=== w_wb_arbiter ===
w_wb_arbiter, signal wires by layer:
Scale bar: 50 µm. Two of the layers only.
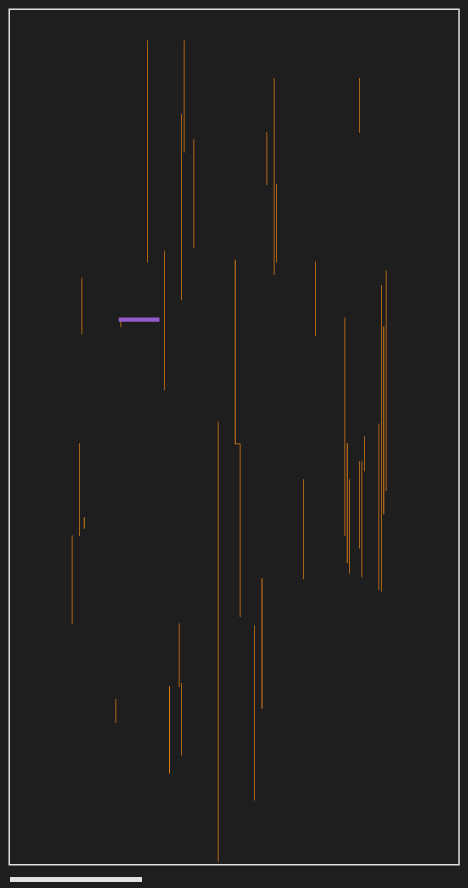
w_wb_arbiter, track usage over the die:
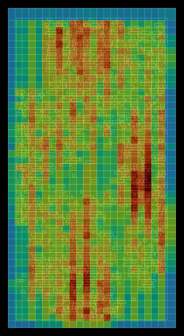
File: config.mk
export PLATFORM = sky130hd
export DESIGN_NAME = w_wb_arbiter
export DESIGN_NICKNAME = d
export VERILOG_FILES = /design/src/rtl/w_wb_arbiter_pkg.sv /design/src/rtl/w_wb_arbiter_fifo.sv /design/src/rtl/w_wb_arbiter.sv
export SDC_FILE = /design/constraint.sdc
export NUM_CORES = 1
export LEC_CHECK = 0
export CELL_PAD_IN_SITES_DETAIL_PLACEMENT = 0
export CELL_PAD_IN_SITES_GLOBAL_PLACEMENT = 1
export CORE_ASPECT_RATIO = 2
export CORE_MARGIN = 8
export CORE_UTILIZATION = 30
export CTS_CLUSTER_DIAMETER = 150
export DETAILED_ROUTE_END_ITERATION = 10
export GPL_ROUTABILITY_DRIVEN = 0
export PLACE_DENSITY = 0.57
export SETUP_SLACK_MARGIN = 0.1
export SLEW_MARGIN = 30
export SYNTH_ARGS = -nofsm -noshare
export SYNTH_HDL_FRONTEND = slang
export SYNTH_SLANG_ARGS = --single-unit
File: constraint.sdc
create_clock -name clk -period 3.3 [get_ports clk]
set_clock_uncertainty 0.2 [all_clocks]
set_input_delay 0.33 -clock clk [delete_from_list [all_inputs] [get_ports clk]]
set_output_delay 0.33 -clock clk [all_outputs]
set_load 0.05 [all_outputs]
File: src/rtl/w_wb_arbiter_pkg.sv
// Shared pipeline definitions for the write-back path.
// It holds the register index width, the hard-wired zero register and the write request record.
package w_wb_arbiter_pkg;

    localparam int REG_W = 5;
    localparam logic [REG_W-1:0] ZERO_REG = '0;

    // Data field width of a write request; the arbiter's DW must not exceed it.
    localparam int XLEN = 32;

    typedef struct packed {
        logic [REG_W-1:0] a3;
        logic [XLEN-1:0]  wd;
        logic [31:0]      pc;
    } wb_req_t;

endpackage

File: src/rtl/w_wb_arbiter_fifo.sv
// Synchronous FIFO of write requests with wrapping head/tail pointers.
// It exposes per-slot valid and address so pending writes can be looked up without popping.
module wb_fifo
    import w_wb_arbiter_pkg::*;
#(
    parameter int DEPTH = 4
) (
    input  logic                        clk,
    input  logic                        reset,
    input  logic                        push,
    input  wb_req_t                     push_req,
    input  logic                        pop,
    output wb_req_t                     head_req,
    output logic                        full,
    output logic [$clog2(DEPTH):0]      count,
    output logic [DEPTH-1:0]            entry_vld,
    output logic [DEPTH-1:0][REG_W-1:0] entry_a3
);

    localparam int PW = $clog2(DEPTH);

    wb_req_t       mem [DEPTH];
    logic [PW-1:0] head_ptr;
    logic [PW-1:0] tail_ptr;
    logic          do_push;
    logic          do_pop;

    assign full     = (count == (PW+1)'(DEPTH));
    assign do_push  = push && !full;
    assign do_pop   = pop && (count != '0);
    assign head_req = mem[head_ptr];

    always_ff @(posedge clk) begin
        if (reset) begin
            head_ptr <= '0;
            tail_ptr <= '0;
            count    <= '0;
        end else begin
            if (do_push)
                tail_ptr <= tail_ptr + PW'(1);
            if (do_pop)
                head_ptr <= head_ptr + PW'(1);
            case ({do_push, do_pop})
                2'b10:   count <= count + (PW+1)'(1);
                2'b01:   count <= count - (PW+1)'(1);
                default: count <= count;
            endcase
        end
    end

    // Storage carries no reset; occupancy alone decides which slots are meaningful.
    always_ff @(posedge clk) begin
        if (do_push)
            mem[tail_ptr] <= push_req;
    end

    // A slot is live when its distance from the head, modulo DEPTH, is below the occupancy.
    always_comb begin
        entry_vld = '0;
        entry_a3  = '0;
        for (int i = 0; i < DEPTH; i++) begin
            entry_vld[i] = ({1'b0, PW'(PW'(i) - head_ptr)} < count);
            entry_a3[i]  = mem[i].a3;
        end
    end

endmodule

File: src/rtl/w_wb_arbiter.sv
// Write-back arbiter: W-stage writes always win the register-file port, buffered MDU results fill idle slots.
// Define WB_TRACE_EN to print a commit trace line for every register-file write.
module w_wb_arbiter
    import w_wb_arbiter_pkg::*;
#(
    parameter int DEPTH = 4,
    parameter int DW    = 32
) (
    input  logic                   clk,
    input  logic                   reset,
    input  logic                   pipe_we,
    input  logic [4:0]             pipe_a3,
    input  logic [DW-1:0]          pipe_wd,
    input  logic [31:0]            pipe_pc,
    input  logic                   mdu_valid,
    output logic                   mdu_ready,
    input  logic [4:0]             mdu_a3,
    input  logic [DW-1:0]          mdu_wd,
    input  logic [31:0]            mdu_pc,
    input  logic [4:0]             q_a1,
    input  logic [4:0]             q_a2,
    output logic                   q_hit1,
    output logic                   q_hit2,
    output logic                   pipe_hold,
    output logic [$clog2(DEPTH):0] fifo_count,
    output logic                   rf_we,
    output logic [4:0]             rf_a3,
    output logic [DW-1:0]          rf_wd,
    output logic [31:0]            rf_wpc
);

    wb_req_t                     pipe_req_p0;
    wb_req_t                     mdu_req_p0;
    wb_req_t                     head_req_p0;
    logic                        eff_pipe_p0;
    logic                        push_p0;
    logic                        pop_p0;
    logic                        full_p0;
    logic [DEPTH-1:0]            entry_vld_p0;
    logic [DEPTH-1:0][REG_W-1:0] entry_a3_p0;

    // ---- stage p0: request qualification and FIFO ----
    assign pipe_req_p0 = '{a3: pipe_a3, wd: XLEN'(pipe_wd), pc: pipe_pc};
    assign mdu_req_p0  = '{a3: mdu_a3,  wd: XLEN'(mdu_wd),  pc: mdu_pc};

    assign eff_pipe_p0 = pipe_we && (pipe_a3 != ZERO_REG);
    assign mdu_ready   = !reset && !full_p0;
    // Results for $0 are handshaken but never stored.
    assign push_p0     = mdu_valid && mdu_ready && (mdu_a3 != ZERO_REG);
    assign pop_p0      = !eff_pipe_p0 && (fifo_count != '0);
    assign pipe_hold   = full_p0;

    wb_fifo #(
        .DEPTH (DEPTH)
    ) u_fifo (
        .clk       (clk),
        .reset     (reset),
        .push      (push_p0),
        .push_req  (mdu_req_p0),
        .pop       (pop_p0),
        .head_req  (head_req_p0),
        .full      (full_p0),
        .count     (fifo_count),
        .entry_vld (entry_vld_p0),
        .entry_a3  (entry_a3_p0)
    );

    always_comb begin
        q_hit1 = 1'b0;
        q_hit2 = 1'b0;
        for (int i = 0; i < DEPTH; i++) begin
            if (entry_vld_p0[i] && (q_a1 != ZERO_REG) && (entry_a3_p0[i] == q_a1))
                q_hit1 = 1'b1;
            if (entry_vld_p0[i] && (q_a2 != ZERO_REG) && (entry_a3_p0[i] == q_a2))
                q_hit2 = 1'b1;
        end
    end

    // ---- stage p1: register-file write register ----
    always_ff @(posedge clk) begin
        if (reset) begin
            rf_we  <= 1'b0;
            rf_a3  <= '0;
            rf_wd  <= '0;
            rf_wpc <= '0;
        end else if (eff_pipe_p0) begin
            rf_we  <= 1'b1;
            rf_a3  <= pipe_req_p0.a3;
            rf_wd  <= DW'(pipe_req_p0.wd);
            rf_wpc <= pipe_req_p0.pc;
        end else if (pop_p0) begin
            rf_we  <= 1'b1;
            rf_a3  <= head_req_p0.a3;
            rf_wd  <= DW'(head_req_p0.wd);
            rf_wpc <= head_req_p0.pc;
        end else begin
            rf_we  <= 1'b0;
        end
    end

`ifdef WB_TRACE_EN
    always @(posedge clk) begin
        if (!reset && rf_we)
            $display("%d@%h: $%d <= %h", $time, rf_wpc, rf_a3, rf_wd);
    end
`else
`endif

endmodule

==> GITHUB_STEP_SUMMARY <==
## Implementation flow summary

| Metric | Value |
|---|---|
| Status | `completed` |
| CP Class | `reg2out` |
| # rows | `112` |
| Max Cap Violations | `0` |
| Logic share of the area | `21.4%` |
| Seq share, synth | `70.0%` |
| Crit path largest cell delay | `0.48 ns` |
| Clock group | `4.16 mW` |
| Pre-Place Util | `30.3%` |
| Final Max Slew Viols | `0` |
| Post-Syn Area | `14,100 µm²` |
| Antenna Violating Nets Remaining | `0` |
| Initial antenna violation count | `9` |
| Final Setup Violations | `0` |
| Met3 wire length | `2000 µm` |
| Stage-log warning count | `31` |
| Netlist cell types | `38` |
| Final hold vios | `0` |
| CP Buf/Inv Count | `2` |
| Top-count cell post-synth | `edfxtp_1` |
| Static Leak | `5.99 nW` |
| CP endpoint kind | `output port` |
| Clock root cell | `clkbuf_16` |
| Registers | `355` |
| Setup bufs post-CTS | `0` |
| Cell type with the largest total area | `edfxtp_1` |
| Adders+Majority by Area | `0.940%` |
Notes on 'signal wires by layer' of w_wb_arbiter above:
Key: orange = met4 [wire length 1,690 µm]; purple = met5 [wire length 13.8 µm]
WL final: 41,300 µm
Overall Global Routing Usage: 15.1%
detailed-route via count: 8,448
DR WL/cell: 23.1 µm

Notes on 'track usage over the die' of w_wb_arbiter above:
busiest grt layer: met2
fin util: 40.0%
met2 Usage GRT: 28.5%
met1 usage in global routing: 15.6%
M3 GR Usage: 2.84%

## path summary, 6_finish.rpt
| check | from | endpoint | slack (ns) | cells after the start |
|---|---|---|---|---|
| worst max-delay path | u_fifo.head_ptr[0] | q_hit1 | 0.24 | 9 |
| worst min-delay path | pipe_pc[23] | rf_wpc[23] | 0.21 | 3 |
| worst max register to register | u_fifo.count[1] | u_fifo.count[2] | 0.75 | 11 |
| worst min register to register | rf_wpc[10] | rf_wpc[10] | 0.34 | 2 |

=== mem_bus_arbiter_flat ===
mem_bus_arbiter_flat, met1 routing:
Scale bar: 50 µm.
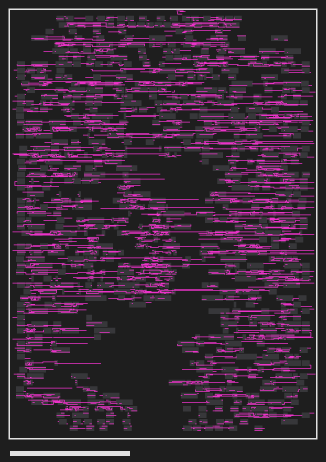
mem_bus_arbiter_flat, signal wires by layer:
Scale bar: 50 µm. Two of the layers only.
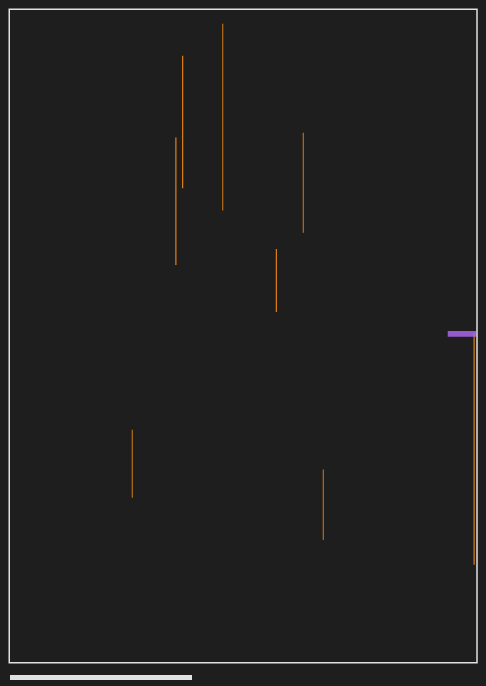
mem_bus_arbiter_flat, track usage over the die:
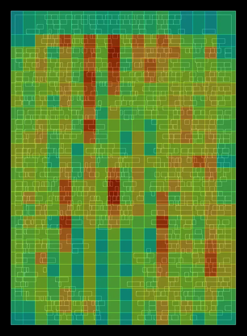
===== src/rtl/mem_bus_arbiter_if.sv =====
// Signal bundle between the fetch/MEM requesters, the memory bus and mem_bus_arbiter.
// The arbiter connects through `master`, and the requester/memory side connects through `slave`.
interface mem_bus_arbiter_if;
    logic        if_req;
    logic [31:0] if_addr;
    logic [31:0] if_rdata;
    logic        if_vd;
    logic        dm_re;
    logic        dm_we;
    logic [31:0] dm_addr;
    logic [31:0] dm_wdata;
    logic [3:0]  dm_wstrb;
    logic [31:0] dm_rdata;
    logic        dm_vd;
    logic        bus_req;
    logic        bus_we;
    logic [31:0] bus_addr;
    logic [31:0] bus_wdata;
    logic [3:0]  bus_wstrb;
    logic        bus_ack;
    logic [31:0] bus_rdata;
    logic        bus_err;
    logic        err_sticky;
    logic        err_clr;

    modport master (
        input  if_req, if_addr, dm_re, dm_we, dm_addr, dm_wdata, dm_wstrb,
               bus_ack, bus_rdata, err_clr,
        output if_rdata, if_vd, dm_rdata, dm_vd, bus_req, bus_we, bus_addr,
               bus_wdata, bus_wstrb, bus_err, err_sticky
    );

    modport slave (
        output if_req, if_addr, dm_re, dm_we, dm_addr, dm_wdata, dm_wstrb,
               bus_ack, bus_rdata, err_clr,
        input  if_rdata, if_vd, dm_rdata, dm_vd, bus_req, bus_we, bus_addr,
               bus_wdata, bus_wstrb, bus_err, err_sticky
    );
endinterface


===== src/rtl/mem_bus_arbiter.sv =====
// Shares one memory bus between instruction fetch and MEM-stage load/store.
// Data has priority, fetch is protected from starvation, and hung transactions time out.
module mem_bus_arbiter #(
    parameter int unsigned MAX_DM_STREAK = 4,
    parameter int unsigned TIMEOUT       = 255
) (
    input logic               clk,
    input logic               rst,
    mem_bus_arbiter_if.master bus
);
    localparam int unsigned TW = $clog2(TIMEOUT + 1);
    localparam int unsigned SW = $clog2(MAX_DM_STREAK + 2);

    typedef enum logic [1:0] {StIdle, StIfWait, StDmWait, StResp} state_e;

    state_e        state_q, state_d;
    logic [SW-1:0] streak_q, streak_d;
    logic [TW-1:0] tmo_q, tmo_d;
    logic          timed_out_q, timed_out_d;
    logic          owner_dm_q, owner_dm_d;
    logic          bus_we_q, bus_we_d;
    logic [31:0]   bus_addr_q, bus_addr_d;
    logic [31:0]   bus_wdata_q, bus_wdata_d;
    logic [3:0]    bus_wstrb_q, bus_wstrb_d;
    logic [31:0]   if_rdata_q, if_rdata_d;
    logic [31:0]   dm_rdata_q, dm_rdata_d;
    logic          err_sticky_q, err_sticky_d;
    logic          dm_req, dm_win, bus_err;

    assign bus_err = (state_q == StResp) && timed_out_q;

    always_comb begin
        state_d      = state_q;
        streak_d     = streak_q;
        tmo_d        = tmo_q;
        timed_out_d  = timed_out_q;
        owner_dm_d   = owner_dm_q;
        bus_we_d     = bus_we_q;
        bus_addr_d   = bus_addr_q;
        bus_wdata_d  = bus_wdata_q;
        bus_wstrb_d  = bus_wstrb_q;
        if_rdata_d   = if_rdata_q;
        dm_rdata_d   = dm_rdata_q;
        dm_req       = bus.dm_re | bus.dm_we;
        dm_win       = 1'b0;

        case (state_q)
            StIdle: begin
                tmo_d       = '0;
                timed_out_d = 1'b0;
                if (dm_req || bus.if_req) begin
                    dm_win     = dm_req && !(bus.if_req && streak_q == SW'(MAX_DM_STREAK));
                    owner_dm_d = dm_win;
                    if (dm_win) begin
                        state_d     = StDmWait;
                        bus_we_d    = bus.dm_we;
                        bus_addr_d  = bus.dm_addr;
                        bus_wdata_d = bus.dm_wdata;
                        bus_wstrb_d = bus.dm_wstrb;
                        // A DM win with fetch pending implies streak < MAX, so +1 cannot overshoot.
                        streak_d    = bus.if_req ? streak_q + SW'(1) : '0;
                    end else begin
                        state_d     = StIfWait;
                        bus_we_d    = 1'b0;
                        bus_addr_d  = bus.if_addr;
                        bus_wdata_d = '0;
                        bus_wstrb_d = 4'hF;
                        streak_d    = '0;
                    end
                end
            end
            StIfWait, StDmWait: begin
                if (bus.bus_ack) begin
                    state_d = StResp;
                    if (owner_dm_q) dm_rdata_d = bus.bus_rdata;
                    else            if_rdata_d = bus.bus_rdata;
                end else if (tmo_q == TW'(TIMEOUT - 1)) begin
                    // Last allowed wait cycle passed without ack: abort with zero data.
                    state_d     = StResp;
                    timed_out_d = 1'b1;
                    if (owner_dm_q) dm_rdata_d = '0;
                    else            if_rdata_d = '0;
                end else begin
                    tmo_d = tmo_q + TW'(1);
                end
            end
            StResp:  state_d = StIdle;
            default: state_d = StIdle;
        endcase

        err_sticky_d = bus_err | (err_sticky_q & ~bus.err_clr);
    end

    always_ff @(posedge clk) begin
        if (rst) begin
            state_q      <= StIdle;
            streak_q     <= '0;
            tmo_q        <= '0;
            timed_out_q  <= 1'b0;
            owner_dm_q   <= 1'b0;
            bus_we_q     <= 1'b0;
            bus_addr_q   <= '0;
            bus_wdata_q  <= '0;
            bus_wstrb_q  <= '0;
            if_rdata_q   <= '0;
            dm_rdata_q   <= '0;
            err_sticky_q <= 1'b0;
        end else begin
            state_q      <= state_d;
            streak_q     <= streak_d;
            tmo_q        <= tmo_d;
            timed_out_q  <= timed_out_d;
            owner_dm_q   <= owner_dm_d;
            bus_we_q     <= bus_we_d;
            bus_addr_q   <= bus_addr_d;
            bus_wdata_q  <= bus_wdata_d;
            bus_wstrb_q  <= bus_wstrb_d;
            if_rdata_q   <= if_rdata_d;
            dm_rdata_q   <= dm_rdata_d;
            err_sticky_q <= err_sticky_d;
        end
    end

    assign bus.bus_req    = (state_q == StIfWait) || (state_q == StDmWait);
    assign bus.bus_we     = bus_we_q;
    assign bus.bus_addr   = bus_addr_q;
    assign bus.bus_wdata  = bus_wdata_q;
    assign bus.bus_wstrb  = bus_wstrb_q;
    assign bus.if_vd      = (state_q == StResp) && !owner_dm_q;
    assign bus.dm_vd      = (state_q == StResp) && owner_dm_q;
    assign bus.if_rdata   = if_rdata_q;
    assign bus.dm_rdata   = dm_rdata_q;
    assign bus.bus_err    = bus_err;
    assign bus.err_sticky = err_sticky_q;
endmodule

===== src/flat_wrapper.sv =====
// flat-port wrapper written by rule: the top's interface ports become plain ports
module mem_bus_arbiter_flat 
#(
    parameter int unsigned MAX_DM_STREAK = 4,
    parameter int unsigned TIMEOUT       = 255
)
  (clk, rst, bus_if_req, bus_if_addr, bus_dm_re, bus_dm_we, bus_dm_addr, bus_dm_wdata, bus_dm_wstrb, bus_bus_ack, bus_bus_rdata, bus_err_clr, bus_if_rdata, bus_if_vd, bus_dm_rdata, bus_dm_vd, bus_bus_req, bus_bus_we, bus_bus_addr, bus_bus_wdata, bus_bus_wstrb, bus_bus_err, bus_err_sticky);
  mem_bus_arbiter_if bus_i ();
  input logic clk;
  input logic rst;
  input wire logic [$bits(bus_i.if_req)-1:0] bus_if_req;
  input wire logic [$bits(bus_i.if_addr)-1:0] bus_if_addr;
  input wire logic [$bits(bus_i.dm_re)-1:0] bus_dm_re;
  input wire logic [$bits(bus_i.dm_we)-1:0] bus_dm_we;
  input wire logic [$bits(bus_i.dm_addr)-1:0] bus_dm_addr;
  input wire logic [$bits(bus_i.dm_wdata)-1:0] bus_dm_wdata;
  input wire logic [$bits(bus_i.dm_wstrb)-1:0] bus_dm_wstrb;
  input wire logic [$bits(bus_i.bus_ack)-1:0] bus_bus_ack;
  input wire logic [$bits(bus_i.bus_rdata)-1:0] bus_bus_rdata;
  input wire logic [$bits(bus_i.err_clr)-1:0] bus_err_clr;
  output wire logic [$bits(bus_i.if_rdata)-1:0] bus_if_rdata;
  output wire logic [$bits(bus_i.if_vd)-1:0] bus_if_vd;
  output wire logic [$bits(bus_i.dm_rdata)-1:0] bus_dm_rdata;
  output wire logic [$bits(bus_i.dm_vd)-1:0] bus_dm_vd;
  output wire logic [$bits(bus_i.bus_req)-1:0] bus_bus_req;
  output wire logic [$bits(bus_i.bus_we)-1:0] bus_bus_we;
  output wire logic [$bits(bus_i.bus_addr)-1:0] bus_bus_addr;
  output wire logic [$bits(bus_i.bus_wdata)-1:0] bus_bus_wdata;
  output wire logic [$bits(bus_i.bus_wstrb)-1:0] bus_bus_wstrb;
  output wire logic [$bits(bus_i.bus_err)-1:0] bus_bus_err;
  output wire logic [$bits(bus_i.err_sticky)-1:0] bus_err_sticky;
  assign bus_i.if_req = bus_if_req;
  assign bus_i.if_addr = bus_if_addr;
  assign bus_i.dm_re = bus_dm_re;
  assign bus_i.dm_we = bus_dm_we;
  assign bus_i.dm_addr = bus_dm_addr;
  assign bus_i.dm_wdata = bus_dm_wdata;
  assign bus_i.dm_wstrb = bus_dm_wstrb;
  assign bus_i.bus_ack = bus_bus_ack;
  assign bus_i.bus_rdata = bus_bus_rdata;
  assign bus_i.err_clr = bus_err_clr;
  assign bus_if_rdata = bus_i.if_rdata;
  assign bus_if_vd = bus_i.if_vd;
  assign bus_dm_rdata = bus_i.dm_rdata;
  assign bus_dm_vd = bus_i.dm_vd;
  assign bus_bus_req = bus_i.bus_req;
  assign bus_bus_we = bus_i.bus_we;
  assign bus_bus_addr = bus_i.bus_addr;
  assign bus_bus_wdata = bus_i.bus_wdata;
  assign bus_bus_wstrb = bus_i.bus_wstrb;
  assign bus_bus_err = bus_i.bus_err;
  assign bus_err_sticky = bus_i.err_sticky;
  mem_bus_arbiter #(.MAX_DM_STREAK(MAX_DM_STREAK), .TIMEOUT(TIMEOUT)) u_core (.clk(clk), .rst(rst), .bus(bus_i));
endmodule

===== config.mk =====
export PLATFORM = sky130hd
export DESIGN_NAME = mem_bus_arbiter_flat
export DESIGN_NICKNAME = d
export VERILOG_FILES = /design/src/rtl/mem_bus_arbiter_if.sv /design/src/rtl/mem_bus_arbiter.sv /design/src/flat_wrapper.sv
export SDC_FILE = /design/constraint.sdc
export NUM_CORES = 1
export LEC_CHECK = 0
export CAP_MARGIN = 20
export CORE_AREA = 2 2 126 177
export CTS_CLUSTER_SIZE = 16
export DETAILED_ROUTE_END_ITERATION = 7
export DIE_AREA = 0 0 128 179
export GPL_TIMING_DRIVEN = 0
export PLACE_DENSITY = 0.58
export SYNTH_ARGS = -nofsm -noshare
export SYNTH_HDL_FRONTEND = slang
export SYNTH_SLANG_ARGS = --single-unit

===== constraint.sdc =====
create_clock -name clk -period 4.7 [get_ports clk]
set_input_delay 1.175 -clock clk [delete_from_list [all_inputs] [get_ports clk]]
set_output_delay 1.175 -clock clk [all_outputs]
set_load 0.1 [all_outputs]

==> GITHUB_STEP_SUMMARY <==
## Implementation flow summary

| Metric | Value |
|---|---|
| Status | `completed` |
| Setup bufs post-CTS | `0` |
| CTS tree | `yes` |
| Post-CTS sizing | `0` |
| Reg area | `2980 µm²` |
| First-pass iteration count of the detailed router | `4` |
| Min-Delay Startpoint | `u_core.bus.if_rdata[6]` |
| Slew @ Worst Pin | `1.06 ns` |
| Max FO, Critical Path | `3` |
| Worst Setup Slack, final | `1.19 ns` |
| Final Non-Filler Cells | `1,200` |
| Worst hold slack | `0.472 ns` |
| Reg-to-Reg End | `u_core.bus.bus_addr[15]` |
| Comb pwr share | `52.8%` |
| R2R Setup Slk | `2.68 ns` |
| Cell Pwr Density | `650 nW/µm²` |
| Worst slew margin | `28.9%` |
| Cells after Synth | `630` |
| Crit path largest cell delay | `1.19 ns` |
| Clk sink count | `149` |
| Die W | `128 µm` |
Notes on 'met1 routing' of mem_bus_arbiter_flat above:
The wires run mostly horizontal. The layer holds 41% of the routed length. The longest straight run is 70.8 µm. The layer carries 8,120 µm of wire.
detailed-route via count: 5,557
WL final: 19,800 µm
met1 usage in global routing: 20.4%

Notes on 'signal wires by layer' of mem_bus_arbiter_flat above:
Key: orange = met4 [wire length 267 µm]; purple = met5 [wire length 6.20 µm]
Overall Global Routing Usage: 17.2%
DR WL/cell: 16.5 µm

Notes on 'track usage over the die' of mem_bus_arbiter_flat above:
met2 Usage GRT: 29.2%
fin util: 46.4%

## cell families (layout without fill, tap and decap cells)
group | count (synthesis) | after routing | share of synthesized area, %
multiplexers | 98 | 98 | 15.6
AND-OR/OR-AND | 97 | 97 | 11.1
AND/OR/NAND/NOR | 217 | 217 | 19.6
adder cells (fa/ha/maj) | 7 | 7 | 1.39
flip-flops | 149 | 149 | 47.4
buffers and inverters | 62 | 368 | 4.89
## per-layer routing
metal,track usage [%],vias to the layer above
met1,20.4,2529
met4,5.49,2
met5,0,-
met2,29.2,207
met3,5.67,20
li1,-,2799

=== mem_port_arbiter ===
**src/rtl/mem_port_arbiter.sv**
```systemverilog
// mem_port_arbiter: shares one memory port between instruction fetch and
// load/store requesters. Round-robin, one outstanding access, registered
// handshakes, and a timeout abort so a dead memory cannot stall the core.
module mem_port_arbiter #(
  parameter int ADDR_W         = 32,
  parameter int DATA_W         = 32,
  parameter int TIMEOUT_CYCLES = 16
) (
  input  logic              clk,
  input  logic              reset,
  input  logic              if_req,
  input  logic [ADDR_W-1:0] if_addr,
  output logic [DATA_W-1:0] if_rdata,
  output logic              if_ack,
  input  logic              d_req,
  input  logic              d_we,
  input  logic [ADDR_W-1:0] d_addr,
  input  logic [DATA_W-1:0] d_wdata,
  output logic [DATA_W-1:0] d_rdata,
  output logic              d_ack,
  output logic              m_req,
  output logic              m_we,
  output logic [ADDR_W-1:0] m_addr,
  output logic [DATA_W-1:0] m_wdata,
  input  logic [DATA_W-1:0] m_rdata,
  input  logic              m_ready,
  output logic              err,
  output logic              err_port
);

  // A zero timeout disables the counter compare; keep at least one bit.
  localparam int CNT_W = (TIMEOUT_CYCLES > 0) ? $clog2(TIMEOUT_CYCLES + 1) : 1;
  localparam logic [CNT_W-1:0] CNT_ONE = CNT_W'(1);
  localparam logic [CNT_W-1:0] CNT_MAX = {CNT_W{1'b1}};
  localparam logic [CNT_W-1:0] CNT_LIM = CNT_W'(TIMEOUT_CYCLES);

  typedef enum logic [1:0] {
    IDLE    = 2'd0,
    BUSY_IF = 2'd1,
    BUSY_D  = 2'd2
  } state_t;

  state_t            r_state, w_state_nxt;
  logic              r_m_req, w_m_req_nxt;
  logic              r_m_we, w_m_we_nxt;
  logic [ADDR_W-1:0] r_m_addr, w_m_addr_nxt;
  logic [DATA_W-1:0] r_m_wdata, w_m_wdata_nxt;
  logic [DATA_W-1:0] r_if_rdata, w_if_rdata_nxt;
  logic [DATA_W-1:0] r_d_rdata, w_d_rdata_nxt;
  logic              r_if_ack, w_if_ack_nxt;
  logic              r_d_ack, w_d_ack_nxt;
  logic              r_err, w_err_nxt;
  logic              r_err_port, w_err_port_nxt;
  logic              r_last_d, w_last_d_nxt;   // 1 = last grant went to data
  logic [CNT_W-1:0]  r_cnt, w_cnt_nxt;

  logic w_if_elig, w_d_elig, w_pick_d, w_busy_d, w_timeout;

  // A port in its ack cycle is not eligible: that cycle belongs to the requester.
  assign w_if_elig = if_req & ~r_if_ack;
  assign w_d_elig  = d_req & ~r_d_ack;
  // Data wins if alone, or on a tie when fetch had the previous grant.
  assign w_pick_d  = w_d_elig & (~w_if_elig | ~r_last_d);
  assign w_busy_d  = (r_state == BUSY_D);
  assign w_timeout = (TIMEOUT_CYCLES != 0) && (r_cnt == CNT_LIM);

  // Next-state and next-output logic for the arbitration FSM.
  always_comb begin
    w_state_nxt    = r_state;
    w_m_req_nxt    = r_m_req;
    w_m_we_nxt     = r_m_we;
    w_m_addr_nxt   = r_m_addr;
    w_m_wdata_nxt  = r_m_wdata;
    w_if_rdata_nxt = r_if_rdata;
    w_d_rdata_nxt  = r_d_rdata;
    w_if_ack_nxt   = 1'b0;
    w_d_ack_nxt    = 1'b0;
    w_err_nxt      = 1'b0;
    w_err_port_nxt = r_err_port;
    w_last_d_nxt   = r_last_d;
    w_cnt_nxt      = r_cnt;
    case (r_state)
      IDLE: begin
        if (w_if_elig || w_d_elig) begin
          w_m_req_nxt  = 1'b1;
          w_last_d_nxt = w_pick_d;
          w_cnt_nxt    = '0;
          if (w_pick_d) begin
            w_m_addr_nxt  = d_addr;
            w_m_we_nxt    = d_we;
            w_m_wdata_nxt = d_wdata;
            w_state_nxt   = BUSY_D;
          end else begin
            w_m_addr_nxt  = if_addr;
            w_m_we_nxt    = 1'b0;
            w_state_nxt   = BUSY_IF;
          end
        end else begin
          w_state_nxt = IDLE;
        end
      end
      BUSY_IF, BUSY_D: begin
        if (m_ready) begin
          // Normal completion; ready beats a coincident timeout.
          w_m_req_nxt = 1'b0;
          w_m_we_nxt  = 1'b0;
          w_state_nxt = IDLE;
          if (w_busy_d) begin
            w_d_ack_nxt = 1'b1;
            if (!r_m_we) begin
              w_d_rdata_nxt = m_rdata;
            end else begin
              w_d_rdata_nxt = r_d_rdata;
            end
          end else begin
            w_if_ack_nxt   = 1'b1;
            w_if_rdata_nxt = m_rdata;
          end
        end else if (w_timeout) begin
          // Abort: complete the requester with zero data and flag the error.
          w_m_req_nxt    = 1'b0;
          w_m_we_nxt     = 1'b0;
          w_state_nxt    = IDLE;
          w_err_nxt      = 1'b1;
          w_err_port_nxt = w_busy_d;
          if (w_busy_d) begin
            w_d_ack_nxt   = 1'b1;
            w_d_rdata_nxt = '0;
          end else begin
            w_if_ack_nxt   = 1'b1;
            w_if_rdata_nxt = '0;
          end
        end else if (r_cnt != CNT_MAX) begin
          w_cnt_nxt = r_cnt + CNT_ONE;
        end else begin
          w_cnt_nxt = r_cnt;
        end
      end
      default: begin
        w_state_nxt = IDLE;
        w_m_req_nxt = 1'b0;
        w_m_we_nxt  = 1'b0;
      end
    endcase
  end

  // State and output registers with asynchronous reset.
  always_ff @(posedge clk or posedge reset) begin
    if (reset) begin
      r_state    <= IDLE;
      r_m_req    <= 1'b0;
      r_m_we     <= 1'b0;
      r_m_addr   <= '0;
      r_m_wdata  <= '0;
      r_if_rdata <= '0;
      r_d_rdata  <= '0;
      r_if_ack   <= 1'b0;
      r_d_ack    <= 1'b0;
      r_err      <= 1'b0;
      r_err_port <= 1'b0;
      r_last_d   <= 1'b1;
      r_cnt      <= '0;
    end else begin
      r_state    <= w_state_nxt;
      r_m_req    <= w_m_req_nxt;
      r_m_we     <= w_m_we_nxt;
      r_m_addr   <= w_m_addr_nxt;
      r_m_wdata  <= w_m_wdata_nxt;
      r_if_rdata <= w_if_rdata_nxt;
      r_d_rdata  <= w_d_rdata_nxt;
      r_if_ack   <= w_if_ack_nxt;
      r_d_ack    <= w_d_ack_nxt;
      r_err      <= w_err_nxt;
      r_err_port <= w_err_port_nxt;
      r_last_d   <= w_last_d_nxt;
      r_cnt      <= w_cnt_nxt;
    end
  end

  assign m_req    = r_m_req;
  assign m_we     = r_m_we;
  assign m_addr   = r_m_addr;
  assign m_wdata  = r_m_wdata;
  assign if_rdata = r_if_rdata;
  assign d_rdata  = r_d_rdata;
  assign if_ack   = r_if_ack;
  assign d_ack    = r_d_ack;
  assign err      = r_err;
  assign err_port = r_err_port;

endmodule

```
**config.mk**
```make
export PLATFORM = sky130hd
export DESIGN_NAME = mem_port_arbiter
export DESIGN_NICKNAME = d
export VERILOG_FILES = /design/src/rtl/mem_port_arbiter.sv
export SDC_FILE = /design/constraint.sdc
export NUM_CORES = 1
export LEC_CHECK = 0
export ABC_CLOCK_PERIOD_IN_PS = 6380
export CAP_MARGIN = 5
export CORE_MARGIN = 5
export CORE_UTILIZATION = 41
export DETAILED_ROUTE_END_ITERATION = 8
export HOLD_SLACK_MARGIN = 0.05
export PLACE_DENSITY = 0.76
export SYNTH_ARGS = -nofsm -noshare
export SYNTH_HDL_FRONTEND = slang
export SYNTH_SLANG_ARGS = --single-unit
```
**constraint.sdc**
```tcl
create_clock -name clk -period 6.38 [get_ports clk]
set_input_delay 0.957 -clock clk [delete_from_list [all_inputs] [get_ports clk]]
set_output_delay 0.957 -clock clk [all_outputs]
set_load 0.01 [all_outputs]
```
mem_port_arbiter, signal wires by layer:
Scale bar: 50 µm. Two of the layers only.
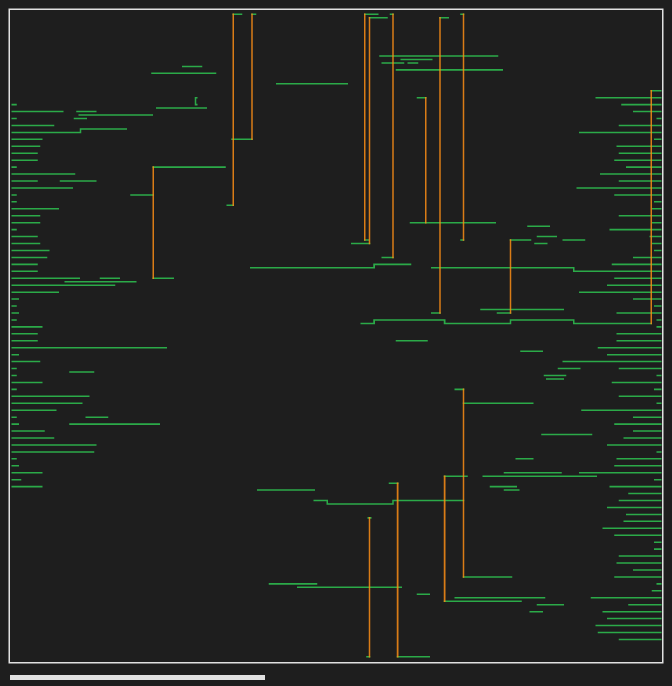
Key: green = met3 [wire length 1,560 µm]; orange = met4 [wire length 528 µm]
WL final: 17,700 µm
DR WL/cell: 19.4 µm
Overall Global Routing Usage: 21.5%
detailed-route via count: 4,774

mem_port_arbiter, wiring heat map:
The die is cut into 26 by 26 equal tiles; white is low, dark blue is high, scaled to the fullest tile. Values are wire area over tile area, all layers added.
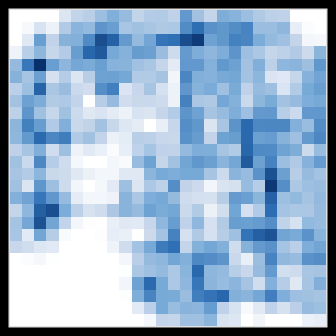
The mean over all tiles is 0.18. 25% of the tiles are over half the peak. The densest ninth of the die: east. The emptiest ninth of the die: south-west.

==> GITHUB_STEP_SUMMARY <==
## Implementation flow summary

| Metric | Value |
|---|---|
| Multi-input logic area | `1820 µm²` |
| Die height | `128 µm` |
| Final Non-Filler Cells | `915` |
| Pre-CTS setup slack | `3.17 ns` |
| Ant. Diodes | `1` |
| Cell type with the largest total area | `dfrtp_1` |
| Status | `completed` |
| Clock root cell | `clkbuf_16` |
| Vias in the first global route | `4,998` |
| Wire length on met1 | `6970 µm` |
| Comb pwr share | `44.1%` |
| Max Used Layer | `met4` |
| Final Setup Violations | `0` |
| Avg Cell Area, Syn | `12.3 µm²` |
| Logic share of the area | `20.0%` |
| Sw frac | `33.3%` |
| RSZ-0062 raised after global routing | `no` |
| Sequential share of power | `34.0%` |
| YS chip area | `5680 µm²` |
-- registers in the layout, summed over array words and instances, names as in the netlist, 2 cells and up --
name	flops
d_rdata	32
if_rdata	32
m_addr	32
m_wdata	32
r_cnt	5
r_state	2
-- synthesized netlist by cell type (2+ instances only) --
library cell and instances:
o21ai_0 17, nand2_1 71, mux2i_1 4, clkbuf_1 10, buf_4 7, a22o_1 32, o21ai_1 21, nand3_1 2
inv_1 43, buf_2 15, mux2_2 35, a222oi_1 32, nor2_1 2, ha_1 6, dfrtp_1 141, o211ai_2 2
nand2b_1 2

=== demux_1_4_deser ===
demux_1_4_deser, met1 routing:
Scale bar: 10 µm.
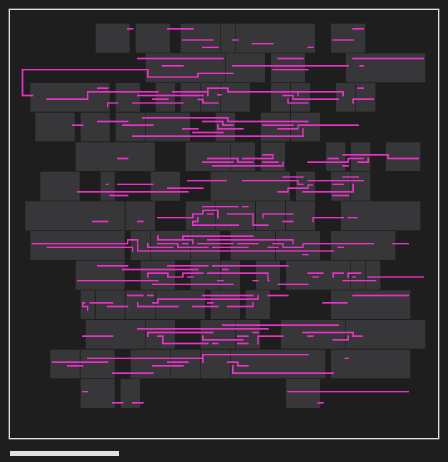
==> src/rtl/demux_pkg.sv <==
// Shared lane/word types for the 1-to-4 deserializer and its mux_4_1 partner.
package demux_pkg;

  localparam int LANES_C = 4;
  localparam int SEL_W_C = 2;

  typedef logic [1:0] lane_sel_t;
  typedef logic [3:0] lane_word_t;

  typedef enum logic {
    OUT_EMPTY = 1'b0,
    OUT_FULL  = 1'b1
  } out_state_t;

endpackage

==> src/rtl/demux_1_4_deser_lane_counter.sv <==
// Rotating lane select: wraps 3->0, a sync beat forces it to 1
// (lane 0 has just been written), terminal count flags lane 3.
module lane_counter
  import demux_pkg::*;
(
  input  logic      clk,
  input  logic      rst,
  input  logic      i_en,
  input  logic      i_load1,
  output lane_sel_t o_sel,
  output logic      o_tc
);

  lane_sel_t r_sel;

  // Select register: clear, load-to-1 on sync, else step when enabled.
  always_ff @(posedge clk) begin
    if (rst) begin
      r_sel <= '0;
    end else if (i_load1) begin
      r_sel <= 2'd1;
    end else if (i_en) begin
      r_sel <= r_sel + 2'd1;
    end
  end

  assign o_sel = r_sel;
  assign o_tc  = (r_sel == 2'd3);

endmodule

==> src/rtl/demux_1_4_deser.sv <==
// Receive end of a time-multiplexed 1-bit link: steers serial bits into
// four lanes and presents each completed word with a valid/ready handshake.
//
// Output register states:
//   state     | meaning
//   OUT_EMPTY | no unconsumed word; data holds the last word
//   OUT_FULL  | data holds a word not yet taken by the consumer
module demux_1_4_deser
  import demux_pkg::*;
#(
  parameter int LANES = 4,
  parameter int SEL_W = 2
)
(
  input  logic             clk,
  input  logic             rst,
  input  logic             in_bit,
  input  logic             in_valid,
  input  logic             in_sync,
  output logic             in_ready,
  output logic [LANES-1:0] data,
  output logic             out_valid,
  input  logic             out_ready,
  output logic [SEL_W-1:0] sel,
  output logic             frame_err
);

  if (LANES != LANES_C || SEL_W != SEL_W_C) begin : g_bad_lanes
    $error("demux_1_4_deser supports only LANES=4, SEL_W=2");
  end

  lane_sel_t  w_sel;
  logic       w_tc;
  logic       w_accept;
  logic       w_sync_beat;
  logic       w_step_beat;
  logic       w_complete;
  out_state_t r_state;
  out_state_t w_state_nxt;
  logic [2:0] r_shadow;
  lane_word_t r_data;
  logic       r_frame_err;

  // Only the completing beat can stall; lanes 0..2 always have room in the shadow.
  assign in_ready    = !((r_state == OUT_FULL) && !out_ready && w_tc);
  assign w_accept    = in_valid && in_ready;
  assign w_sync_beat = w_accept && in_sync;
  assign w_step_beat = w_accept && !in_sync;
  assign w_complete  = w_step_beat && w_tc;

  lane_counter u_lane_counter (
    .clk     (clk),
    .rst     (rst),
    .i_en    (w_step_beat),
    .i_load1 (w_sync_beat),
    .o_sel   (w_sel),
    .o_tc    (w_tc)
  );

  // Shadow lanes 0..2 and the sticky framing error; a mid-word sync drops the partial word.
  always_ff @(posedge clk) begin
    if (rst) begin
      r_shadow    <= '0;
      r_frame_err <= 1'b0;
    end else if (w_sync_beat) begin
      if (w_sel != 2'd0) begin
        r_shadow    <= {2'b00, in_bit};
        r_frame_err <= 1'b1;
      end else begin
        r_shadow[0] <= in_bit;
      end
    end else if (w_step_beat) begin
      case (w_sel)
        2'd0:    r_shadow[0] <= in_bit;
        2'd1:    r_shadow[1] <= in_bit;
        2'd2:    r_shadow[2] <= in_bit;
        default: ;
      endcase
    end
  end

  // Output state register.
  always_ff @(posedge clk) begin
    if (rst) begin
      r_state <= OUT_EMPTY;
    end else begin
      r_state <= w_state_nxt;
    end
  end

  // Next output state: a completion always lands FULL, even while draining.
  always_comb begin
    w_state_nxt = r_state;
    case (r_state)
      OUT_EMPTY: if (w_complete) w_state_nxt = OUT_FULL;
      OUT_FULL:  if (!w_complete && out_ready) w_state_nxt = OUT_EMPTY;
      default:   w_state_nxt = OUT_EMPTY;
    endcase
  end

  // Word register: loads only on completion, so it holds while unconsumed and after drain.
  always_ff @(posedge clk) begin
    if (rst) begin
      r_data <= '0;
    end else if (w_complete) begin
      r_data <= {in_bit, r_shadow};
    end
  end

  assign data      = r_data;
  assign out_valid = (r_state == OUT_FULL);
  assign sel       = w_sel;
  assign frame_err = r_frame_err;

endmodule

==> config.mk <==
export PLATFORM = sky130hd
export DESIGN_NAME = demux_1_4_deser
export DESIGN_NICKNAME = d
export VERILOG_FILES = /design/src/rtl/demux_pkg.sv /design/src/rtl/demux_1_4_deser_lane_counter.sv /design/src/rtl/demux_1_4_deser.sv
export SDC_FILE = /design/constraint.sdc
export NUM_CORES = 1
export LEC_CHECK = 0
export CORE_UTILIZATION = 41
export CTS_CLUSTER_SIZE = 30
export DETAILED_ROUTE_END_ITERATION = 12
export MAX_ROUTING_LAYER = met4
export PLACE_DENSITY = 0.72
export SYNTH_ARGS = -nofsm -noshare
export SYNTH_HDL_FRONTEND = slang
export SYNTH_SLANG_ARGS = --single-unit
==> constraint.sdc <==
create_clock -name clk -period 1.25 [get_ports clk]
set_input_delay 0.125 -clock clk [delete_from_list [all_inputs] [get_ports clk]]
set_output_delay 0.125 -clock clk [all_outputs]
set_load 0.02 [all_outputs]
==> GITHUB_STEP_SUMMARY <==
## Implementation flow summary

| Metric | Value |
|---|---|
| Synth top area cells | `dfxtp_1 39%, ha_1 8.8%, a21oi_1 6.1%, o41ai_2 5.7%, nand3_1 3.5%` |
| Worst Setup Slack, final | `-0.0265 ns` |
| Asr flop ratio synth | `0%` |
| Wire length on met1 | `602 µm` |
| Met2 Usage GRT | `29.2%` |
| M3 GR Usage | `1.70%` |
| Final Max Slew Viols | `0` |
| # rows | `13` |
| CP Depth | `5` |
| Initial DRC Count | `4` |
| Post-Place Cells | `96` |
| Hold Buf Count CTS | `0` |
| Reg clk slew, reported paths | `0.07 ns` |
| Reg-to-Reg End | `r_shadow[0]` |
| I/O Pins | `15` |
| Final Setup Violations | `4` |
| Clk sink count | `11` |
| RSZ-0062 raised after global routing | `yes` |
| Adders+Majority by Area | `8.77%` |
| Met2 routed wirelength | `564 µm` |
| WHS Path Cells | `2` |
| Detail Placement HPWL | `933 µm` |
| Failing checks | `setup timing` |
| Status | `finished with violations` |
| Layout clock buffers | `4` |
| Crit path largest cell delay | `0.38 ns` |
| Layout area overhead | `51.1%` |
| Avg Cell Area, Syn | `10.0 µm²` |
Notes on 'met1 routing' of demux_1_4_deser above:
85 nets have wire on it. The layer carries 602 µm of wire. The layer holds 51% of the routed length. The longest straight run is 17.9 µm. The wires run mostly horizontal.
WL final: 1180 µm
met1 usage in global routing: 23.7%
detailed-route via count: 502

[layout by cell type (no fill, tap or decap), drive strengths merged, types with 3 or more instances in the layout]
| master | n |
|---|---|
| a21oi | 7 |
| dfxtp | 11 |
| buf | 14 |
| inv | 4 |
| o21ai | 4 |
| dlygate4sd2 | 8 |
| nor2b | 3 |
| ha | 4 |
| clkbuf | 4 |
| clkdlybuf4s50 | 5 |
| nand3 | 4 |
[state kept, by name, summed over array words and instances, names as in the netlist]
register	cells
u_lane_counter.o_sel	2
out_valid	1
frame_err	1
r_shadow	3
data	4

=== regf_access_ctrl ===
`src/rtl/regf_access_ctrl.sv`:
```
// regf_access_ctrl: zero-fills the register file after reset, then arbitrates its write port and read port-0 between core and debug
module regf_access_ctrl #(
   parameter int XLEN    = 32,
   parameter bit INIT_EN = 1'b1
) (
   input  logic            clk,
   input  logic            areset,
   input  logic            i_core_halted,
   input  logic            i_wbu_wren,
   input  logic [4:0]      i_wbu_addr,
   input  logic [XLEN-1:0] i_wbu_data,
   input  logic            i_core_rden,
   input  logic [4:0]      i_core_rs0_addr,
   output logic            o_rf_wren,
   output logic [4:0]      o_rf_waddr,
   output logic [XLEN-1:0] o_rf_wdata,
   output logic            o_rf_rden,
   output logic [4:0]      o_rf_rs0_addr,
   input  logic [XLEN-1:0] i_rf_rs0_data,
   input  logic            i_dbg_req,
   input  logic            i_dbg_we,
   input  logic [4:0]      i_dbg_addr,
   input  logic [XLEN-1:0] i_dbg_wdata,
   output logic            o_dbg_ack,
   output logic [XLEN-1:0] o_dbg_rdata,
   output logic            o_init_busy
);
   typedef enum logic [1:0] {INIT, RUN, DRD, ACK} state_t;
   state_t     state, state_nxt;
   logic [4:0] cnt;
   logic       dbg_wr_gnt, dbg_rd_gnt;
   // debug is served only from RUN, while halted, and only when the core leaves the port idle
   assign dbg_wr_gnt  = state == RUN && i_dbg_req && i_dbg_we && i_core_halted && !i_wbu_wren;
   assign dbg_rd_gnt  = state == RUN && i_dbg_req && !i_dbg_we && i_core_halted && !i_wbu_wren && !i_core_rden;
   assign o_init_busy = state == INIT;
   // state, zero-fill counter and debug response registers
   always_ff @(posedge clk or posedge areset)
      if (areset) begin
         state       <= INIT_EN ? INIT : RUN;
         cnt         <= 5'd1;
         o_dbg_ack   <= 1'b0;
         o_dbg_rdata <= '0;
      end else begin
         state     <= state_nxt;
         o_dbg_ack <= state_nxt == ACK;
         if (state == INIT) cnt <= cnt + 5'd1;
         if (state == DRD) o_dbg_rdata <= i_rf_rs0_data;
      end
   // port muxing and next state; zero-fill owns the write port, core beats debug elsewhere
   always_comb begin
      o_rf_wren     = state == INIT || i_wbu_wren || (dbg_wr_gnt && |i_dbg_addr);
      o_rf_waddr    = state == INIT ? cnt : (i_wbu_wren ? i_wbu_addr : (dbg_wr_gnt ? i_dbg_addr : i_wbu_addr));
      o_rf_wdata    = state == INIT ? '0 : (i_wbu_wren ? i_wbu_data : (dbg_wr_gnt ? i_dbg_wdata : i_wbu_data));
      o_rf_rden     = i_core_rden || dbg_rd_gnt;
      o_rf_rs0_addr = dbg_rd_gnt ? i_dbg_addr : i_core_rs0_addr;
      state_nxt     = state == INIT ? (cnt == 5'd31 ? RUN : INIT) :
                      state == DRD  ? ACK :
                      state == ACK  ? RUN :
                      dbg_wr_gnt    ? ACK :
                      dbg_rd_gnt    ? DRD : RUN;
   end
endmodule

```
`config.mk`:
```
export PLATFORM = sky130hd
export DESIGN_NAME = regf_access_ctrl
export DESIGN_NICKNAME = d
export VERILOG_FILES = /design/src/rtl/regf_access_ctrl.sv
export SDC_FILE = /design/constraint.sdc
export NUM_CORES = 1
export LEC_CHECK = 0
export CAP_MARGIN = 10
export CORE_AREA = 2 2 112 82
export DETAILED_ROUTE_END_ITERATION = 10
export DIE_AREA = 0 0 114 84
export PLACE_DENSITY = 0.76
export SLEW_MARGIN = 20
export SYNTH_ARGS = -nofsm -noshare
export SYNTH_HDL_FRONTEND = slang
export SYNTH_SLANG_ARGS = --single-unit
```
`constraint.sdc`:
```
create_clock -name clk -period 2.4 [get_ports clk]
set_input_delay 0.48 -clock clk [delete_from_list [all_inputs] [get_ports clk]]
set_output_delay 0.48 -clock clk [all_outputs]
set_load 0.1 [all_outputs]
```
==> GITHUB_STEP_SUMMARY <==
## Implementation flow summary

| Metric | Value |
|---|---|
| Status | `finished with violations` |
| Failing checks | `setup timing` |
| Tap Count | `108` |
| Final Setup Violations | `42` |
| Pwr top | `combinational cells` |
| Final hold vios | `0` |
| Port Buffer Count | `195` |
| Layout area overhead | `167%` |
| I/O Pins | `196` |
| Asr flop ratio synth | `100%` |
| Post-CTS sizing | `73` |
| Busiest grt layer | `met2` |
| Antenna Violating Nets Remaining | `0` |
| Most common logic cells in the final layout | `111 x clkdlybuf4s50_1, 73 x buf_4, 53 x buf_12` |
| Worst Setup Slack, final | `-0.195 ns` |
| Logic share of the area | `32.8%` |
| Fillcell total | `503` |
| GR Overflow Total | `0` |
| Largest net degree at the start of global routing | `41` |
| Static Leak | `2.64 nW` |
| Slew @ Worst Pin | `0.519 ns` |
==> worst max-delay path: cells and delay by family <==
kind                   cells  cell delay, ns
buffers and inverters      4            0.71
AND/OR/NAND/NOR            2            0.60
multiplexers               1            0.32
==> cells by family after synthesis <==
group	Yosys count	synth area share, %
mux	39	17.6
flops	40	40.2
xor+xnor	3	1.05
compound gates	76	19.3
buf+inv	34	5.98
simple gates	61	14.8
fa+ha+maj	2	1.00
==> state kept, by name (all words and copies together) (netlist names) <==
| signal | cells |
|---|---|
| cnt | 5 |
| o_dbg_ack | 1 |
| o_dbg_rdata | 32 |
| state | 2 |
regf_access_ctrl, wiring heat map:
The die is cut into 23 by 17 equal tiles; white is low, dark blue is high, scaled to the fullest tile. Values are wire area over tile area, all layers added.
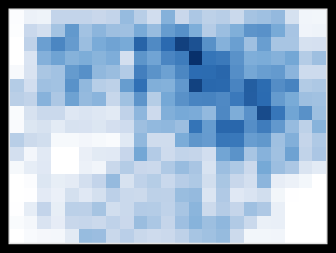
23% of the tiles are over half the peak. 6.9% of the tiles are nearly empty. The fullest tile reaches 0.71.
detailed-route via count: 3,437
Overall Global Routing Usage: 27.0%

regf_access_ctrl, zoomed window:
Scale bar: 5 µm. Region (76, 53) to (96, 73) µm. Cells in grey, sequential cells in the stronger grey; small squares are vias.
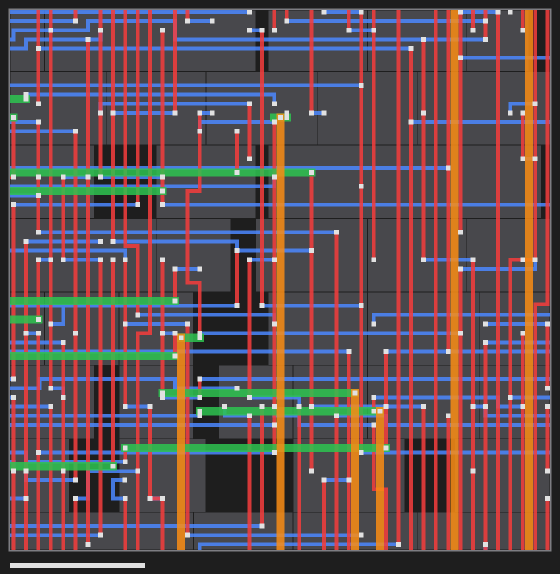
Key: orange = met4; blue = met1; green = met3; red = met2
33 logic cells have their middle in the window. Sequential cells in the window: 0. Most frequent: clkdlybuf4s50_1 (8), buf_4 (6), o31ai_2 (4).


=== adder_share_arbiter_flat ===
adder_share_arbiter_flat, zoomed window:
Scale bar: 5 µm. Region (122, 70) to (142, 90) µm. Cells in grey, sequential cells in the stronger grey; small squares are vias.
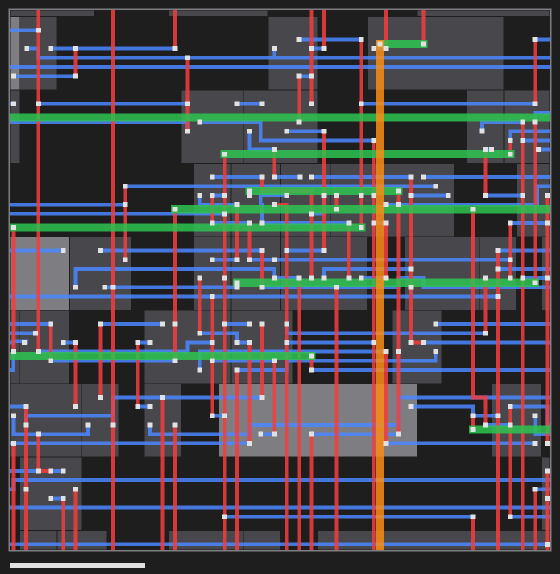
adder_share_arbiter_flat, signal wires by layer:
Scale bar: 50 µm. Two of the layers only.
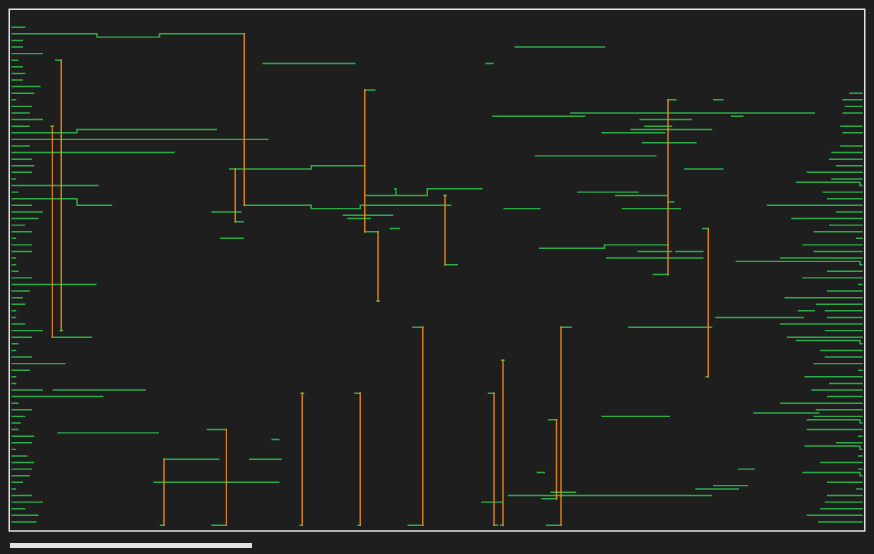
adder_share_arbiter_flat, track usage over the die:
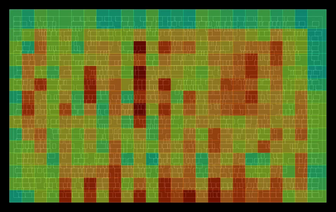
## src/rtl/adder_share_arbiter_if.sv

```systemverilog
// Request/response bundle for the shared-adder arbiter.
// The master side is the requester pool plus result consumer; the slave side is the arbiter.
interface adder_share_arbiter_if #(
  parameter int unsigned NUM_REQ = 4,
  parameter int unsigned ID_W    = 2
);
  logic [NUM_REQ-1:0]    req_valid;
  logic [NUM_REQ-1:0]    req_ready;
  logic [NUM_REQ*32-1:0] req_a;
  logic [NUM_REQ*32-1:0] req_b;
  logic [NUM_REQ-1:0]    req_cin;
  logic                  resp_valid;
  logic                  resp_ready;
  logic [ID_W-1:0]       resp_id;
  logic [31:0]           resp_sum;
  logic                  resp_cout;

  modport master (
    output req_valid, req_a, req_b, req_cin, resp_ready,
    input  req_ready, resp_valid, resp_id, resp_sum, resp_cout
  );

  modport slave (
    input  req_valid, req_a, req_b, req_cin, resp_ready,
    output req_ready, resp_valid, resp_id, resp_sum, resp_cout
  );
endinterface

```

## src/rtl/adder_share_arbiter.sv

```systemverilog
// Round-robin time-sharing of one 32-bit adder (two chained 16-bit slices) among NUM_REQ
// requesters; one operation in flight, result returned over a valid/ready channel.
module adder_share_arbiter #(
  parameter int unsigned NUM_REQ = 4,
  parameter int unsigned ID_W    = $clog2(NUM_REQ)
) (
  input  logic                        clk,
  input  logic                        reset,
  adder_share_arbiter_if.slave        bus,
  output logic                        busy,
  output logic [15:0]                 op_count
);

  typedef enum logic [1:0] {StIdle, StExec, StResp} state_e;

  state_e          state_q, state_d;
  logic [ID_W-1:0] rr_ptr_q;
  logic [31:0]     a_q, b_q;
  logic            cin_q;
  logic [ID_W-1:0] gid_q;
  logic            resp_valid_q, resp_cout_q;
  logic [ID_W-1:0] resp_id_q;
  logic [31:0]     resp_sum_q;
  logic [15:0]     op_count_q;
  logic            busy_q;

  logic            gnt_found;
  logic [ID_W-1:0] gnt_idx;
  logic [ID_W:0]   cand;
  logic [31:0]     sel_a, sel_b;
  logic            sel_cin;
  logic            accept, handshake;
  logic [16:0]     lo_sum, hi_sum;

  // First valid requester at or after rr_ptr, searching upward with wrap.
  always_comb begin
    gnt_found = 1'b0;
    gnt_idx   = '0;
    cand      = '0;
    for (int unsigned i = 0; i < NUM_REQ; i++) begin
      cand = {1'b0, rr_ptr_q} + (ID_W+1)'(i);
      if (cand >= (ID_W+1)'(NUM_REQ)) begin
        cand = cand - (ID_W+1)'(NUM_REQ);
      end
      if (!gnt_found && bus.req_valid[cand[ID_W-1:0]]) begin
        gnt_found = 1'b1;
        gnt_idx   = cand[ID_W-1:0];
      end
    end
  end

  always_comb begin
    sel_a   = '0;
    sel_b   = '0;
    sel_cin = 1'b0;
    for (int unsigned i = 0; i < NUM_REQ; i++) begin
      if (gnt_idx == ID_W'(i)) begin
        sel_a   = bus.req_a[i*32 +: 32];
        sel_b   = bus.req_b[i*32 +: 32];
        sel_cin = bus.req_cin[i];
      end
    end
  end

  // Shared adder: the high slice consumes the low slice's carry.
  always_comb begin
    lo_sum = {1'b0, a_q[15:0]} + {1'b0, b_q[15:0]} + 17'(cin_q);
    hi_sum = {1'b0, a_q[31:16]} + {1'b0, b_q[31:16]} + 17'(lo_sum[16]);
  end

  always_comb begin
    state_d = state_q;
    unique case (state_q)
      StIdle:  if (gnt_found) state_d = StExec;
      StExec:  state_d = StResp;
      StResp:  if (bus.resp_ready) state_d = StIdle;
      default: state_d = StIdle;
    endcase
  end

  always_comb begin
    accept        = (state_q == StIdle) && gnt_found && !reset;
    handshake     = (state_q == StResp) && bus.resp_ready;
    bus.req_ready = '0;
    if (accept) begin
      bus.req_ready[gnt_idx] = 1'b1;
    end
  end

  always_ff @(posedge clk) begin
    if (reset) begin
      state_q      <= StIdle;
      rr_ptr_q     <= '0;
      a_q          <= '0;
      b_q          <= '0;
      cin_q        <= 1'b0;
      gid_q        <= '0;
      resp_valid_q <= 1'b0;
      resp_id_q    <= '0;
      resp_sum_q   <= '0;
      resp_cout_q  <= 1'b0;
      op_count_q   <= '0;
      busy_q       <= 1'b0;
    end else begin
      state_q <= state_d;
      busy_q  <= (state_d != StIdle);
      if (accept) begin
        a_q      <= sel_a;
        b_q      <= sel_b;
        cin_q    <= sel_cin;
        gid_q    <= gnt_idx;
        rr_ptr_q <= (gnt_idx == ID_W'(NUM_REQ - 1)) ? '0 : gnt_idx + ID_W'(1);
      end
      if (state_q == StExec) begin
        resp_valid_q <= 1'b1;
        resp_id_q    <= gid_q;
        resp_sum_q   <= {hi_sum[15:0], lo_sum[15:0]};
        resp_cout_q  <= hi_sum[16];
      end
      if (handshake) begin
        resp_valid_q <= 1'b0;
        op_count_q   <= op_count_q + 16'd1;
      end
    end
  end

  assign bus.resp_valid = resp_valid_q;
  assign bus.resp_id    = resp_id_q;
  assign bus.resp_sum   = resp_sum_q;
  assign bus.resp_cout  = resp_cout_q;
  assign busy           = busy_q;
  assign op_count       = op_count_q;

endmodule

```

## src/flat_wrapper.sv

```systemverilog
// flat-port wrapper written by rule: the top's interface ports become plain ports
module adder_share_arbiter_flat 
#(
  parameter int unsigned NUM_REQ = 4,
  parameter int unsigned ID_W    = $clog2(NUM_REQ)
)
  (clk, reset, busy, op_count, bus_req_valid, bus_req_a, bus_req_b, bus_req_cin, bus_resp_ready, bus_req_ready, bus_resp_valid, bus_resp_id, bus_resp_sum, bus_resp_cout);
  adder_share_arbiter_if #(.NUM_REQ(NUM_REQ), .ID_W(ID_W)) bus_i ();
  input  logic clk;
  input  logic reset;
  output logic busy;
  output logic [15:0] op_count;
  input wire logic [$bits(bus_i.req_valid)-1:0] bus_req_valid;
  input wire logic [$bits(bus_i.req_a)-1:0] bus_req_a;
  input wire logic [$bits(bus_i.req_b)-1:0] bus_req_b;
  input wire logic [$bits(bus_i.req_cin)-1:0] bus_req_cin;
  input wire logic [$bits(bus_i.resp_ready)-1:0] bus_resp_ready;
  output wire logic [$bits(bus_i.req_ready)-1:0] bus_req_ready;
  output wire logic [$bits(bus_i.resp_valid)-1:0] bus_resp_valid;
  output wire logic [$bits(bus_i.resp_id)-1:0] bus_resp_id;
  output wire logic [$bits(bus_i.resp_sum)-1:0] bus_resp_sum;
  output wire logic [$bits(bus_i.resp_cout)-1:0] bus_resp_cout;
  assign bus_i.req_valid = bus_req_valid;
  assign bus_i.req_a = bus_req_a;
  assign bus_i.req_b = bus_req_b;
  assign bus_i.req_cin = bus_req_cin;
  assign bus_i.resp_ready = bus_resp_ready;
  assign bus_req_ready = bus_i.req_ready;
  assign bus_resp_valid = bus_i.resp_valid;
  assign bus_resp_id = bus_i.resp_id;
  assign bus_resp_sum = bus_i.resp_sum;
  assign bus_resp_cout = bus_i.resp_cout;
  adder_share_arbiter #(.NUM_REQ(NUM_REQ), .ID_W(ID_W)) u_core (.clk(clk), .reset(reset), .bus(bus_i), .busy(busy), .op_count(op_count));
endmodule
```

## config.mk

```make
export PLATFORM = sky130hd
export DESIGN_NAME = adder_share_arbiter_flat
export DESIGN_NICKNAME = d
export VERILOG_FILES = /design/src/rtl/adder_share_arbiter_if.sv /design/src/rtl/adder_share_arbiter.sv /design/src/flat_wrapper.sv
export SDC_FILE = /design/constraint.sdc
export NUM_CORES = 1
export LEC_CHECK = 0
export CAP_MARGIN = 20
export CORE_ASPECT_RATIO = 0.6
export CORE_MARGIN = 2
export CORE_UTILIZATION = 44
export DETAILED_ROUTE_END_ITERATION = 10
export HOLD_SLACK_MARGIN = 0.05
export MAX_ROUTING_LAYER = met4
export PLACE_DENSITY_LB_ADDON = 0.05
export SYNTH_ARGS = -nofsm -noshare
export SYNTH_HDL_FRONTEND = slang
export SYNTH_SLANG_ARGS = --single-unit
```

## constraint.sdc

```tcl
create_clock -name clk -period 4.9 [get_ports clk]
set_clock_uncertainty 0.05 [all_clocks]
set_input_delay 0.49 -clock clk [delete_from_list [all_inputs] [get_ports clk]]
set_output_delay 0.49 -clock clk [all_outputs]
set_load 0.01 [all_outputs]
```

==> GITHUB_STEP_SUMMARY <==
## Implementation flow summary

| Metric | Value |
|---|---|
| Final Non-Filler Cells | `1,514` |
| Die height | `107 µm` |
| Netlist cell types | `64` |
| Adders+Majority by Area | `6.63%` |
| FMAX | `232 MHz` |
| Status | `completed` |
| H-tree depth | `4` |
| Final Setup Violations | `0` |
| Avg Cell Area, Syn | `7.83 µm²` |
| RSZ-0062 raised after global routing | `no` |
| Max FO, Critical Path | `5` |
| Post-Synth Simple-Gate Area | `24.9%` |
| Top cell by count, worst path | `fa_1` |
| First-pass iteration count of the detailed router | `5` |
| Synth top area cells | `dfxtp_1 32%, a221oi_1 7.4%, a21oi_1 6.7%, a211oi_1 6.2%, ha_1 5.6%` |
| Ant. Diodes | `0` |
| Post-Syn Area | `7820 µm²` |
| Final Critical Period | `4.30 ns` |
| P_sw | `1.22 mW` |
| R2R Setup Slk | `0.60 ns` |
About 'zoomed window' of adder_share_arbiter_flat:
Key: orange = met4; blue = met1; red = met2; green = met3
28 logic cells have their middle in the window. Netlist names of flops here include `u_core.bus.resp_cout` (1). Sequential cells in the window: 1.

About 'signal wires by layer' of adder_share_arbiter_flat:
Key: orange = met4 [wire length 517 µm]; green = met3 [wire length 1,720 µm]
Overall Global Routing Usage: 28.2%
DR WL/cell: 17.4 µm
detailed-route via count: 8,485
WL final: 26,300 µm

About 'track usage over the die' of adder_share_arbiter_flat:
met1 usage in global routing: 34.5%
busiest grt layer: met2
fin util: 68.1%

[cells by family after synthesis]
family | after synthesis
AOI/OAI and AO/OA | 317
xor gates and xnor gates | 26
adders and majority gates | 39
buffers and inverters | 99
DFF | 124
muxes | 2
and+or+nand+nor | 391
[through the flow]
stage               hold slack, ns  area (µm²)  util (%)  power (mW)  setup slack (ns)
finish                       0.401       11800      68.1        3.79             0.598
global route                 0.426       11800      68.1        3.98             0.163
CTS                          0.401       11800      68.1        3.80             0.639
detailed placement           0.393       11100      64.4        2.48             0.675
global placement             0.392       11100      64.4        2.47             0.841
floorplan                    0.382        7820         -        1.96              1.12

=== cipher_ctrl ===
cipher_ctrl, zoomed window:
Scale bar: 5 µm. Region (45, 29) to (65, 49) µm. Cells in grey, sequential cells in the stronger grey; small squares are vias.
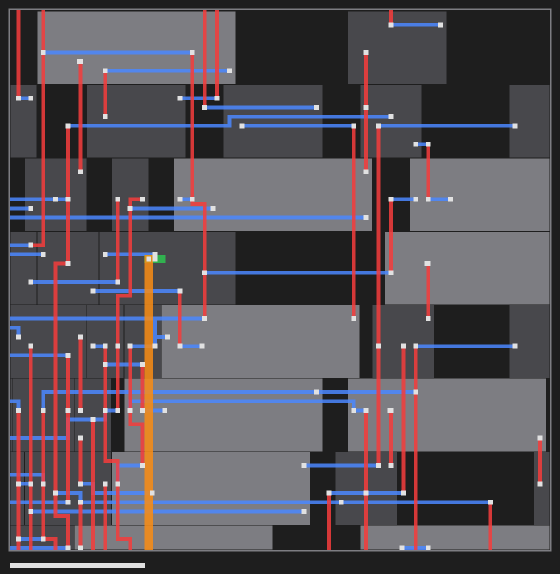
[config.mk]
export PLATFORM = sky130hd
export DESIGN_NAME = cipher_ctrl
export DESIGN_NICKNAME = d
export VERILOG_FILES = /design/src/rtl/cipher_pkg.sv /design/src/rtl/cipher_cnt.sv /design/src/rtl/cipher_ctrl.sv
export SDC_FILE = /design/constraint.sdc
export NUM_CORES = 1
export LEC_CHECK = 0
export CAP_MARGIN = 40
export CORE_ASPECT_RATIO = 0.7
export CORE_UTILIZATION = 49
export CTS_CLUSTER_SIZE = 20
export DETAILED_ROUTE_END_ITERATION = 16
export PLACE_DENSITY = 0.81
export RECOVER_POWER = 100
export SYNTH_ARGS = -nofsm -noshare
export SYNTH_HDL_FRONTEND = slang
export SYNTH_SLANG_ARGS = --single-unit
export TNS_END_PERCENT = 1
[constraint.sdc]
create_clock -name clk -period 2.1 [get_ports clk]
set_input_delay 0.315 -clock clk [delete_from_list [all_inputs] [get_ports clk]]
set_output_delay 0.315 -clock clk [all_outputs]
set_load 0.01 [all_outputs]
[src/rtl/cipher_pkg.sv]
// Shared types and default parameters for the frame cipher controller.
package cipher_pkg;

  localparam int unsigned NPIX_DEF   = 16384;
  localparam int unsigned ADDR_W_DEF = 14;
  localparam int unsigned WARMUP_DEF = 64;
  // Warmup counter width: holds up to 1023 discarded keystream words
  localparam int unsigned WU_W       = 10;

  typedef enum logic [2:0] {
    ST_IDLE   = 3'd0,
    ST_WARMUP = 3'd1,
    ST_RUN    = 3'd2,
    ST_FLUSH  = 3'd3,
    ST_DONE   = 3'd4
  } state_t;

endpackage

[src/rtl/cipher_cnt.sv]
// Enable/clear up-counter with a terminal-count flag at value LAST.
module cipher_cnt #(
  parameter int unsigned W    = 4,
  parameter int unsigned LAST = 15
) (
  input  logic         clk,
  input  logic         rst,
  input  logic         clr,
  input  logic         en,
  output logic [W-1:0] cnt,
  output logic         tc_c
);

  // Count register; reset and clear both return to zero
  always_ff @(posedge clk) begin
    if (rst || clr) cnt <= '0;
    else if (en)    cnt <= cnt + W'(1);
  end

  assign tc_c = (cnt == W'(LAST));

endmodule

[src/rtl/cipher_ctrl.sv]
// Frame cipher controller: discards WARMUP keystream words, then streams
// NPIX plaintext reads with matching ciphertext writes one cycle later.
// Optional build macro CIPHER_CTRL_ABORT_EN adds an abort input.
module cipher_ctrl
  import cipher_pkg::*;
#(
  parameter int unsigned NPIX   = NPIX_DEF,
  parameter int unsigned ADDR_W = ADDR_W_DEF,
  parameter int unsigned WARMUP = WARMUP_DEF
) (
  input  logic              clk,
  input  logic              rst,
  input  logic              start,
  input  logic              key_valid,
`ifdef CIPHER_CTRL_ABORT_EN
  input  logic              abort,
`endif
  output logic              key_take,
  output logic              rd_en,
  output logic [ADDR_W-1:0] rd_addr,
  output logic              wr_en,
  output logic [ADDR_W-1:0] wr_addr,
  output logic              busy,
  output logic              done
);

  localparam int unsigned WU_LAST = (WARMUP == 0) ? 0 : WARMUP - 1;
  localparam logic        WU_SKIP = (WARMUP == 0);

  state_t            state, state_nxt;
  logic              clr_c, wu_en_c, pix_en_c, abort_c;
  logic              wu_tc, pix_tc;
  logic [WU_W-1:0]   wu_cnt_unused;
  logic [ADDR_W-1:0] pix_cnt;

`ifdef CIPHER_CTRL_ABORT_EN
  assign abort_c = abort && busy;
`else
  assign abort_c = 1'b0;
`endif

  // Keystream words discarded before the first pixel
  cipher_cnt #(.W(WU_W), .LAST(WU_LAST)) u_wu_cnt (
    .clk  (clk),
    .rst  (rst),
    .clr  (clr_c),
    .en   (wu_en_c),
    .cnt  (wu_cnt_unused),
    .tc_c (wu_tc)
  );

  // Pixel issue counter, doubles as the read address
  cipher_cnt #(.W(ADDR_W), .LAST(NPIX - 1)) u_pix_cnt (
    .clk  (clk),
    .rst  (rst),
    .clr  (clr_c),
    .en   (pix_en_c),
    .cnt  (pix_cnt),
    .tc_c (pix_tc)
  );

  assign rd_addr = pix_cnt;

  // Next-state and handshake decode
  always_comb begin
    state_nxt = state;
    key_take  = 1'b0;
    rd_en     = 1'b0;
    clr_c     = 1'b0;
    wu_en_c   = 1'b0;
    pix_en_c  = 1'b0;
    case (state)
      ST_IDLE, ST_DONE: begin
        if (start) begin
          clr_c     = 1'b1;
          state_nxt = WU_SKIP ? ST_RUN : ST_WARMUP;
        end
      end
      ST_WARMUP: begin
        key_take = key_valid;
        wu_en_c  = key_valid;
        if (key_valid && wu_tc) state_nxt = ST_RUN;
      end
      ST_RUN: begin
        key_take = key_valid;
        rd_en    = key_valid;
        pix_en_c = key_valid;
        if (key_valid && pix_tc) state_nxt = ST_FLUSH;
      end
      ST_FLUSH: state_nxt = ST_DONE;
      default:  state_nxt = ST_IDLE;
    endcase
    // Abort kills the frame immediately, including this cycle's read
    if (abort_c) begin
      state_nxt = ST_IDLE;
      key_take  = 1'b0;
      rd_en     = 1'b0;
      wu_en_c   = 1'b0;
      pix_en_c  = 1'b0;
      clr_c     = 1'b1;
    end
  end

  // State, status flags and the one-cycle-delayed write strobe
  always_ff @(posedge clk) begin
    if (rst) begin
      state   <= ST_IDLE;
      busy    <= 1'b0;
      done    <= 1'b0;
      wr_en   <= 1'b0;
      wr_addr <= '0;
    end else begin
      state   <= state_nxt;
      busy    <= (state_nxt == ST_WARMUP) || (state_nxt == ST_RUN) ||
                 (state_nxt == ST_FLUSH);
      done    <= (state_nxt == ST_DONE);
      wr_en   <= rd_en;
      wr_addr <= rd_addr;
    end
  end

endmodule

==> GITHUB_STEP_SUMMARY <==
## Implementation flow summary

| Metric | Value |
|---|---|
| Final hold vios | `0` |
| Ys flops | `44` |
| FMAX | `498 MHz` |
| Aoi share | `4.86%` |
| Cell Int Power | `1.21 mW` |
| Sequential share of power | `55.0%` |
| Max FO, Critical Path | `3` |
| Clock group | `634 µW` |
| Reg area | `883 µm²` |
| Crit path cell chain | `clkdlybuf4s50_1 -> and4bb_4 -> buf_4 -> clkdlybuf4s50_1` |
| Status | `completed` |
| Cell type with the largest total area | `dfxtp_1` |
| Fillcell total | `255` |
| CP Buf/Inv Count | `3` |
| Core area | `3250 µm²` |
| Fin util | `68.7%` |
| Top-count cell post-synth | `dfxtp_1` |
| Top area contributor share | `51.1%` |
| Met3 wire length | `224 µm` |
| P_sw | `318 µW` |
## Picture notes: 'zoomed window' of cipher_ctrl
Key: red = met2; blue = met1; orange = met4; green = met3
Most frequent: dfxtp_1 (8), nor2b_1 (5). Netlist names of flops here include `wr_addr` (4), `u_pix_cnt.cnt` (3). 24 logic cells have their middle in the window. Sequential cells in the window: 8.

-- flip-flops by register name (all words and copies together) (netlist names) --
name	cells
u_pix_cnt.cnt	14
wr_addr	14
u_wu_cnt.cnt	10
state	3
busy	1
done	1
wr_en	1
-- timing repair --
action	4_1_cts	5_1_grt
endpoints found under the hold margin	0	0
setup endpoints to repair	0	1
resized	0	3
-- layout make-up --
class | count | share of cell area (%)
Inverter | 1 | 0.168
Clock inverter | 2 | 1.57
Multi-Input combinational cell | 122 | 34.7
Sequential cell | 44 | 39.5
Tap cell | 47 | 2.63
Timing Repair Buffer | 43 | 18.1
Clock buffer | 6 | 3.25

=== stopwatch_ctrl ===
stopwatch_ctrl, zoomed window:
Scale bar: 5 µm. Region (37, 37) to (57, 57) µm. Cells in grey, sequential cells in the stronger grey; small squares are vias.
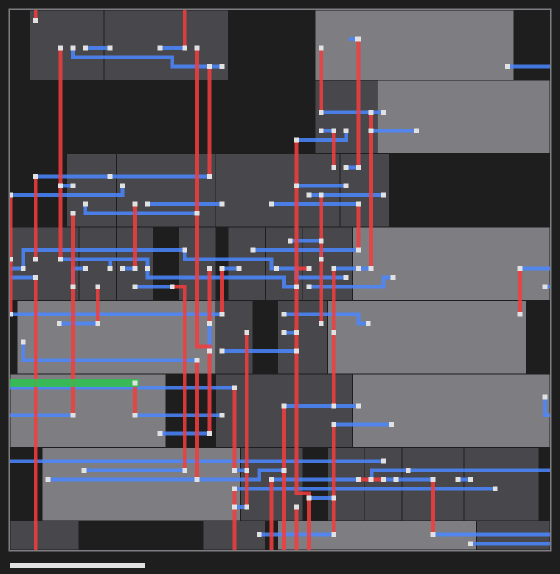
stopwatch_ctrl, signal wires by layer:
Scale bar: 20 µm. Two of the layers only.
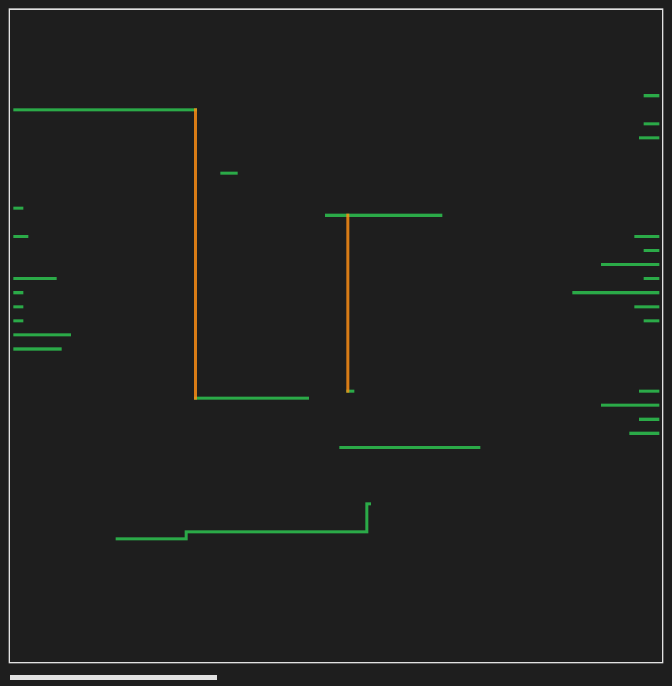
`config.mk`:
```
export PLATFORM = sky130hd
export DESIGN_NAME = stopwatch_ctrl
export DESIGN_NICKNAME = d
export VERILOG_FILES = /design/src/rtl/stopwatch_pkg.sv /design/src/rtl/stopwatch_ctrl_bcd_digit.sv /design/src/rtl/stopwatch_ctrl.sv
export SDC_FILE = /design/constraint.sdc
export NUM_CORES = 1
export LEC_CHECK = 0
export CORE_MARGIN = 1
export CORE_UTILIZATION = 47
export DETAILED_ROUTE_END_ITERATION = 10
export GPL_TIMING_DRIVEN = 0
export PLACE_DENSITY_LB_ADDON = 0.1
export SYNTH_ARGS = -nofsm -noshare
export SYNTH_HDL_FRONTEND = slang
export SYNTH_SLANG_ARGS = --single-unit
export TNS_END_PERCENT = 100
```
`constraint.sdc`:
```
create_clock -name clk -period 1.97 [get_ports clk]
set_input_delay 0.197 -clock clk [delete_from_list [all_inputs] [get_ports clk]]
set_output_delay 0.197 -clock clk [all_outputs]
set_load 0.1 [all_outputs]
```
`src/rtl/stopwatch_pkg.sv`:
```
// ============================================================================
// Module   : stopwatch_pkg
// Purpose  : Shared FSM encoding, BCD constants and display helper.
// Revision : 1.0
// ============================================================================
`default_nettype none

package stopwatch_pkg;

   typedef enum logic [1:0] {
      IDLE  = 2'd0,
      RUN   = 2'd1,
      PAUSE = 2'd2
   } sw_state_t;

   localparam logic [3:0] BCD_MAX    = 4'd9;
   localparam int         NUM_DIGITS = 4;

   function automatic logic [3:0] digit_onehot(input logic [1:0] idx);
      digit_onehot = 4'b0001 << idx;
   endfunction

endpackage

`default_nettype wire

```
`src/rtl/stopwatch_ctrl_bcd_digit.sv`:
```
// ============================================================================
// Module   : bcd_digit
// Purpose  : Single decimal counter stage with ripple carry to the next stage.
// Revision : 1.0
// ============================================================================
`default_nettype none

module bcd_digit
   import stopwatch_pkg::*;
(
   input  logic       clk,
   input  logic       rst,
   input  logic       clr,
   input  logic       inc,
   output logic [3:0] q,
   output logic       carry
);

   // Carry is combinational so the whole chain rolls over on one edge.
   assign carry = inc & (q == BCD_MAX);

   always_ff @(posedge clk) begin
      if (rst || clr) begin
         q <= 4'd0;
      end else if (inc) begin
         q <= (q >= BCD_MAX) ? 4'd0 : q + 4'd1;
      end
   end

endmodule

`default_nettype wire

```
`src/rtl/stopwatch_ctrl.sv`:
```
// ============================================================================
// Module   : stopwatch_ctrl
// Purpose  : Four-digit BCD stopwatch with run/pause FSM and multiplexed scan.
// Revision : 1.0
// ============================================================================
`default_nettype none

module stopwatch_ctrl
   import stopwatch_pkg::*;
#(
   parameter int TICK_DIV = 10,
   parameter int SCAN_DIV = 4
) (
   input  logic        clk,
   input  logic        rst,
   input  logic        start_stop,
   input  logic        clear,
   output logic [15:0] count,
   output logic        running,
   output logic        overflow,
   output logic [3:0]  digit_sel,
   output logic [3:0]  digit_bcd
);

   localparam int TW  = $clog2(TICK_DIV);
   localparam int SCW = (SCAN_DIV > 1) ? $clog2(SCAN_DIV) : 1;

   localparam logic [TW-1:0]  c_tick_last = TW'(TICK_DIV - 1);
   localparam logic [SCW-1:0] c_scan_last = SCW'(SCAN_DIV - 1);

   sw_state_t              r_state;
   sw_state_t              w_state_nxt;
   logic [TW-1:0]          r_presc;
   logic                   w_tick;
   logic [NUM_DIGITS:0]    w_inc;
   logic [15:0]            w_count;
   logic                   r_overflow;
   logic [SCW-1:0]         r_scan_cnt;
   logic [1:0]             r_scan_idx;

   // ------------------------------------------------------------------
   // Run/pause state machine
   // ------------------------------------------------------------------
   always_ff @(posedge clk) begin
      if (rst) begin
         r_state <= IDLE;
      end else begin
         r_state <= w_state_nxt;
      end
   end

   always_comb begin
      w_state_nxt = r_state;
      if (clear) begin
         w_state_nxt = IDLE;
      end else if (start_stop) begin
         case (r_state)
            IDLE:    w_state_nxt = RUN;
            RUN:     w_state_nxt = PAUSE;
            PAUSE:   w_state_nxt = RUN;
            default: w_state_nxt = IDLE;
         endcase
      end else if ((r_state != IDLE) && (r_state != RUN) && (r_state != PAUSE)) begin
         w_state_nxt = IDLE;
      end
   end

   assign running = (r_state == RUN);

   // ------------------------------------------------------------------
   // Prescaler: free-runs in RUN, frozen in PAUSE so a resume keeps its phase
   // ------------------------------------------------------------------
   always_ff @(posedge clk) begin
      if (rst || clear) begin
         r_presc <= '0;
      end else if (r_state == RUN) begin
         r_presc <= (r_presc == c_tick_last) ? '0 : r_presc + 1'b1;
      end else if (r_state == IDLE) begin
         r_presc <= '0;
      end
   end

   assign w_tick = (r_state == RUN) && (r_presc == c_tick_last);

   // ------------------------------------------------------------------
   // BCD digit chain
   // ------------------------------------------------------------------
   assign w_inc[0] = w_tick;

   generate
      for (genvar gi = 0; gi < NUM_DIGITS; gi++) begin : g_digit
         bcd_digit u_digit (
            .clk   (clk),
            .rst   (rst),
            .clr   (clear),
            .inc   (w_inc[gi]),
            .q     (w_count[gi*4 +: 4]),
            .carry (w_inc[gi+1])
         );
      end
   endgenerate

   assign count = w_count;

   always_ff @(posedge clk) begin
      if (rst || clear) begin
         r_overflow <= 1'b0;
      end else if (w_inc[NUM_DIGITS]) begin
         r_overflow <= 1'b1;
      end
   end

   assign overflow = r_overflow;

   // ------------------------------------------------------------------
   // Display scan: independent of FSM state, only rst restarts it
   // ------------------------------------------------------------------
   always_ff @(posedge clk) begin
      if (rst) begin
         r_scan_cnt <= '0;
         r_scan_idx <= 2'd0;
         digit_sel  <= 4'b0001;
         digit_bcd  <= 4'd0;
      end else begin
         if (r_scan_cnt == c_scan_last) begin
            r_scan_cnt <= '0;
            r_scan_idx <= r_scan_idx + 2'd1;
         end else begin
            r_scan_cnt <= r_scan_cnt + 1'b1;
         end
         digit_sel <= digit_onehot(r_scan_idx);
         digit_bcd <= w_count[{r_scan_idx, 2'b00} +: 4];
      end
   end

endmodule

`default_nettype wire

```
==> GITHUB_STEP_SUMMARY <==
## Implementation flow summary

| Metric | Value |
|---|---|
| Status | `completed` |
| Dominant flop cell | `dfxtp_1` |
| Clock root cell | `clkbuf_8` |
| Met2 Usage GRT | `33.6%` |
| Worst hold slack | `0.455 ns` |
| R2r startpoint | `g_digit[2].u_digit.q[1]` |
| CTS tree | `yes` |
| Pwr top | `sequential cells` |
| Pre-Place Util | `50.9%` |
| Ys flops | `35` |
| Final hold vios | `0` |
| Slew @ Worst Pin | `0.961 ns` |
| M3 GR Usage | `5.66%` |
| Final Setup Violations | `0` |
| Period Utilization, post-route | `98.9%` |
| Post-synth EDFFs | `0` |
| CP Data Arrival Time | `2.17 ns` |
| Biggest register | `g_digit.u_digit.q` |
| Port Buffer Count | `29` |
| Floorplan Nets | `199` |
| Registers | `35` |
| Initial DRC Count | `56` |
| H-tree depth | `2` |
| Crit path cell chain | `inv_4 -> ha_4 -> nand4bb_1 -> or4_4 -> or4b_1 -> a21oi_1` |
| Commonest Layout Cell | `nor2_1` |
| Register-to-Register Path Depth | `6` |
| Worst slew margin | `35.7%` |
| Logic share of the area | `45.3%` |
| Met3 wire length | `136 µm` |
| Max FO, Critical Path | `5` |
## Picture notes: 'zoomed window' of stopwatch_ctrl
Key: green = met3; red = met2; blue = met1
Sequential cells in the window: 8. Most frequent: dfxtp_1 (8), nor3_1 (4). Netlist names of flops here include `digit_sel` (4), `r_scan_idx` (2). 30 logic cells have their middle in the window.

## Picture notes: 'signal wires by layer' of stopwatch_ctrl
Key: orange = met4 [wire length 44.9 µm]; green = met3 [wire length 136 µm]
WL final: 3730 µm
DR WL/cell: 14.1 µm
Overall Global Routing Usage: 20.6%

## logic make-up after synthesis
kind of cell	share of synthesized area, %
and+or+nand+nor	23.2
DFF	40.0
AOI/OAI and AO/OA	9.87
buffers and inverters	3.86
adders and majority gates	11.4
muxes	8.58
xor gates and xnor gates	3.00
## synth_stat cells, types with 4 or more instances
master   instances  share of area [%]
a21oi_1          8                2.3
a41oi_1          4                2.0
dfxtp_1         35                 40
ha_1            16                 11
inv_1           13                2.8
nand2_1         11                2.4
nor2_1          22                4.7
nor2b_1          5                1.8
nor3_1           5                1.4
o21ai_0          6                1.7
xnor2_1          5                2.5

=== clp_ctrl_gen ===
clp_ctrl_gen, met1 routing:
Scale bar: 20 µm.
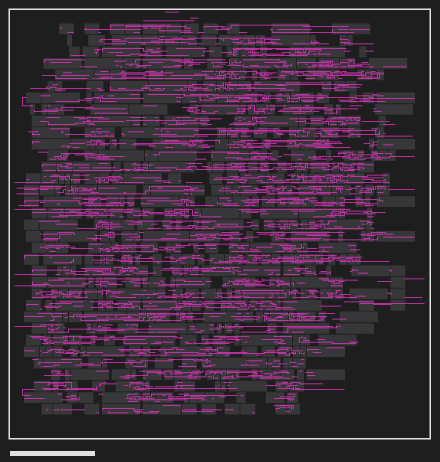
clp_ctrl_gen, zoomed window:
Scale bar: 5 µm. Region (64, 66) to (84, 86) µm. Cells in grey, sequential cells in the stronger grey; small squares are vias.
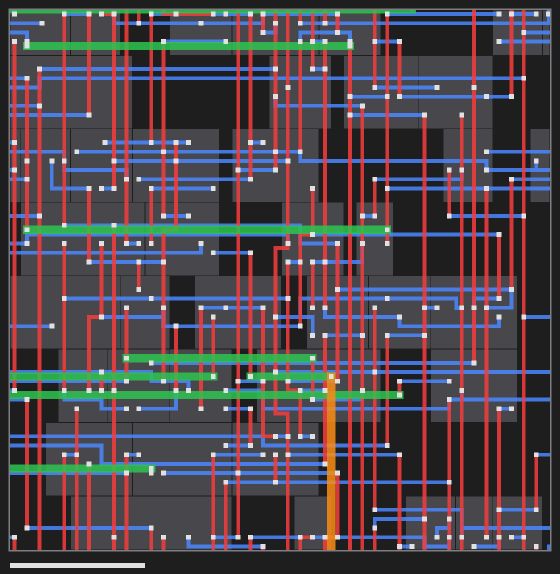
==> config.mk <==
export PLATFORM = sky130hd
export DESIGN_NAME = clp_ctrl_gen
export DESIGN_NICKNAME = d
export VERILOG_FILES = /design/src/rtl/clp_ctrl_gen.sv
export SDC_FILE = /design/constraint.sdc
export NUM_CORES = 1
export LEC_CHECK = 0
export CORE_AREA = 3 3 96 98
export CTS_BUF_LIST = sky130_fd_sc_hd__clkbuf_16
export DETAILED_ROUTE_END_ITERATION = 12
export DIE_AREA = 0 0 99 101
export PLACE_DENSITY = 0.89
export SLEW_MARGIN = 20
export SYNTH_ARGS = -nofsm -noshare
export SYNTH_HDL_FRONTEND = slang
export SYNTH_SLANG_ARGS = --single-unit
==> constraint.sdc <==
create_clock -name clk -period 8.77 [get_ports clk]
set_input_delay 1.3155 -clock clk [delete_from_list [all_inputs] [get_ports clk]]
set_output_delay 1.3155 -clock clk [all_outputs]
set_load 0.05 [all_outputs]
==> src/rtl/clp_ctrl_gen.sv <==
// ============================================================================
// clp_ctrl_gen
// ----------------------------------------------------------------------------
// Purpose:
//   Control sequencer for one convolution pass over a square feature map.
//   After an accepted start it waits out the compute pipeline fill latency,
//   then sweeps the output map row by row. For each row it enables the compute
//   array for Wo valid columns, followed by a K-1 cycle gap for the line
//   change. A single row stream with no gaps is used when K==1. An optional
//   cycle budget cuts the pass short with a timeout.
//
// Derived quantities (K = kernel size, F = feature size):
//   LAT = 1 if K==1 else K+2     fill latency in cycles
//   Wo  = Ho = F-K+1             output columns / rows
//   gap = K-1                    idle cycles between output rows
//
// Ports:
//   clk           in   single clock, rising edge
//   rst           in   asynchronous active-high reset
//   start         in   one-cycle request to begin a pass (sampled in IDLE)
//   abort         in   synchronous abort of a running pass
//   kernel_size   in   KS_W   odd kernel size K, captured on accepted start
//   feature_size  in   FEAT_W feature map edge F, captured on accepted start
//   work_time     in   CNT_W  cycle budget, 0 = unlimited
//   busy          out  high in every state except IDLE
//   clp_enable    out  compute array enable, high on valid output columns
//   data_ready    out  same timing as clp_enable
//   row_cnt       out  FEAT_W current output row, 0-based
//   col_cnt       out  FEAT_W current output column, 0-based
//   done          out  one-cycle pulse at pass end (normal or timeout)
//   timeout       out  one-cycle pulse with done when the budget expired
//   cfg_err       out  one-cycle pulse when a start is rejected
// ============================================================================
module clp_ctrl_gen #(
    parameter int CNT_W  = 16,
    parameter int FEAT_W = 8,
    parameter int KS_W   = 3
) (
    input  logic              clk,
    input  logic              rst,
    input  logic              start,
    input  logic              abort,
    input  logic [KS_W-1:0]   kernel_size,
    input  logic [FEAT_W-1:0] feature_size,
    input  logic [CNT_W-1:0]  work_time,
    output logic              busy,
    output logic              clp_enable,
    output logic              data_ready,
    output logic [FEAT_W-1:0] row_cnt,
    output logic [FEAT_W-1:0] col_cnt,
    output logic              done,
    output logic              timeout,
    output logic              cfg_err
);

    // The phase counter must reach LAT-1 = K+1, which for the largest
    // representable K needs one bit more than the kernel size itself.
    localparam int PH_W  = KS_W + 1;
    localparam int CMP_W = FEAT_W + KS_W;

    typedef enum logic [2:0] {
        S_IDLE,
        S_FILL,
        S_RUN,
        S_GAP,
        S_DONE
    } state_t;

    state_t              r_state;
    logic [CNT_W-1:0]    r_cycleCnt;
    logic [KS_W-1:0]     r_kSize;
    logic [FEAT_W-1:0]   r_fSize;
    logic [CNT_W-1:0]    r_workTime;
    logic [PH_W-1:0]     r_phase;

    logic                w_cfgIllegal;
    logic [CMP_W-1:0]    w_kCmp;
    logic [CMP_W-1:0]    w_fCmp;
    logic [PH_W-1:0]     w_kExt;
    logic [PH_W-1:0]     w_latLast;
    logic [PH_W-1:0]     w_gapLast;
    logic [FEAT_W-1:0]   w_kFeat;
    logic [FEAT_W-1:0]   w_lastIdx;
    logic [CNT_W-1:0]    w_cycNext;
    logic                w_timeUp;
    logic                w_lastCol;
    logic                w_lastRow;
    logic                w_kIsOne;

    // Configuration check on the live inputs: the start decision is made in
    // the same cycle the request is sampled.
    assign w_kCmp       = CMP_W'(kernel_size);
    assign w_fCmp       = CMP_W'(feature_size);
    assign w_cfgIllegal = (kernel_size == '0) || !kernel_size[0] || (w_kCmp > w_fCmp);

    // Values derived from the latched configuration. Wo and Ho are equal for
    // a square map, so a single last-index value serves both counters.
    assign w_kExt    = {1'b0, r_kSize};
    assign w_kIsOne  = (r_kSize == KS_W'(1));
    assign w_latLast = w_kIsOne ? '0 : (w_kExt + PH_W'(1));
    assign w_gapLast = w_kExt - PH_W'(2);
    assign w_kFeat   = FEAT_W'(r_kSize);
    assign w_lastIdx = r_fSize - w_kFeat;
    assign w_lastCol = (col_cnt == w_lastIdx);
    assign w_lastRow = (row_cnt == w_lastIdx);

    // The budget is compared against the value the cycle counter takes at
    // the coming edge, so that the pass is in DONE (and clp_enable is low)
    // exactly at the edge where the counter reaches work_time.
    assign w_cycNext = (r_cycleCnt == {CNT_W{1'b1}}) ? r_cycleCnt : (r_cycleCnt + CNT_W'(1));
    assign w_timeUp  = (r_workTime != '0) && (w_cycNext == r_workTime);

    // Single sequencer: state, counters, latched configuration and every
    // output are registered here. Priority inside a busy state is
    // abort > natural completion > timeout > normal progress.
    always_ff @(posedge clk or posedge rst) begin
        if (rst) begin
            r_state    <= S_IDLE;
            r_cycleCnt <= '0;
            r_kSize    <= '0;
            r_fSize    <= '0;
            r_workTime <= '0;
            r_phase    <= '0;
            busy       <= 1'b0;
            clp_enable <= 1'b0;
            data_ready <= 1'b0;
            row_cnt    <= '0;
            col_cnt    <= '0;
            done       <= 1'b0;
            timeout    <= 1'b0;
            cfg_err    <= 1'b0;
        end else begin
            done    <= 1'b0;
            timeout <= 1'b0;
            cfg_err <= 1'b0;

            if (r_state != S_IDLE) begin
                r_cycleCnt <= w_cycNext;
            end

            if ((r_state != S_IDLE) && abort) begin
                r_state    <= S_IDLE;
                busy       <= 1'b0;
                clp_enable <= 1'b0;
                data_ready <= 1'b0;
            end else begin
                case (r_state)
                    S_IDLE: begin
                        if (start) begin
                            if (w_cfgIllegal) begin
                                cfg_err <= 1'b1;
                            end else begin
                                r_state    <= S_FILL;
                                busy       <= 1'b1;
                                r_cycleCnt <= '0;
                                r_phase    <= '0;
                                row_cnt    <= '0;
                                col_cnt    <= '0;
                                r_kSize    <= kernel_size;
                                r_fSize    <= feature_size;
                                r_workTime <= work_time;
                            end
                        end
                    end

                    S_FILL: begin
                        if (w_timeUp) begin
                            r_state <= S_DONE;
                            done    <= 1'b1;
                            timeout <= 1'b1;
                        end else if (r_phase == w_latLast) begin
                            r_state    <= S_RUN;
                            clp_enable <= 1'b1;
                            data_ready <= 1'b1;
                        end else begin
                            r_phase <= r_phase + PH_W'(1);
                        end
                    end

                    S_RUN: begin
                        if (w_lastCol && w_lastRow) begin
                            r_state    <= S_DONE;
                            done       <= 1'b1;
                            clp_enable <= 1'b0;
                            data_ready <= 1'b0;
                        end else if (w_timeUp) begin
                            r_state    <= S_DONE;
                            done       <= 1'b1;
                            timeout    <= 1'b1;
                            clp_enable <= 1'b0;
                            data_ready <= 1'b0;
                        end else if (w_lastCol) begin
                            // A 1x1 kernel needs no line change, so the next
                            // row follows immediately.
                            if (w_kIsOne) begin
                                row_cnt <= row_cnt + FEAT_W'(1);
                                col_cnt <= '0;
                            end else begin
                                r_state    <= S_GAP;
                                r_phase    <= '0;
                                clp_enable <= 1'b0;
                                data_ready <= 1'b0;
                            end
                        end else begin
                            col_cnt <= col_cnt + FEAT_W'(1);
                        end
                    end

                    S_GAP: begin
                        if (w_timeUp) begin
                            r_state <= S_DONE;
                            done    <= 1'b1;
                            timeout <= 1'b1;
                        end else if (r_phase == w_gapLast) begin
                            r_state    <= S_RUN;
                            row_cnt    <= row_cnt + FEAT_W'(1);
                            col_cnt    <= '0;
                            clp_enable <= 1'b1;
                            data_ready <= 1'b1;
                        end else begin
                            r_phase <= r_phase + PH_W'(1);
                        end
                    end

                    S_DONE: begin
                        r_state <= S_IDLE;
                        busy    <= 1'b0;
                    end

                    default: begin
                        r_state    <= S_IDLE;
                        busy       <= 1'b0;
                        clp_enable <= 1'b0;
                        data_ready <= 1'b0;
                    end
                endcase
            end
        end
    end

endmodule

==> GITHUB_STEP_SUMMARY <==
## Implementation flow summary

| Metric | Value |
|---|---|
| Largest regs | `r_cycleCnt (16), r_workTime (16)` |
| Hold/Removal Path Class | `reg2reg` |
| YS chip area | `5300 µm²` |
| Status | `completed` |
| Pre-CTS setup slack | `3.56 ns` |
| Most common logic cells in the final layout | `71 x dfrtp_1, 52 x clkdlybuf4s50_1, 43 x o21ai_0` |
| CP Depth | `12` |
| WHS Path Cells | `2` |
| Cells in synth_stat.txt | `594` |
| Share of cells above drive strength 1 | `10.9%` |
| Seq. pwr | `582 µW` |
| Port Buffer Count | `52` |
| Busiest grt layer | `met2` |
| Number of CTS-inserted buffers | `9` |
| Top area contributor share | `33.5%` |
| Max FO, Critical Path | `20` |
| Cell type with the largest total area | `dfrtp_1` |
| Clk sink count | `71` |
| Setup bufs post-CTS | `0` |
| Pwr top | `combinational cells` |
| Die height | `101 µm` |
| Commonest Layout Cell | `dfrtp_1` |
| CP Data Arrival Time | `5.09 ns` |
| Asr flop ratio synth | `100%` |
| # rows | `34` |
| Cells after Synth | `594` |
| Largest net degree at the start of global routing | `72` |
| Crit path largest cell delay | `0.90 ns` |
| Vias/cell | `6.64` |
## Picture notes: 'met1 routing' of clp_ctrl_gen
The wires run mostly horizontal. The layer carries 5,860 µm of wire. 616 nets have wire on it. The longest straight run is 27.4 µm. The layer holds 41% of the routed length.
WL final: 14,400 µm
detailed-route via count: 4,872

## Picture notes: 'zoomed window' of clp_ctrl_gen
Key: green = met3; red = met2; orange = met4; blue = met1
36 logic cells have their middle in the window. Sequential cells in the window: 0. Most frequent: nand3_1 (4), and4_1 (3), a31oi_1 (3).

[kinds of logic after synthesis]
family	after synthesis	share of synthesized area, %
multiplexers	25	5.26
buffers and inverters	64	5.69
flip-flops	71	33.5
adder cells (fa/ha/maj)	14	3.45
AND/OR/NAND/NOR	230	25.2
AND-OR/OR-AND	146	19.1
XOR/XNOR	44	7.79
[cell type report]
cell class              instances  area [µm²]  share of cell area [%]
multi-input cells             459        3230                    52.5
repair buffers                 55         543                    8.84
well taps                     108         135                    2.20
clock inverters                 7         145                    2.36
clock buffers                   9         225                    3.66
flip-flops and latches         71        1780                    28.9
inverters                      25        93.8                    1.53

=== ghr_spec_ctrl ===
## src/rtl/ghr_spec_ctrl.sv

```systemverilog
`default_nettype none
// ============================================================================
//  Module      : ghr_spec_ctrl
//  Description : Speculative global-history controller with per-branch
//                checkpoint queue for a dual-issue fetch front end.
//  Revision    : 1.0  initial release
// ============================================================================
module ghr_spec_ctrl #(
    parameter int HIST_W = 6,
    parameter int DEPTH  = 8,
    parameter int PTR_W  = 3
) (
    input  logic              clock,
    input  logic              reset,
    input  logic              fetch_br0,
    input  logic              fetch_pred0,
    input  logic              fetch_br1,
    input  logic              fetch_pred1,
    output logic              fetch_ready,
    input  logic              res_valid,
    input  logic              res_taken,
    input  logic              res_mispredict,
    input  logic              flush,
    output logic [HIST_W-1:0] ghr_spec,
    output logic [HIST_W-1:0] ghr_commit,
    output logic [PTR_W:0]    count,
    output logic              underflow_err
);

    localparam logic [PTR_W:0] c_READY_MAX = (PTR_W+1)'(DEPTH - 2);

    logic [HIST_W-1:0] r_spec;
    logic [HIST_W-1:0] r_commit;
    logic [PTR_W-1:0]  r_head;
    logic [PTR_W-1:0]  r_tail;
    logic [PTR_W:0]    r_count;
    logic              r_uf;
    logic [HIST_W-1:0] r_ckpt [DEPTH];

    logic              w_res_legal;
    logic              w_mispredict;
    logic              w_fetch_acc;
    logic [PTR_W:0]    w_n;
    logic [PTR_W:0]    w_n_acc;
    logic [PTR_W:0]    w_dec;
    logic [PTR_W-1:0]  w_head_inc;
    logic [PTR_W-1:0]  w_head_next;
    logic [PTR_W-1:0]  w_tail_p1;
    logic [PTR_W-1:0]  w_tail_fetch;
    logic [HIST_W-1:0] w_commit_next;
    logic [HIST_W-1:0] w_spec_fetch;
    logic [HIST_W-1:0] w_spec_repair;

    assign fetch_ready   = (r_count <= c_READY_MAX);
    assign ghr_spec      = r_spec;
    assign ghr_commit    = r_commit;
    assign count         = r_count;
    assign underflow_err = r_uf;

    // A resolve is only legal when something is outstanding.
    assign w_res_legal   = res_valid && (r_count != '0);
    assign w_mispredict  = w_res_legal && res_mispredict;
    assign w_fetch_acc   = fetch_ready && !flush && !w_mispredict;

    assign w_n           = {{PTR_W{1'b0}}, fetch_br0} + {{PTR_W{1'b0}}, fetch_br1};
    assign w_n_acc       = w_fetch_acc ? w_n : '0;
    assign w_dec         = {{PTR_W{1'b0}}, w_res_legal};

    assign w_head_inc    = r_head + 1'b1;
    assign w_head_next   = w_res_legal ? w_head_inc : r_head;
    assign w_tail_p1     = r_tail + 1'b1;
    assign w_tail_fetch  = r_tail + w_n[PTR_W-1:0];

    assign w_commit_next = w_res_legal ? {r_commit[HIST_W-2:0], res_taken} : r_commit;
    assign w_spec_repair = {r_ckpt[r_head][HIST_W-2:0], res_taken};

    always_comb begin
        w_spec_fetch = r_spec;
        unique case ({fetch_br0, fetch_br1})
            2'b11:   w_spec_fetch = {r_spec[HIST_W-3:0], fetch_pred0, fetch_pred1};
            2'b10:   w_spec_fetch = {r_spec[HIST_W-2:0], fetch_pred0};
            2'b01:   w_spec_fetch = {r_spec[HIST_W-2:0], fetch_pred1};
            default: w_spec_fetch = r_spec;
        endcase
    end

    // Queue storage carries no reset; entries are only read once written.
    always_ff @(posedge clock) begin
        if (!reset && w_fetch_acc) begin
            if (fetch_br0 || fetch_br1)
                r_ckpt[r_tail] <= r_spec;
            if (fetch_br0 && fetch_br1)
                r_ckpt[w_tail_p1] <= {r_spec[HIST_W-2:0], fetch_pred0};
        end
    end

    always_ff @(posedge clock) begin
        if (reset) begin
            r_spec   <= '0;
            r_commit <= '0;
            r_head   <= '0;
            r_tail   <= '0;
            r_count  <= '0;
            r_uf     <= 1'b0;
        end else begin
            if (res_valid && (r_count == '0))
                r_uf <= 1'b1;
            r_commit <= w_commit_next;
            if (flush) begin
                r_spec  <= w_commit_next;
                r_head  <= w_head_next;
                r_tail  <= w_head_next;
                r_count <= '0;
            end else if (w_mispredict) begin
                r_spec  <= w_spec_repair;
                r_head  <= w_head_inc;
                r_tail  <= w_head_inc;
                r_count <= '0;
            end else begin
                r_head  <= w_head_next;
                r_count <= r_count + w_n_acc - w_dec;
                if (w_fetch_acc) begin
                    r_spec <= w_spec_fetch;
                    r_tail <= w_tail_fetch;
                end
            end
        end
    end

endmodule
`default_nettype wire

```

## config.mk

```make
export PLATFORM = sky130hd
export DESIGN_NAME = ghr_spec_ctrl
export DESIGN_NICKNAME = d
export VERILOG_FILES = /design/src/rtl/ghr_spec_ctrl.sv
export SDC_FILE = /design/constraint.sdc
export NUM_CORES = 1
export LEC_CHECK = 0
export ABC_AREA = 1
export CORE_ASPECT_RATIO = 1.75
export CORE_UTILIZATION = 59
export DETAILED_ROUTE_END_ITERATION = 8
export PLACE_DENSITY_LB_ADDON = 0.25
export SLEW_MARGIN = 20
export SYNTH_ARGS = -nofsm -noshare
export SYNTH_HDL_FRONTEND = slang
export SYNTH_SLANG_ARGS = --single-unit
```

## constraint.sdc

```tcl
create_clock -name clock -period 2.7 [get_ports clock]
set_clock_uncertainty 0.1 [all_clocks]
set_input_delay 0.54 -clock clock [delete_from_list [all_inputs] [get_ports clock]]
set_output_delay 0.54 -clock clock [all_outputs]
set_load 0.02 [all_outputs]
```

ghr_spec_ctrl, zoomed window:
Scale bar: 5 µm. Region (37, 71) to (57, 91) µm. Cells in grey, sequential cells in the stronger grey; small squares are vias.
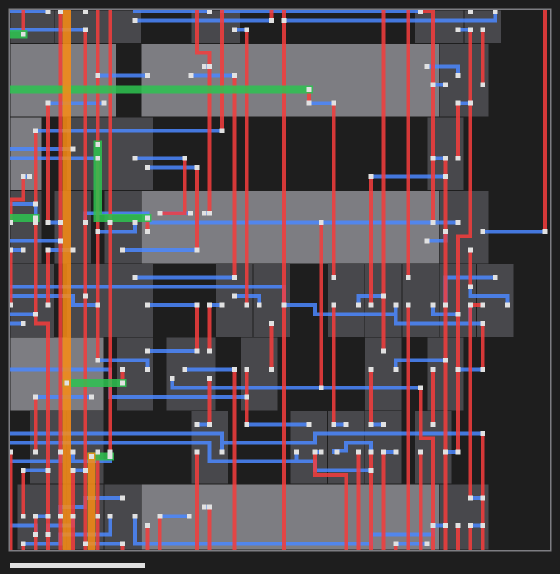
Key: blue = met1; orange = met4; green = met3; red = met2
Sequential cells in the window: 3. Most frequent: nand2_1 (15), nor2_1 (9), o21ai_0 (4). 35 logic cells have their middle in the window. Netlist names of flops here include `r_ckpt` (3).

==> GITHUB_STEP_SUMMARY <==
## Implementation flow summary

| Metric | Value |
|---|---|
| GR Overflow Total | `0` |
| CP Depth | `6` |
| Comb_multi_in | `360` |
| Commonest Layout Cell | `nand2_1` |
| Detail Placement HPWL | `7270 µm` |
| Slew @ Worst Pin | `0.605 ns` |
| First-pass iteration count of the detailed router | `5` |
| Period Utilization, post-route | `94.3%` |
| Fin nets | `567` |
| Max Cap Violations | `0` |
| CTS Buffer Depth | `2` |
| RSZ-0062 raised after global routing | `no` |
| CP startpoint kind | `flop` |
| FMAX | `393 MHz` |
| Cells in synth_stat.txt | `494` |
| Setup bufs post-CTS | `0` |
| Clock group | `678 µW` |
| Residual DRC | `0` |
| Status | `completed` |
| Core area | `6230 µm²` |
| Die W | `62.9 µm` |
[synth_stat cells (2+ instances only)]
library cell,n
clkbuf_1,10
a21oi_1,6
dfxtp_1,23
nand2_2,6
o211ai_1,2
nand2_1,110
buf_2,8
o21ai_2,13
inv_1,44
buf_6,3
xnor2_1,2
o21ai_0,55
nor2_2,5
nor2_1,73
fa_1,2
nand4_1,4
nand3_1,51
ha_1,14
nand2_4,2
o22ai_1,5
edfxtp_1,40
o21ai_1,2
clkinv_1,2
[worst min-delay path: cells and delay by family (launching register included)]
family	cells	cell delay (ns)
AOI/OAI and AO/OA	1	0.05
buffers and inverters	1	0.05
DFF	1	0.31

=== mfcc_frame_packer ===
$ cat config.mk
export PLATFORM = sky130hd
export DESIGN_NAME = mfcc_frame_packer
export DESIGN_NICKNAME = d
export VERILOG_FILES = /design/src/rtl/mfcc_frame_packer_pkg.sv /design/src/rtl/mfcc_frame_packer_sat_shift.sv /design/src/rtl/mfcc_frame_packer.sv
export SDC_FILE = /design/constraint.sdc
export NUM_CORES = 1
export LEC_CHECK = 0
export CORE_AREA = 2 2 263 265
export DETAILED_ROUTE_END_ITERATION = 8
export DIE_AREA = 0 0 265 267
export PLACE_DENSITY_LB_ADDON = 0.12
export SYNTH_ARGS = -nofsm -noshare
export SYNTH_HDL_FRONTEND = slang
export SYNTH_SLANG_ARGS = --single-unit
export TNS_END_PERCENT = 20
$ cat constraint.sdc
create_clock -name clk -period 2.7 [get_ports clk]
set_clock_uncertainty 0.2 [all_clocks]
set_input_delay 0.405 -clock clk [delete_from_list [all_inputs] [get_ports clk]]
set_output_delay 0.405 -clock clk [all_outputs]
set_load 0.02 [all_outputs]
$ cat src/rtl/mfcc_frame_packer_pkg.sv
// Shared types and helpers for the keyword-spotting feature path.
// State encoding and saturation bounds are reused by the later conv stages.
package mfcc_frame_packer_pkg;

  localparam int NUM_FEATURES_DEF = 40;
  localparam int ACTIV_BITS_DEF   = 16;

  typedef enum logic [1:0] {
    COLLECT   = 2'd0,
    ISSUE     = 2'd1,
    WAIT_DONE = 2'd2
  } state_t;

  // Bounds of a signed two's-complement value of the given width, held wide enough for any stage.
  function automatic logic signed [63:0] satHigh(input int unsigned bits);
    satHigh = (64'sd1 <<< (bits - 1)) - 64'sd1;
  endfunction

  function automatic logic signed [63:0] satLow(input int unsigned bits);
    satLow = -(64'sd1 <<< (bits - 1));
  endfunction

endpackage

$ cat src/rtl/mfcc_frame_packer_sat_shift.sv
// Arithmetic right shift followed by signed saturation to OUT_BITS.
// Purely combinational; o_sat flags that the result was clamped.
module sat_shift
  import mfcc_frame_packer_pkg::*;
#(
  parameter int IN_BITS  = 24,
  parameter int OUT_BITS = ACTIV_BITS_DEF,
  parameter int SHIFT    = 8
) (
  input  logic signed [IN_BITS-1:0]  i_value,
  output logic        [OUT_BITS-1:0] o_value,
  output logic                       o_sat
);

  logic signed [IN_BITS-1:0] w_shifted;
  logic signed [63:0]        w_wide;

  assign w_shifted = i_value >>> SHIFT;
  assign w_wide    = {{(64 - IN_BITS){w_shifted[IN_BITS-1]}}, w_shifted};

  always_comb begin
    o_sat   = 1'b0;
    o_value = w_wide[OUT_BITS-1:0];
    if (w_wide > satHigh(OUT_BITS)) begin
      o_sat   = 1'b1;
      o_value = {1'b0, {(OUT_BITS - 1){1'b1}}};
    end else if (w_wide < satLow(OUT_BITS)) begin
      o_sat   = 1'b1;
      o_value = {1'b1, {(OUT_BITS - 1){1'b0}}};
    end
  end

endmodule

$ cat src/rtl/mfcc_frame_packer.sv
// Packs a serial stream of MFCC coefficients into one wide frame for the conv stage,
// pulses frame_valid once per complete frame and stalls the extractor until conv_done.
module mfcc_frame_packer
  import mfcc_frame_packer_pkg::*;
#(
  parameter int NUM_FEATURES = NUM_FEATURES_DEF,
  parameter int IN_BITS      = 24,
  parameter int ACTIV_BITS   = ACTIV_BITS_DEF,
  parameter int SHIFT        = 8
) (
  input  logic                               clk,
  input  logic                               rst_n,
  input  logic signed [IN_BITS-1:0]          i_feat_in,
  input  logic                               i_feat_valid,
  input  logic                               i_frame_start,
  output logic                               o_feat_ready,
  output logic [NUM_FEATURES*ACTIV_BITS-1:0] o_frame_out,
  output logic                               o_frame_valid,
  output logic                               o_frame_sat,
  input  logic                               i_conv_done,
  output logic                               o_frame_err,
  output logic                               o_busy
);

  localparam int CNT_W = (NUM_FEATURES > 1) ? $clog2(NUM_FEATURES) : 1;
  localparam logic [CNT_W-1:0] LAST_SLOT = CNT_W'(NUM_FEATURES - 1);

  state_t                  r_state;
  state_t                  w_stateNext;
  logic [CNT_W-1:0]        r_count;
  logic [CNT_W-1:0]        w_countNext;
  logic [CNT_W-1:0]        w_slot;
  logic                    w_write;
  logic                    r_sat;
  logic                    w_satNext;
  logic                    r_frameErr;
  logic                    w_frameErrNext;
  logic                    w_accept;
  logic [ACTIV_BITS-1:0]   w_coef;
  logic                    w_coefSat;
  logic [ACTIV_BITS-1:0]   r_slots [NUM_FEATURES];

  sat_shift #(
    .IN_BITS  (IN_BITS),
    .OUT_BITS (ACTIV_BITS),
    .SHIFT    (SHIFT)
  ) u_sat_shift (
    .i_value (i_feat_in),
    .o_value (w_coef),
    .o_sat   (w_coefSat)
  );

  assign o_feat_ready  = (r_state == COLLECT);
  assign o_frame_valid = (r_state == ISSUE);
  assign o_busy        = (r_state == ISSUE) || (r_state == WAIT_DONE);
  assign o_frame_sat   = r_sat;
  assign o_frame_err   = r_frameErr;
  assign w_accept      = i_feat_valid & o_feat_ready;

  always_comb begin
    for (int k = 0; k < NUM_FEATURES; k++) begin
      o_frame_out[k*ACTIV_BITS +: ACTIV_BITS] = r_slots[k];
    end
  end

  // frame_start always restarts at slot 0; a mid-frame restart abandons the partial frame.
  always_comb begin
    w_stateNext    = r_state;
    w_countNext    = r_count;
    w_slot         = r_count;
    w_write        = 1'b0;
    w_satNext      = r_sat;
    w_frameErrNext = 1'b0;
    case (r_state)
      COLLECT: begin
        if (w_accept) begin
          if (i_frame_start) begin
            w_write        = 1'b1;
            w_slot         = '0;
            w_satNext      = w_coefSat;
            w_frameErrNext = (r_count != '0);
          end else if (r_count == '0) begin
            w_frameErrNext = 1'b1;
          end else begin
            w_write   = 1'b1;
            w_satNext = r_sat | w_coefSat;
          end
          if (w_write) begin
            if (w_slot == LAST_SLOT) begin
              w_stateNext = ISSUE;
              w_countNext = '0;
            end else begin
              w_countNext = w_slot + CNT_W'(1);
            end
          end
        end
      end
      ISSUE: begin
        w_stateNext = WAIT_DONE;
      end
      WAIT_DONE: begin
        if (i_conv_done) begin
          w_stateNext = COLLECT;
        end
      end
      default: begin
        w_stateNext = COLLECT;
      end
    endcase
  end

  always_ff @(posedge clk or negedge rst_n) begin
    if (!rst_n) begin
      r_state    <= COLLECT;
      r_count    <= '0;
      r_sat      <= 1'b0;
      r_frameErr <= 1'b0;
      for (int k = 0; k < NUM_FEATURES; k++) begin
        r_slots[k] <= '0;
      end
    end else begin
      r_state    <= w_stateNext;
      r_count    <= w_countNext;
      r_sat      <= w_satNext;
      r_frameErr <= w_frameErrNext;
      if (w_write) begin
        r_slots[w_slot] <= w_coef;
      end
    end
  end

endmodule

mfcc_frame_packer, signal wires by layer:
Scale bar: 100 µm. Two of the layers only.
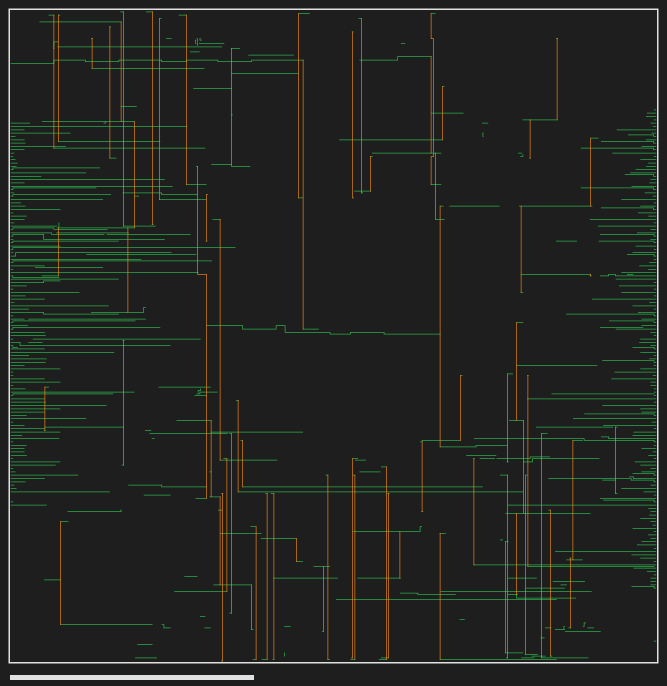
Key: orange = met4 [wire length 3,540 µm]; green = met3 [wire length 6,480 µm]
DR WL/cell: 27.5 µm
Overall Global Routing Usage: 24.4%
detailed-route via count: 16,200
WL final: 88,300 µm

mfcc_frame_packer, met1 routing:
Scale bar: 100 µm.
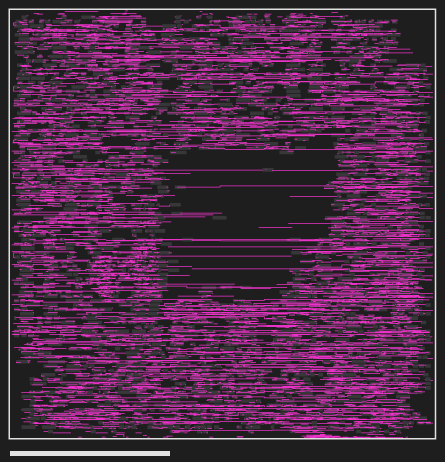
The layer carries 35.8 mm of wire. The wires run mostly horizontal.
met1 usage in global routing: 30.2%

==> GITHUB_STEP_SUMMARY <==
## Implementation flow summary

| Metric | Value |
|---|---|
| Status | `finished with violations` |
| Pre-Place Util | `36.4%` |
| CTS Buffer Depth | `3` |
| Final Setup Violations | `71` |
| Worst Setup Slack, final | `-0.0686 ns` |
| Antenna Violating Nets Remaining | `0` |
| First-pass iteration count of the detailed router | `5` |
| First-pass GRT wire length | `125,000 µm` |
| Area fraction of clock buffers and clock inverters | `6.62%` |
| P_sw | `7.41 mW` |
| Floorplan Nets | `1,571` |
| Residual DRC | `0` |
| MUX share of area | `29.3%` |
| Largest class | `registers` |
| Fin nets | `2,313` |
| Worst Setup EP | `o_frame_out[131]` |
| Synth top area cells | `dfrtp_1 66%, mux2_2 29%, clkbuf_1 1.2%, buf_2 0.83%, ha_1 0.35%` |
| Failing checks | `setup timing` |
| Post-Synth Simple-Gate Area | `2.06%` |
| Met2 routed wirelength | `42,500 µm` |
| Asr flop ratio synth | `100%` |
| CP Launch Point | `r_count[3]` |
| Commonest Layout Cell | `dfrtp_1` |
| CP Class | `reg2reg` |
| Period Utilization, post-route | `103%` |
| Layout area overhead | `48.2%` |
| Worst IR drop on VDD | `610 µV` |
| Clk sink count | `650` |
mfcc_frame_packer, zoomed window:
Scale bar: 5 µm. Region (189, 190) to (209, 210) µm. Cells in grey, sequential cells in the stronger grey; small squares are vias.
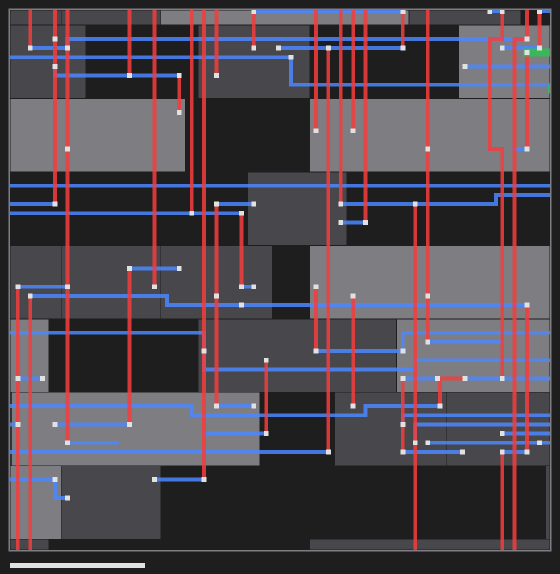
Key: green = met3; red = met2; blue = met1
Netlist names of flops here include `o_frame_out` (5). Most frequent: mux2_2 (5), dfrtp_1 (5), clkdlybuf4s50_1 (3). 14 logic cells have their middle in the window. Sequential cells in the window: 5.

stage by stage:
stage	area, µm²	setup TNS (ns)	hold slack (ns)	power, mW
global placement	33500	-114.27	0.202	16.6
floorplan	24800	-21.28	-0.0906	13.6
detailed placement	33500	-114.20	0.159	16.7
global route	36700	-18.21	0.132	27.6
CTS	36600	-9.33	0.114	26.9
finish	36700	-2.14	0.0986	26.6
critical path: stages (launching register included):
cell and delay, ns:
dfrtp_1 0.38, or3_4 0.41, nor4_4 0.17, buf_4 0.17
ha_4 0.12, and3b_2 0.25, buf_4 0.18, nand4_1 0.11
buf_6 0.14, clkbuf_16 0.18, mux2_2 0.33


==> gallery <==
Met1 routing.
image #1
Scale bar: 20 µm.
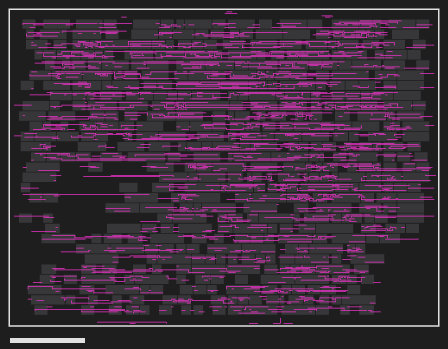
image #2
Scale bar: 20 µm.
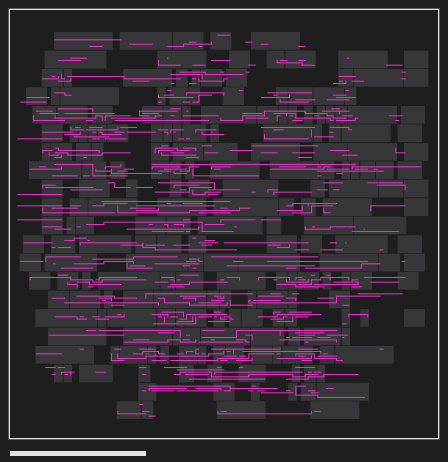
image #3
Scale bar: 50 µm.
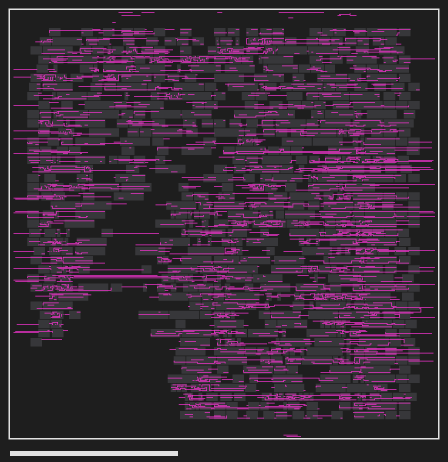
image #4
Scale bar: 20 µm.
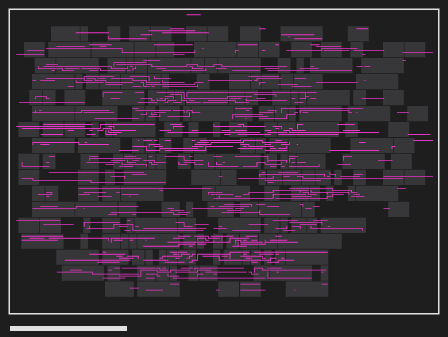
image #5
Scale bar: 50 µm.
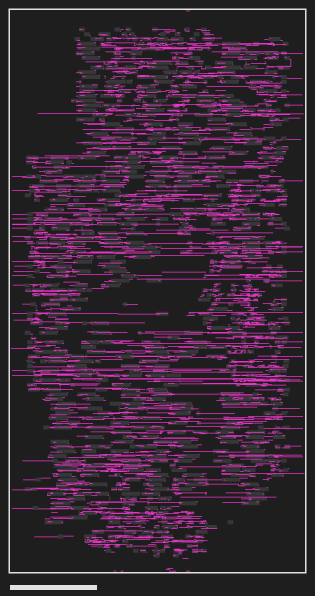
image #6
Scale bar: 50 µm.
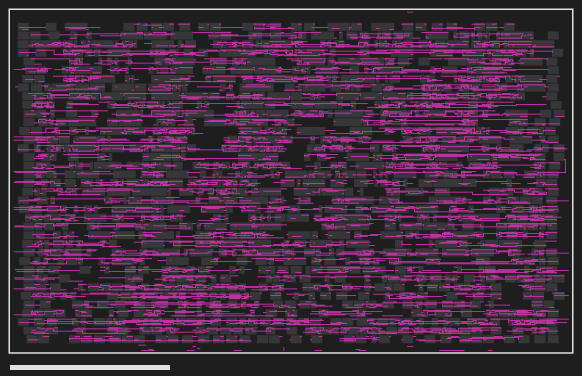
w_wb_arbiter -> image #5
stopwatch_ctrl -> image #2
cipher_ctrl -> image #4
regf_access_ctrl -> image #1
mem_port_arbiter -> image #3
adder_share_arbiter_flat -> image #6
- largest die: image #5

Key to image #1:
The layer carries 5,430 µm of wire. The longest straight run is 35.0 µm. 548 nets have wire on it. The layer holds 38% of the routed length.


==> layout pictures side by side <==
Wiring heat map.
(a)
The die is cut into 35 by 21 equal tiles; white is low, dark blue is high, scaled to the fullest tile. Values are wire area over tile area, all layers added.
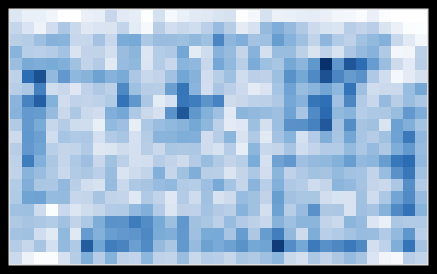
(b)
The die is cut into 13 by 13 equal tiles; white is low, dark blue is high, scaled to the fullest tile. Values are wire area over tile area, all layers added.
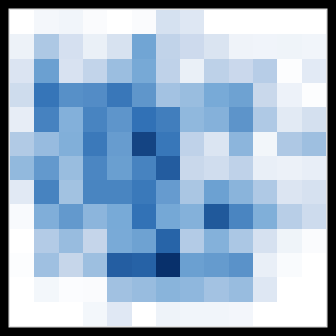
(c)
The die is cut into 26 by 27 equal tiles; white is low, dark blue is high, scaled to the fullest tile. Values are wire area over tile area, all layers added.
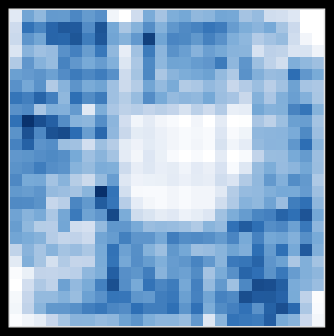
(d)
The die is cut into 15 by 10 equal tiles; white is low, dark blue is high, scaled to the fullest tile. Values are wire area over tile area, all layers added.
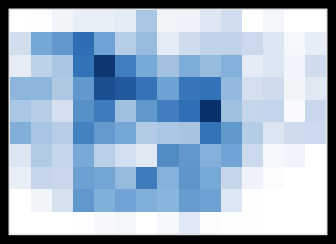
(e)
The die is cut into 26 by 36 equal tiles; white is low, dark blue is high, scaled to the fullest tile. Values are wire area over tile area, all layers added.
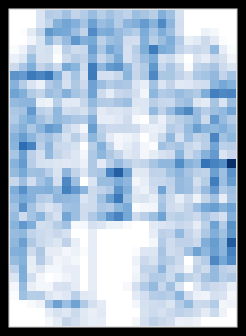
(f)
The die is cut into 17 by 32 equal tiles; white is low, dark blue is high, scaled to the fullest tile. Values are wire area over tile area, all layers added.
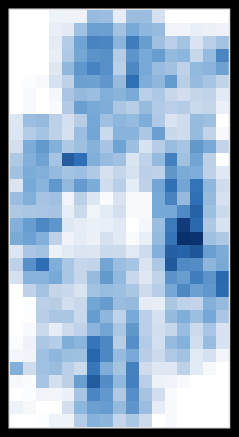
w_wb_arbiter: (f)
mem_bus_arbiter_flat: (e)
cipher_ctrl: (d)
stopwatch_ctrl: (b)
adder_share_arbiter_flat: (a)
mfcc_frame_packer: (c)

Power and IR drop assume default switching activity.
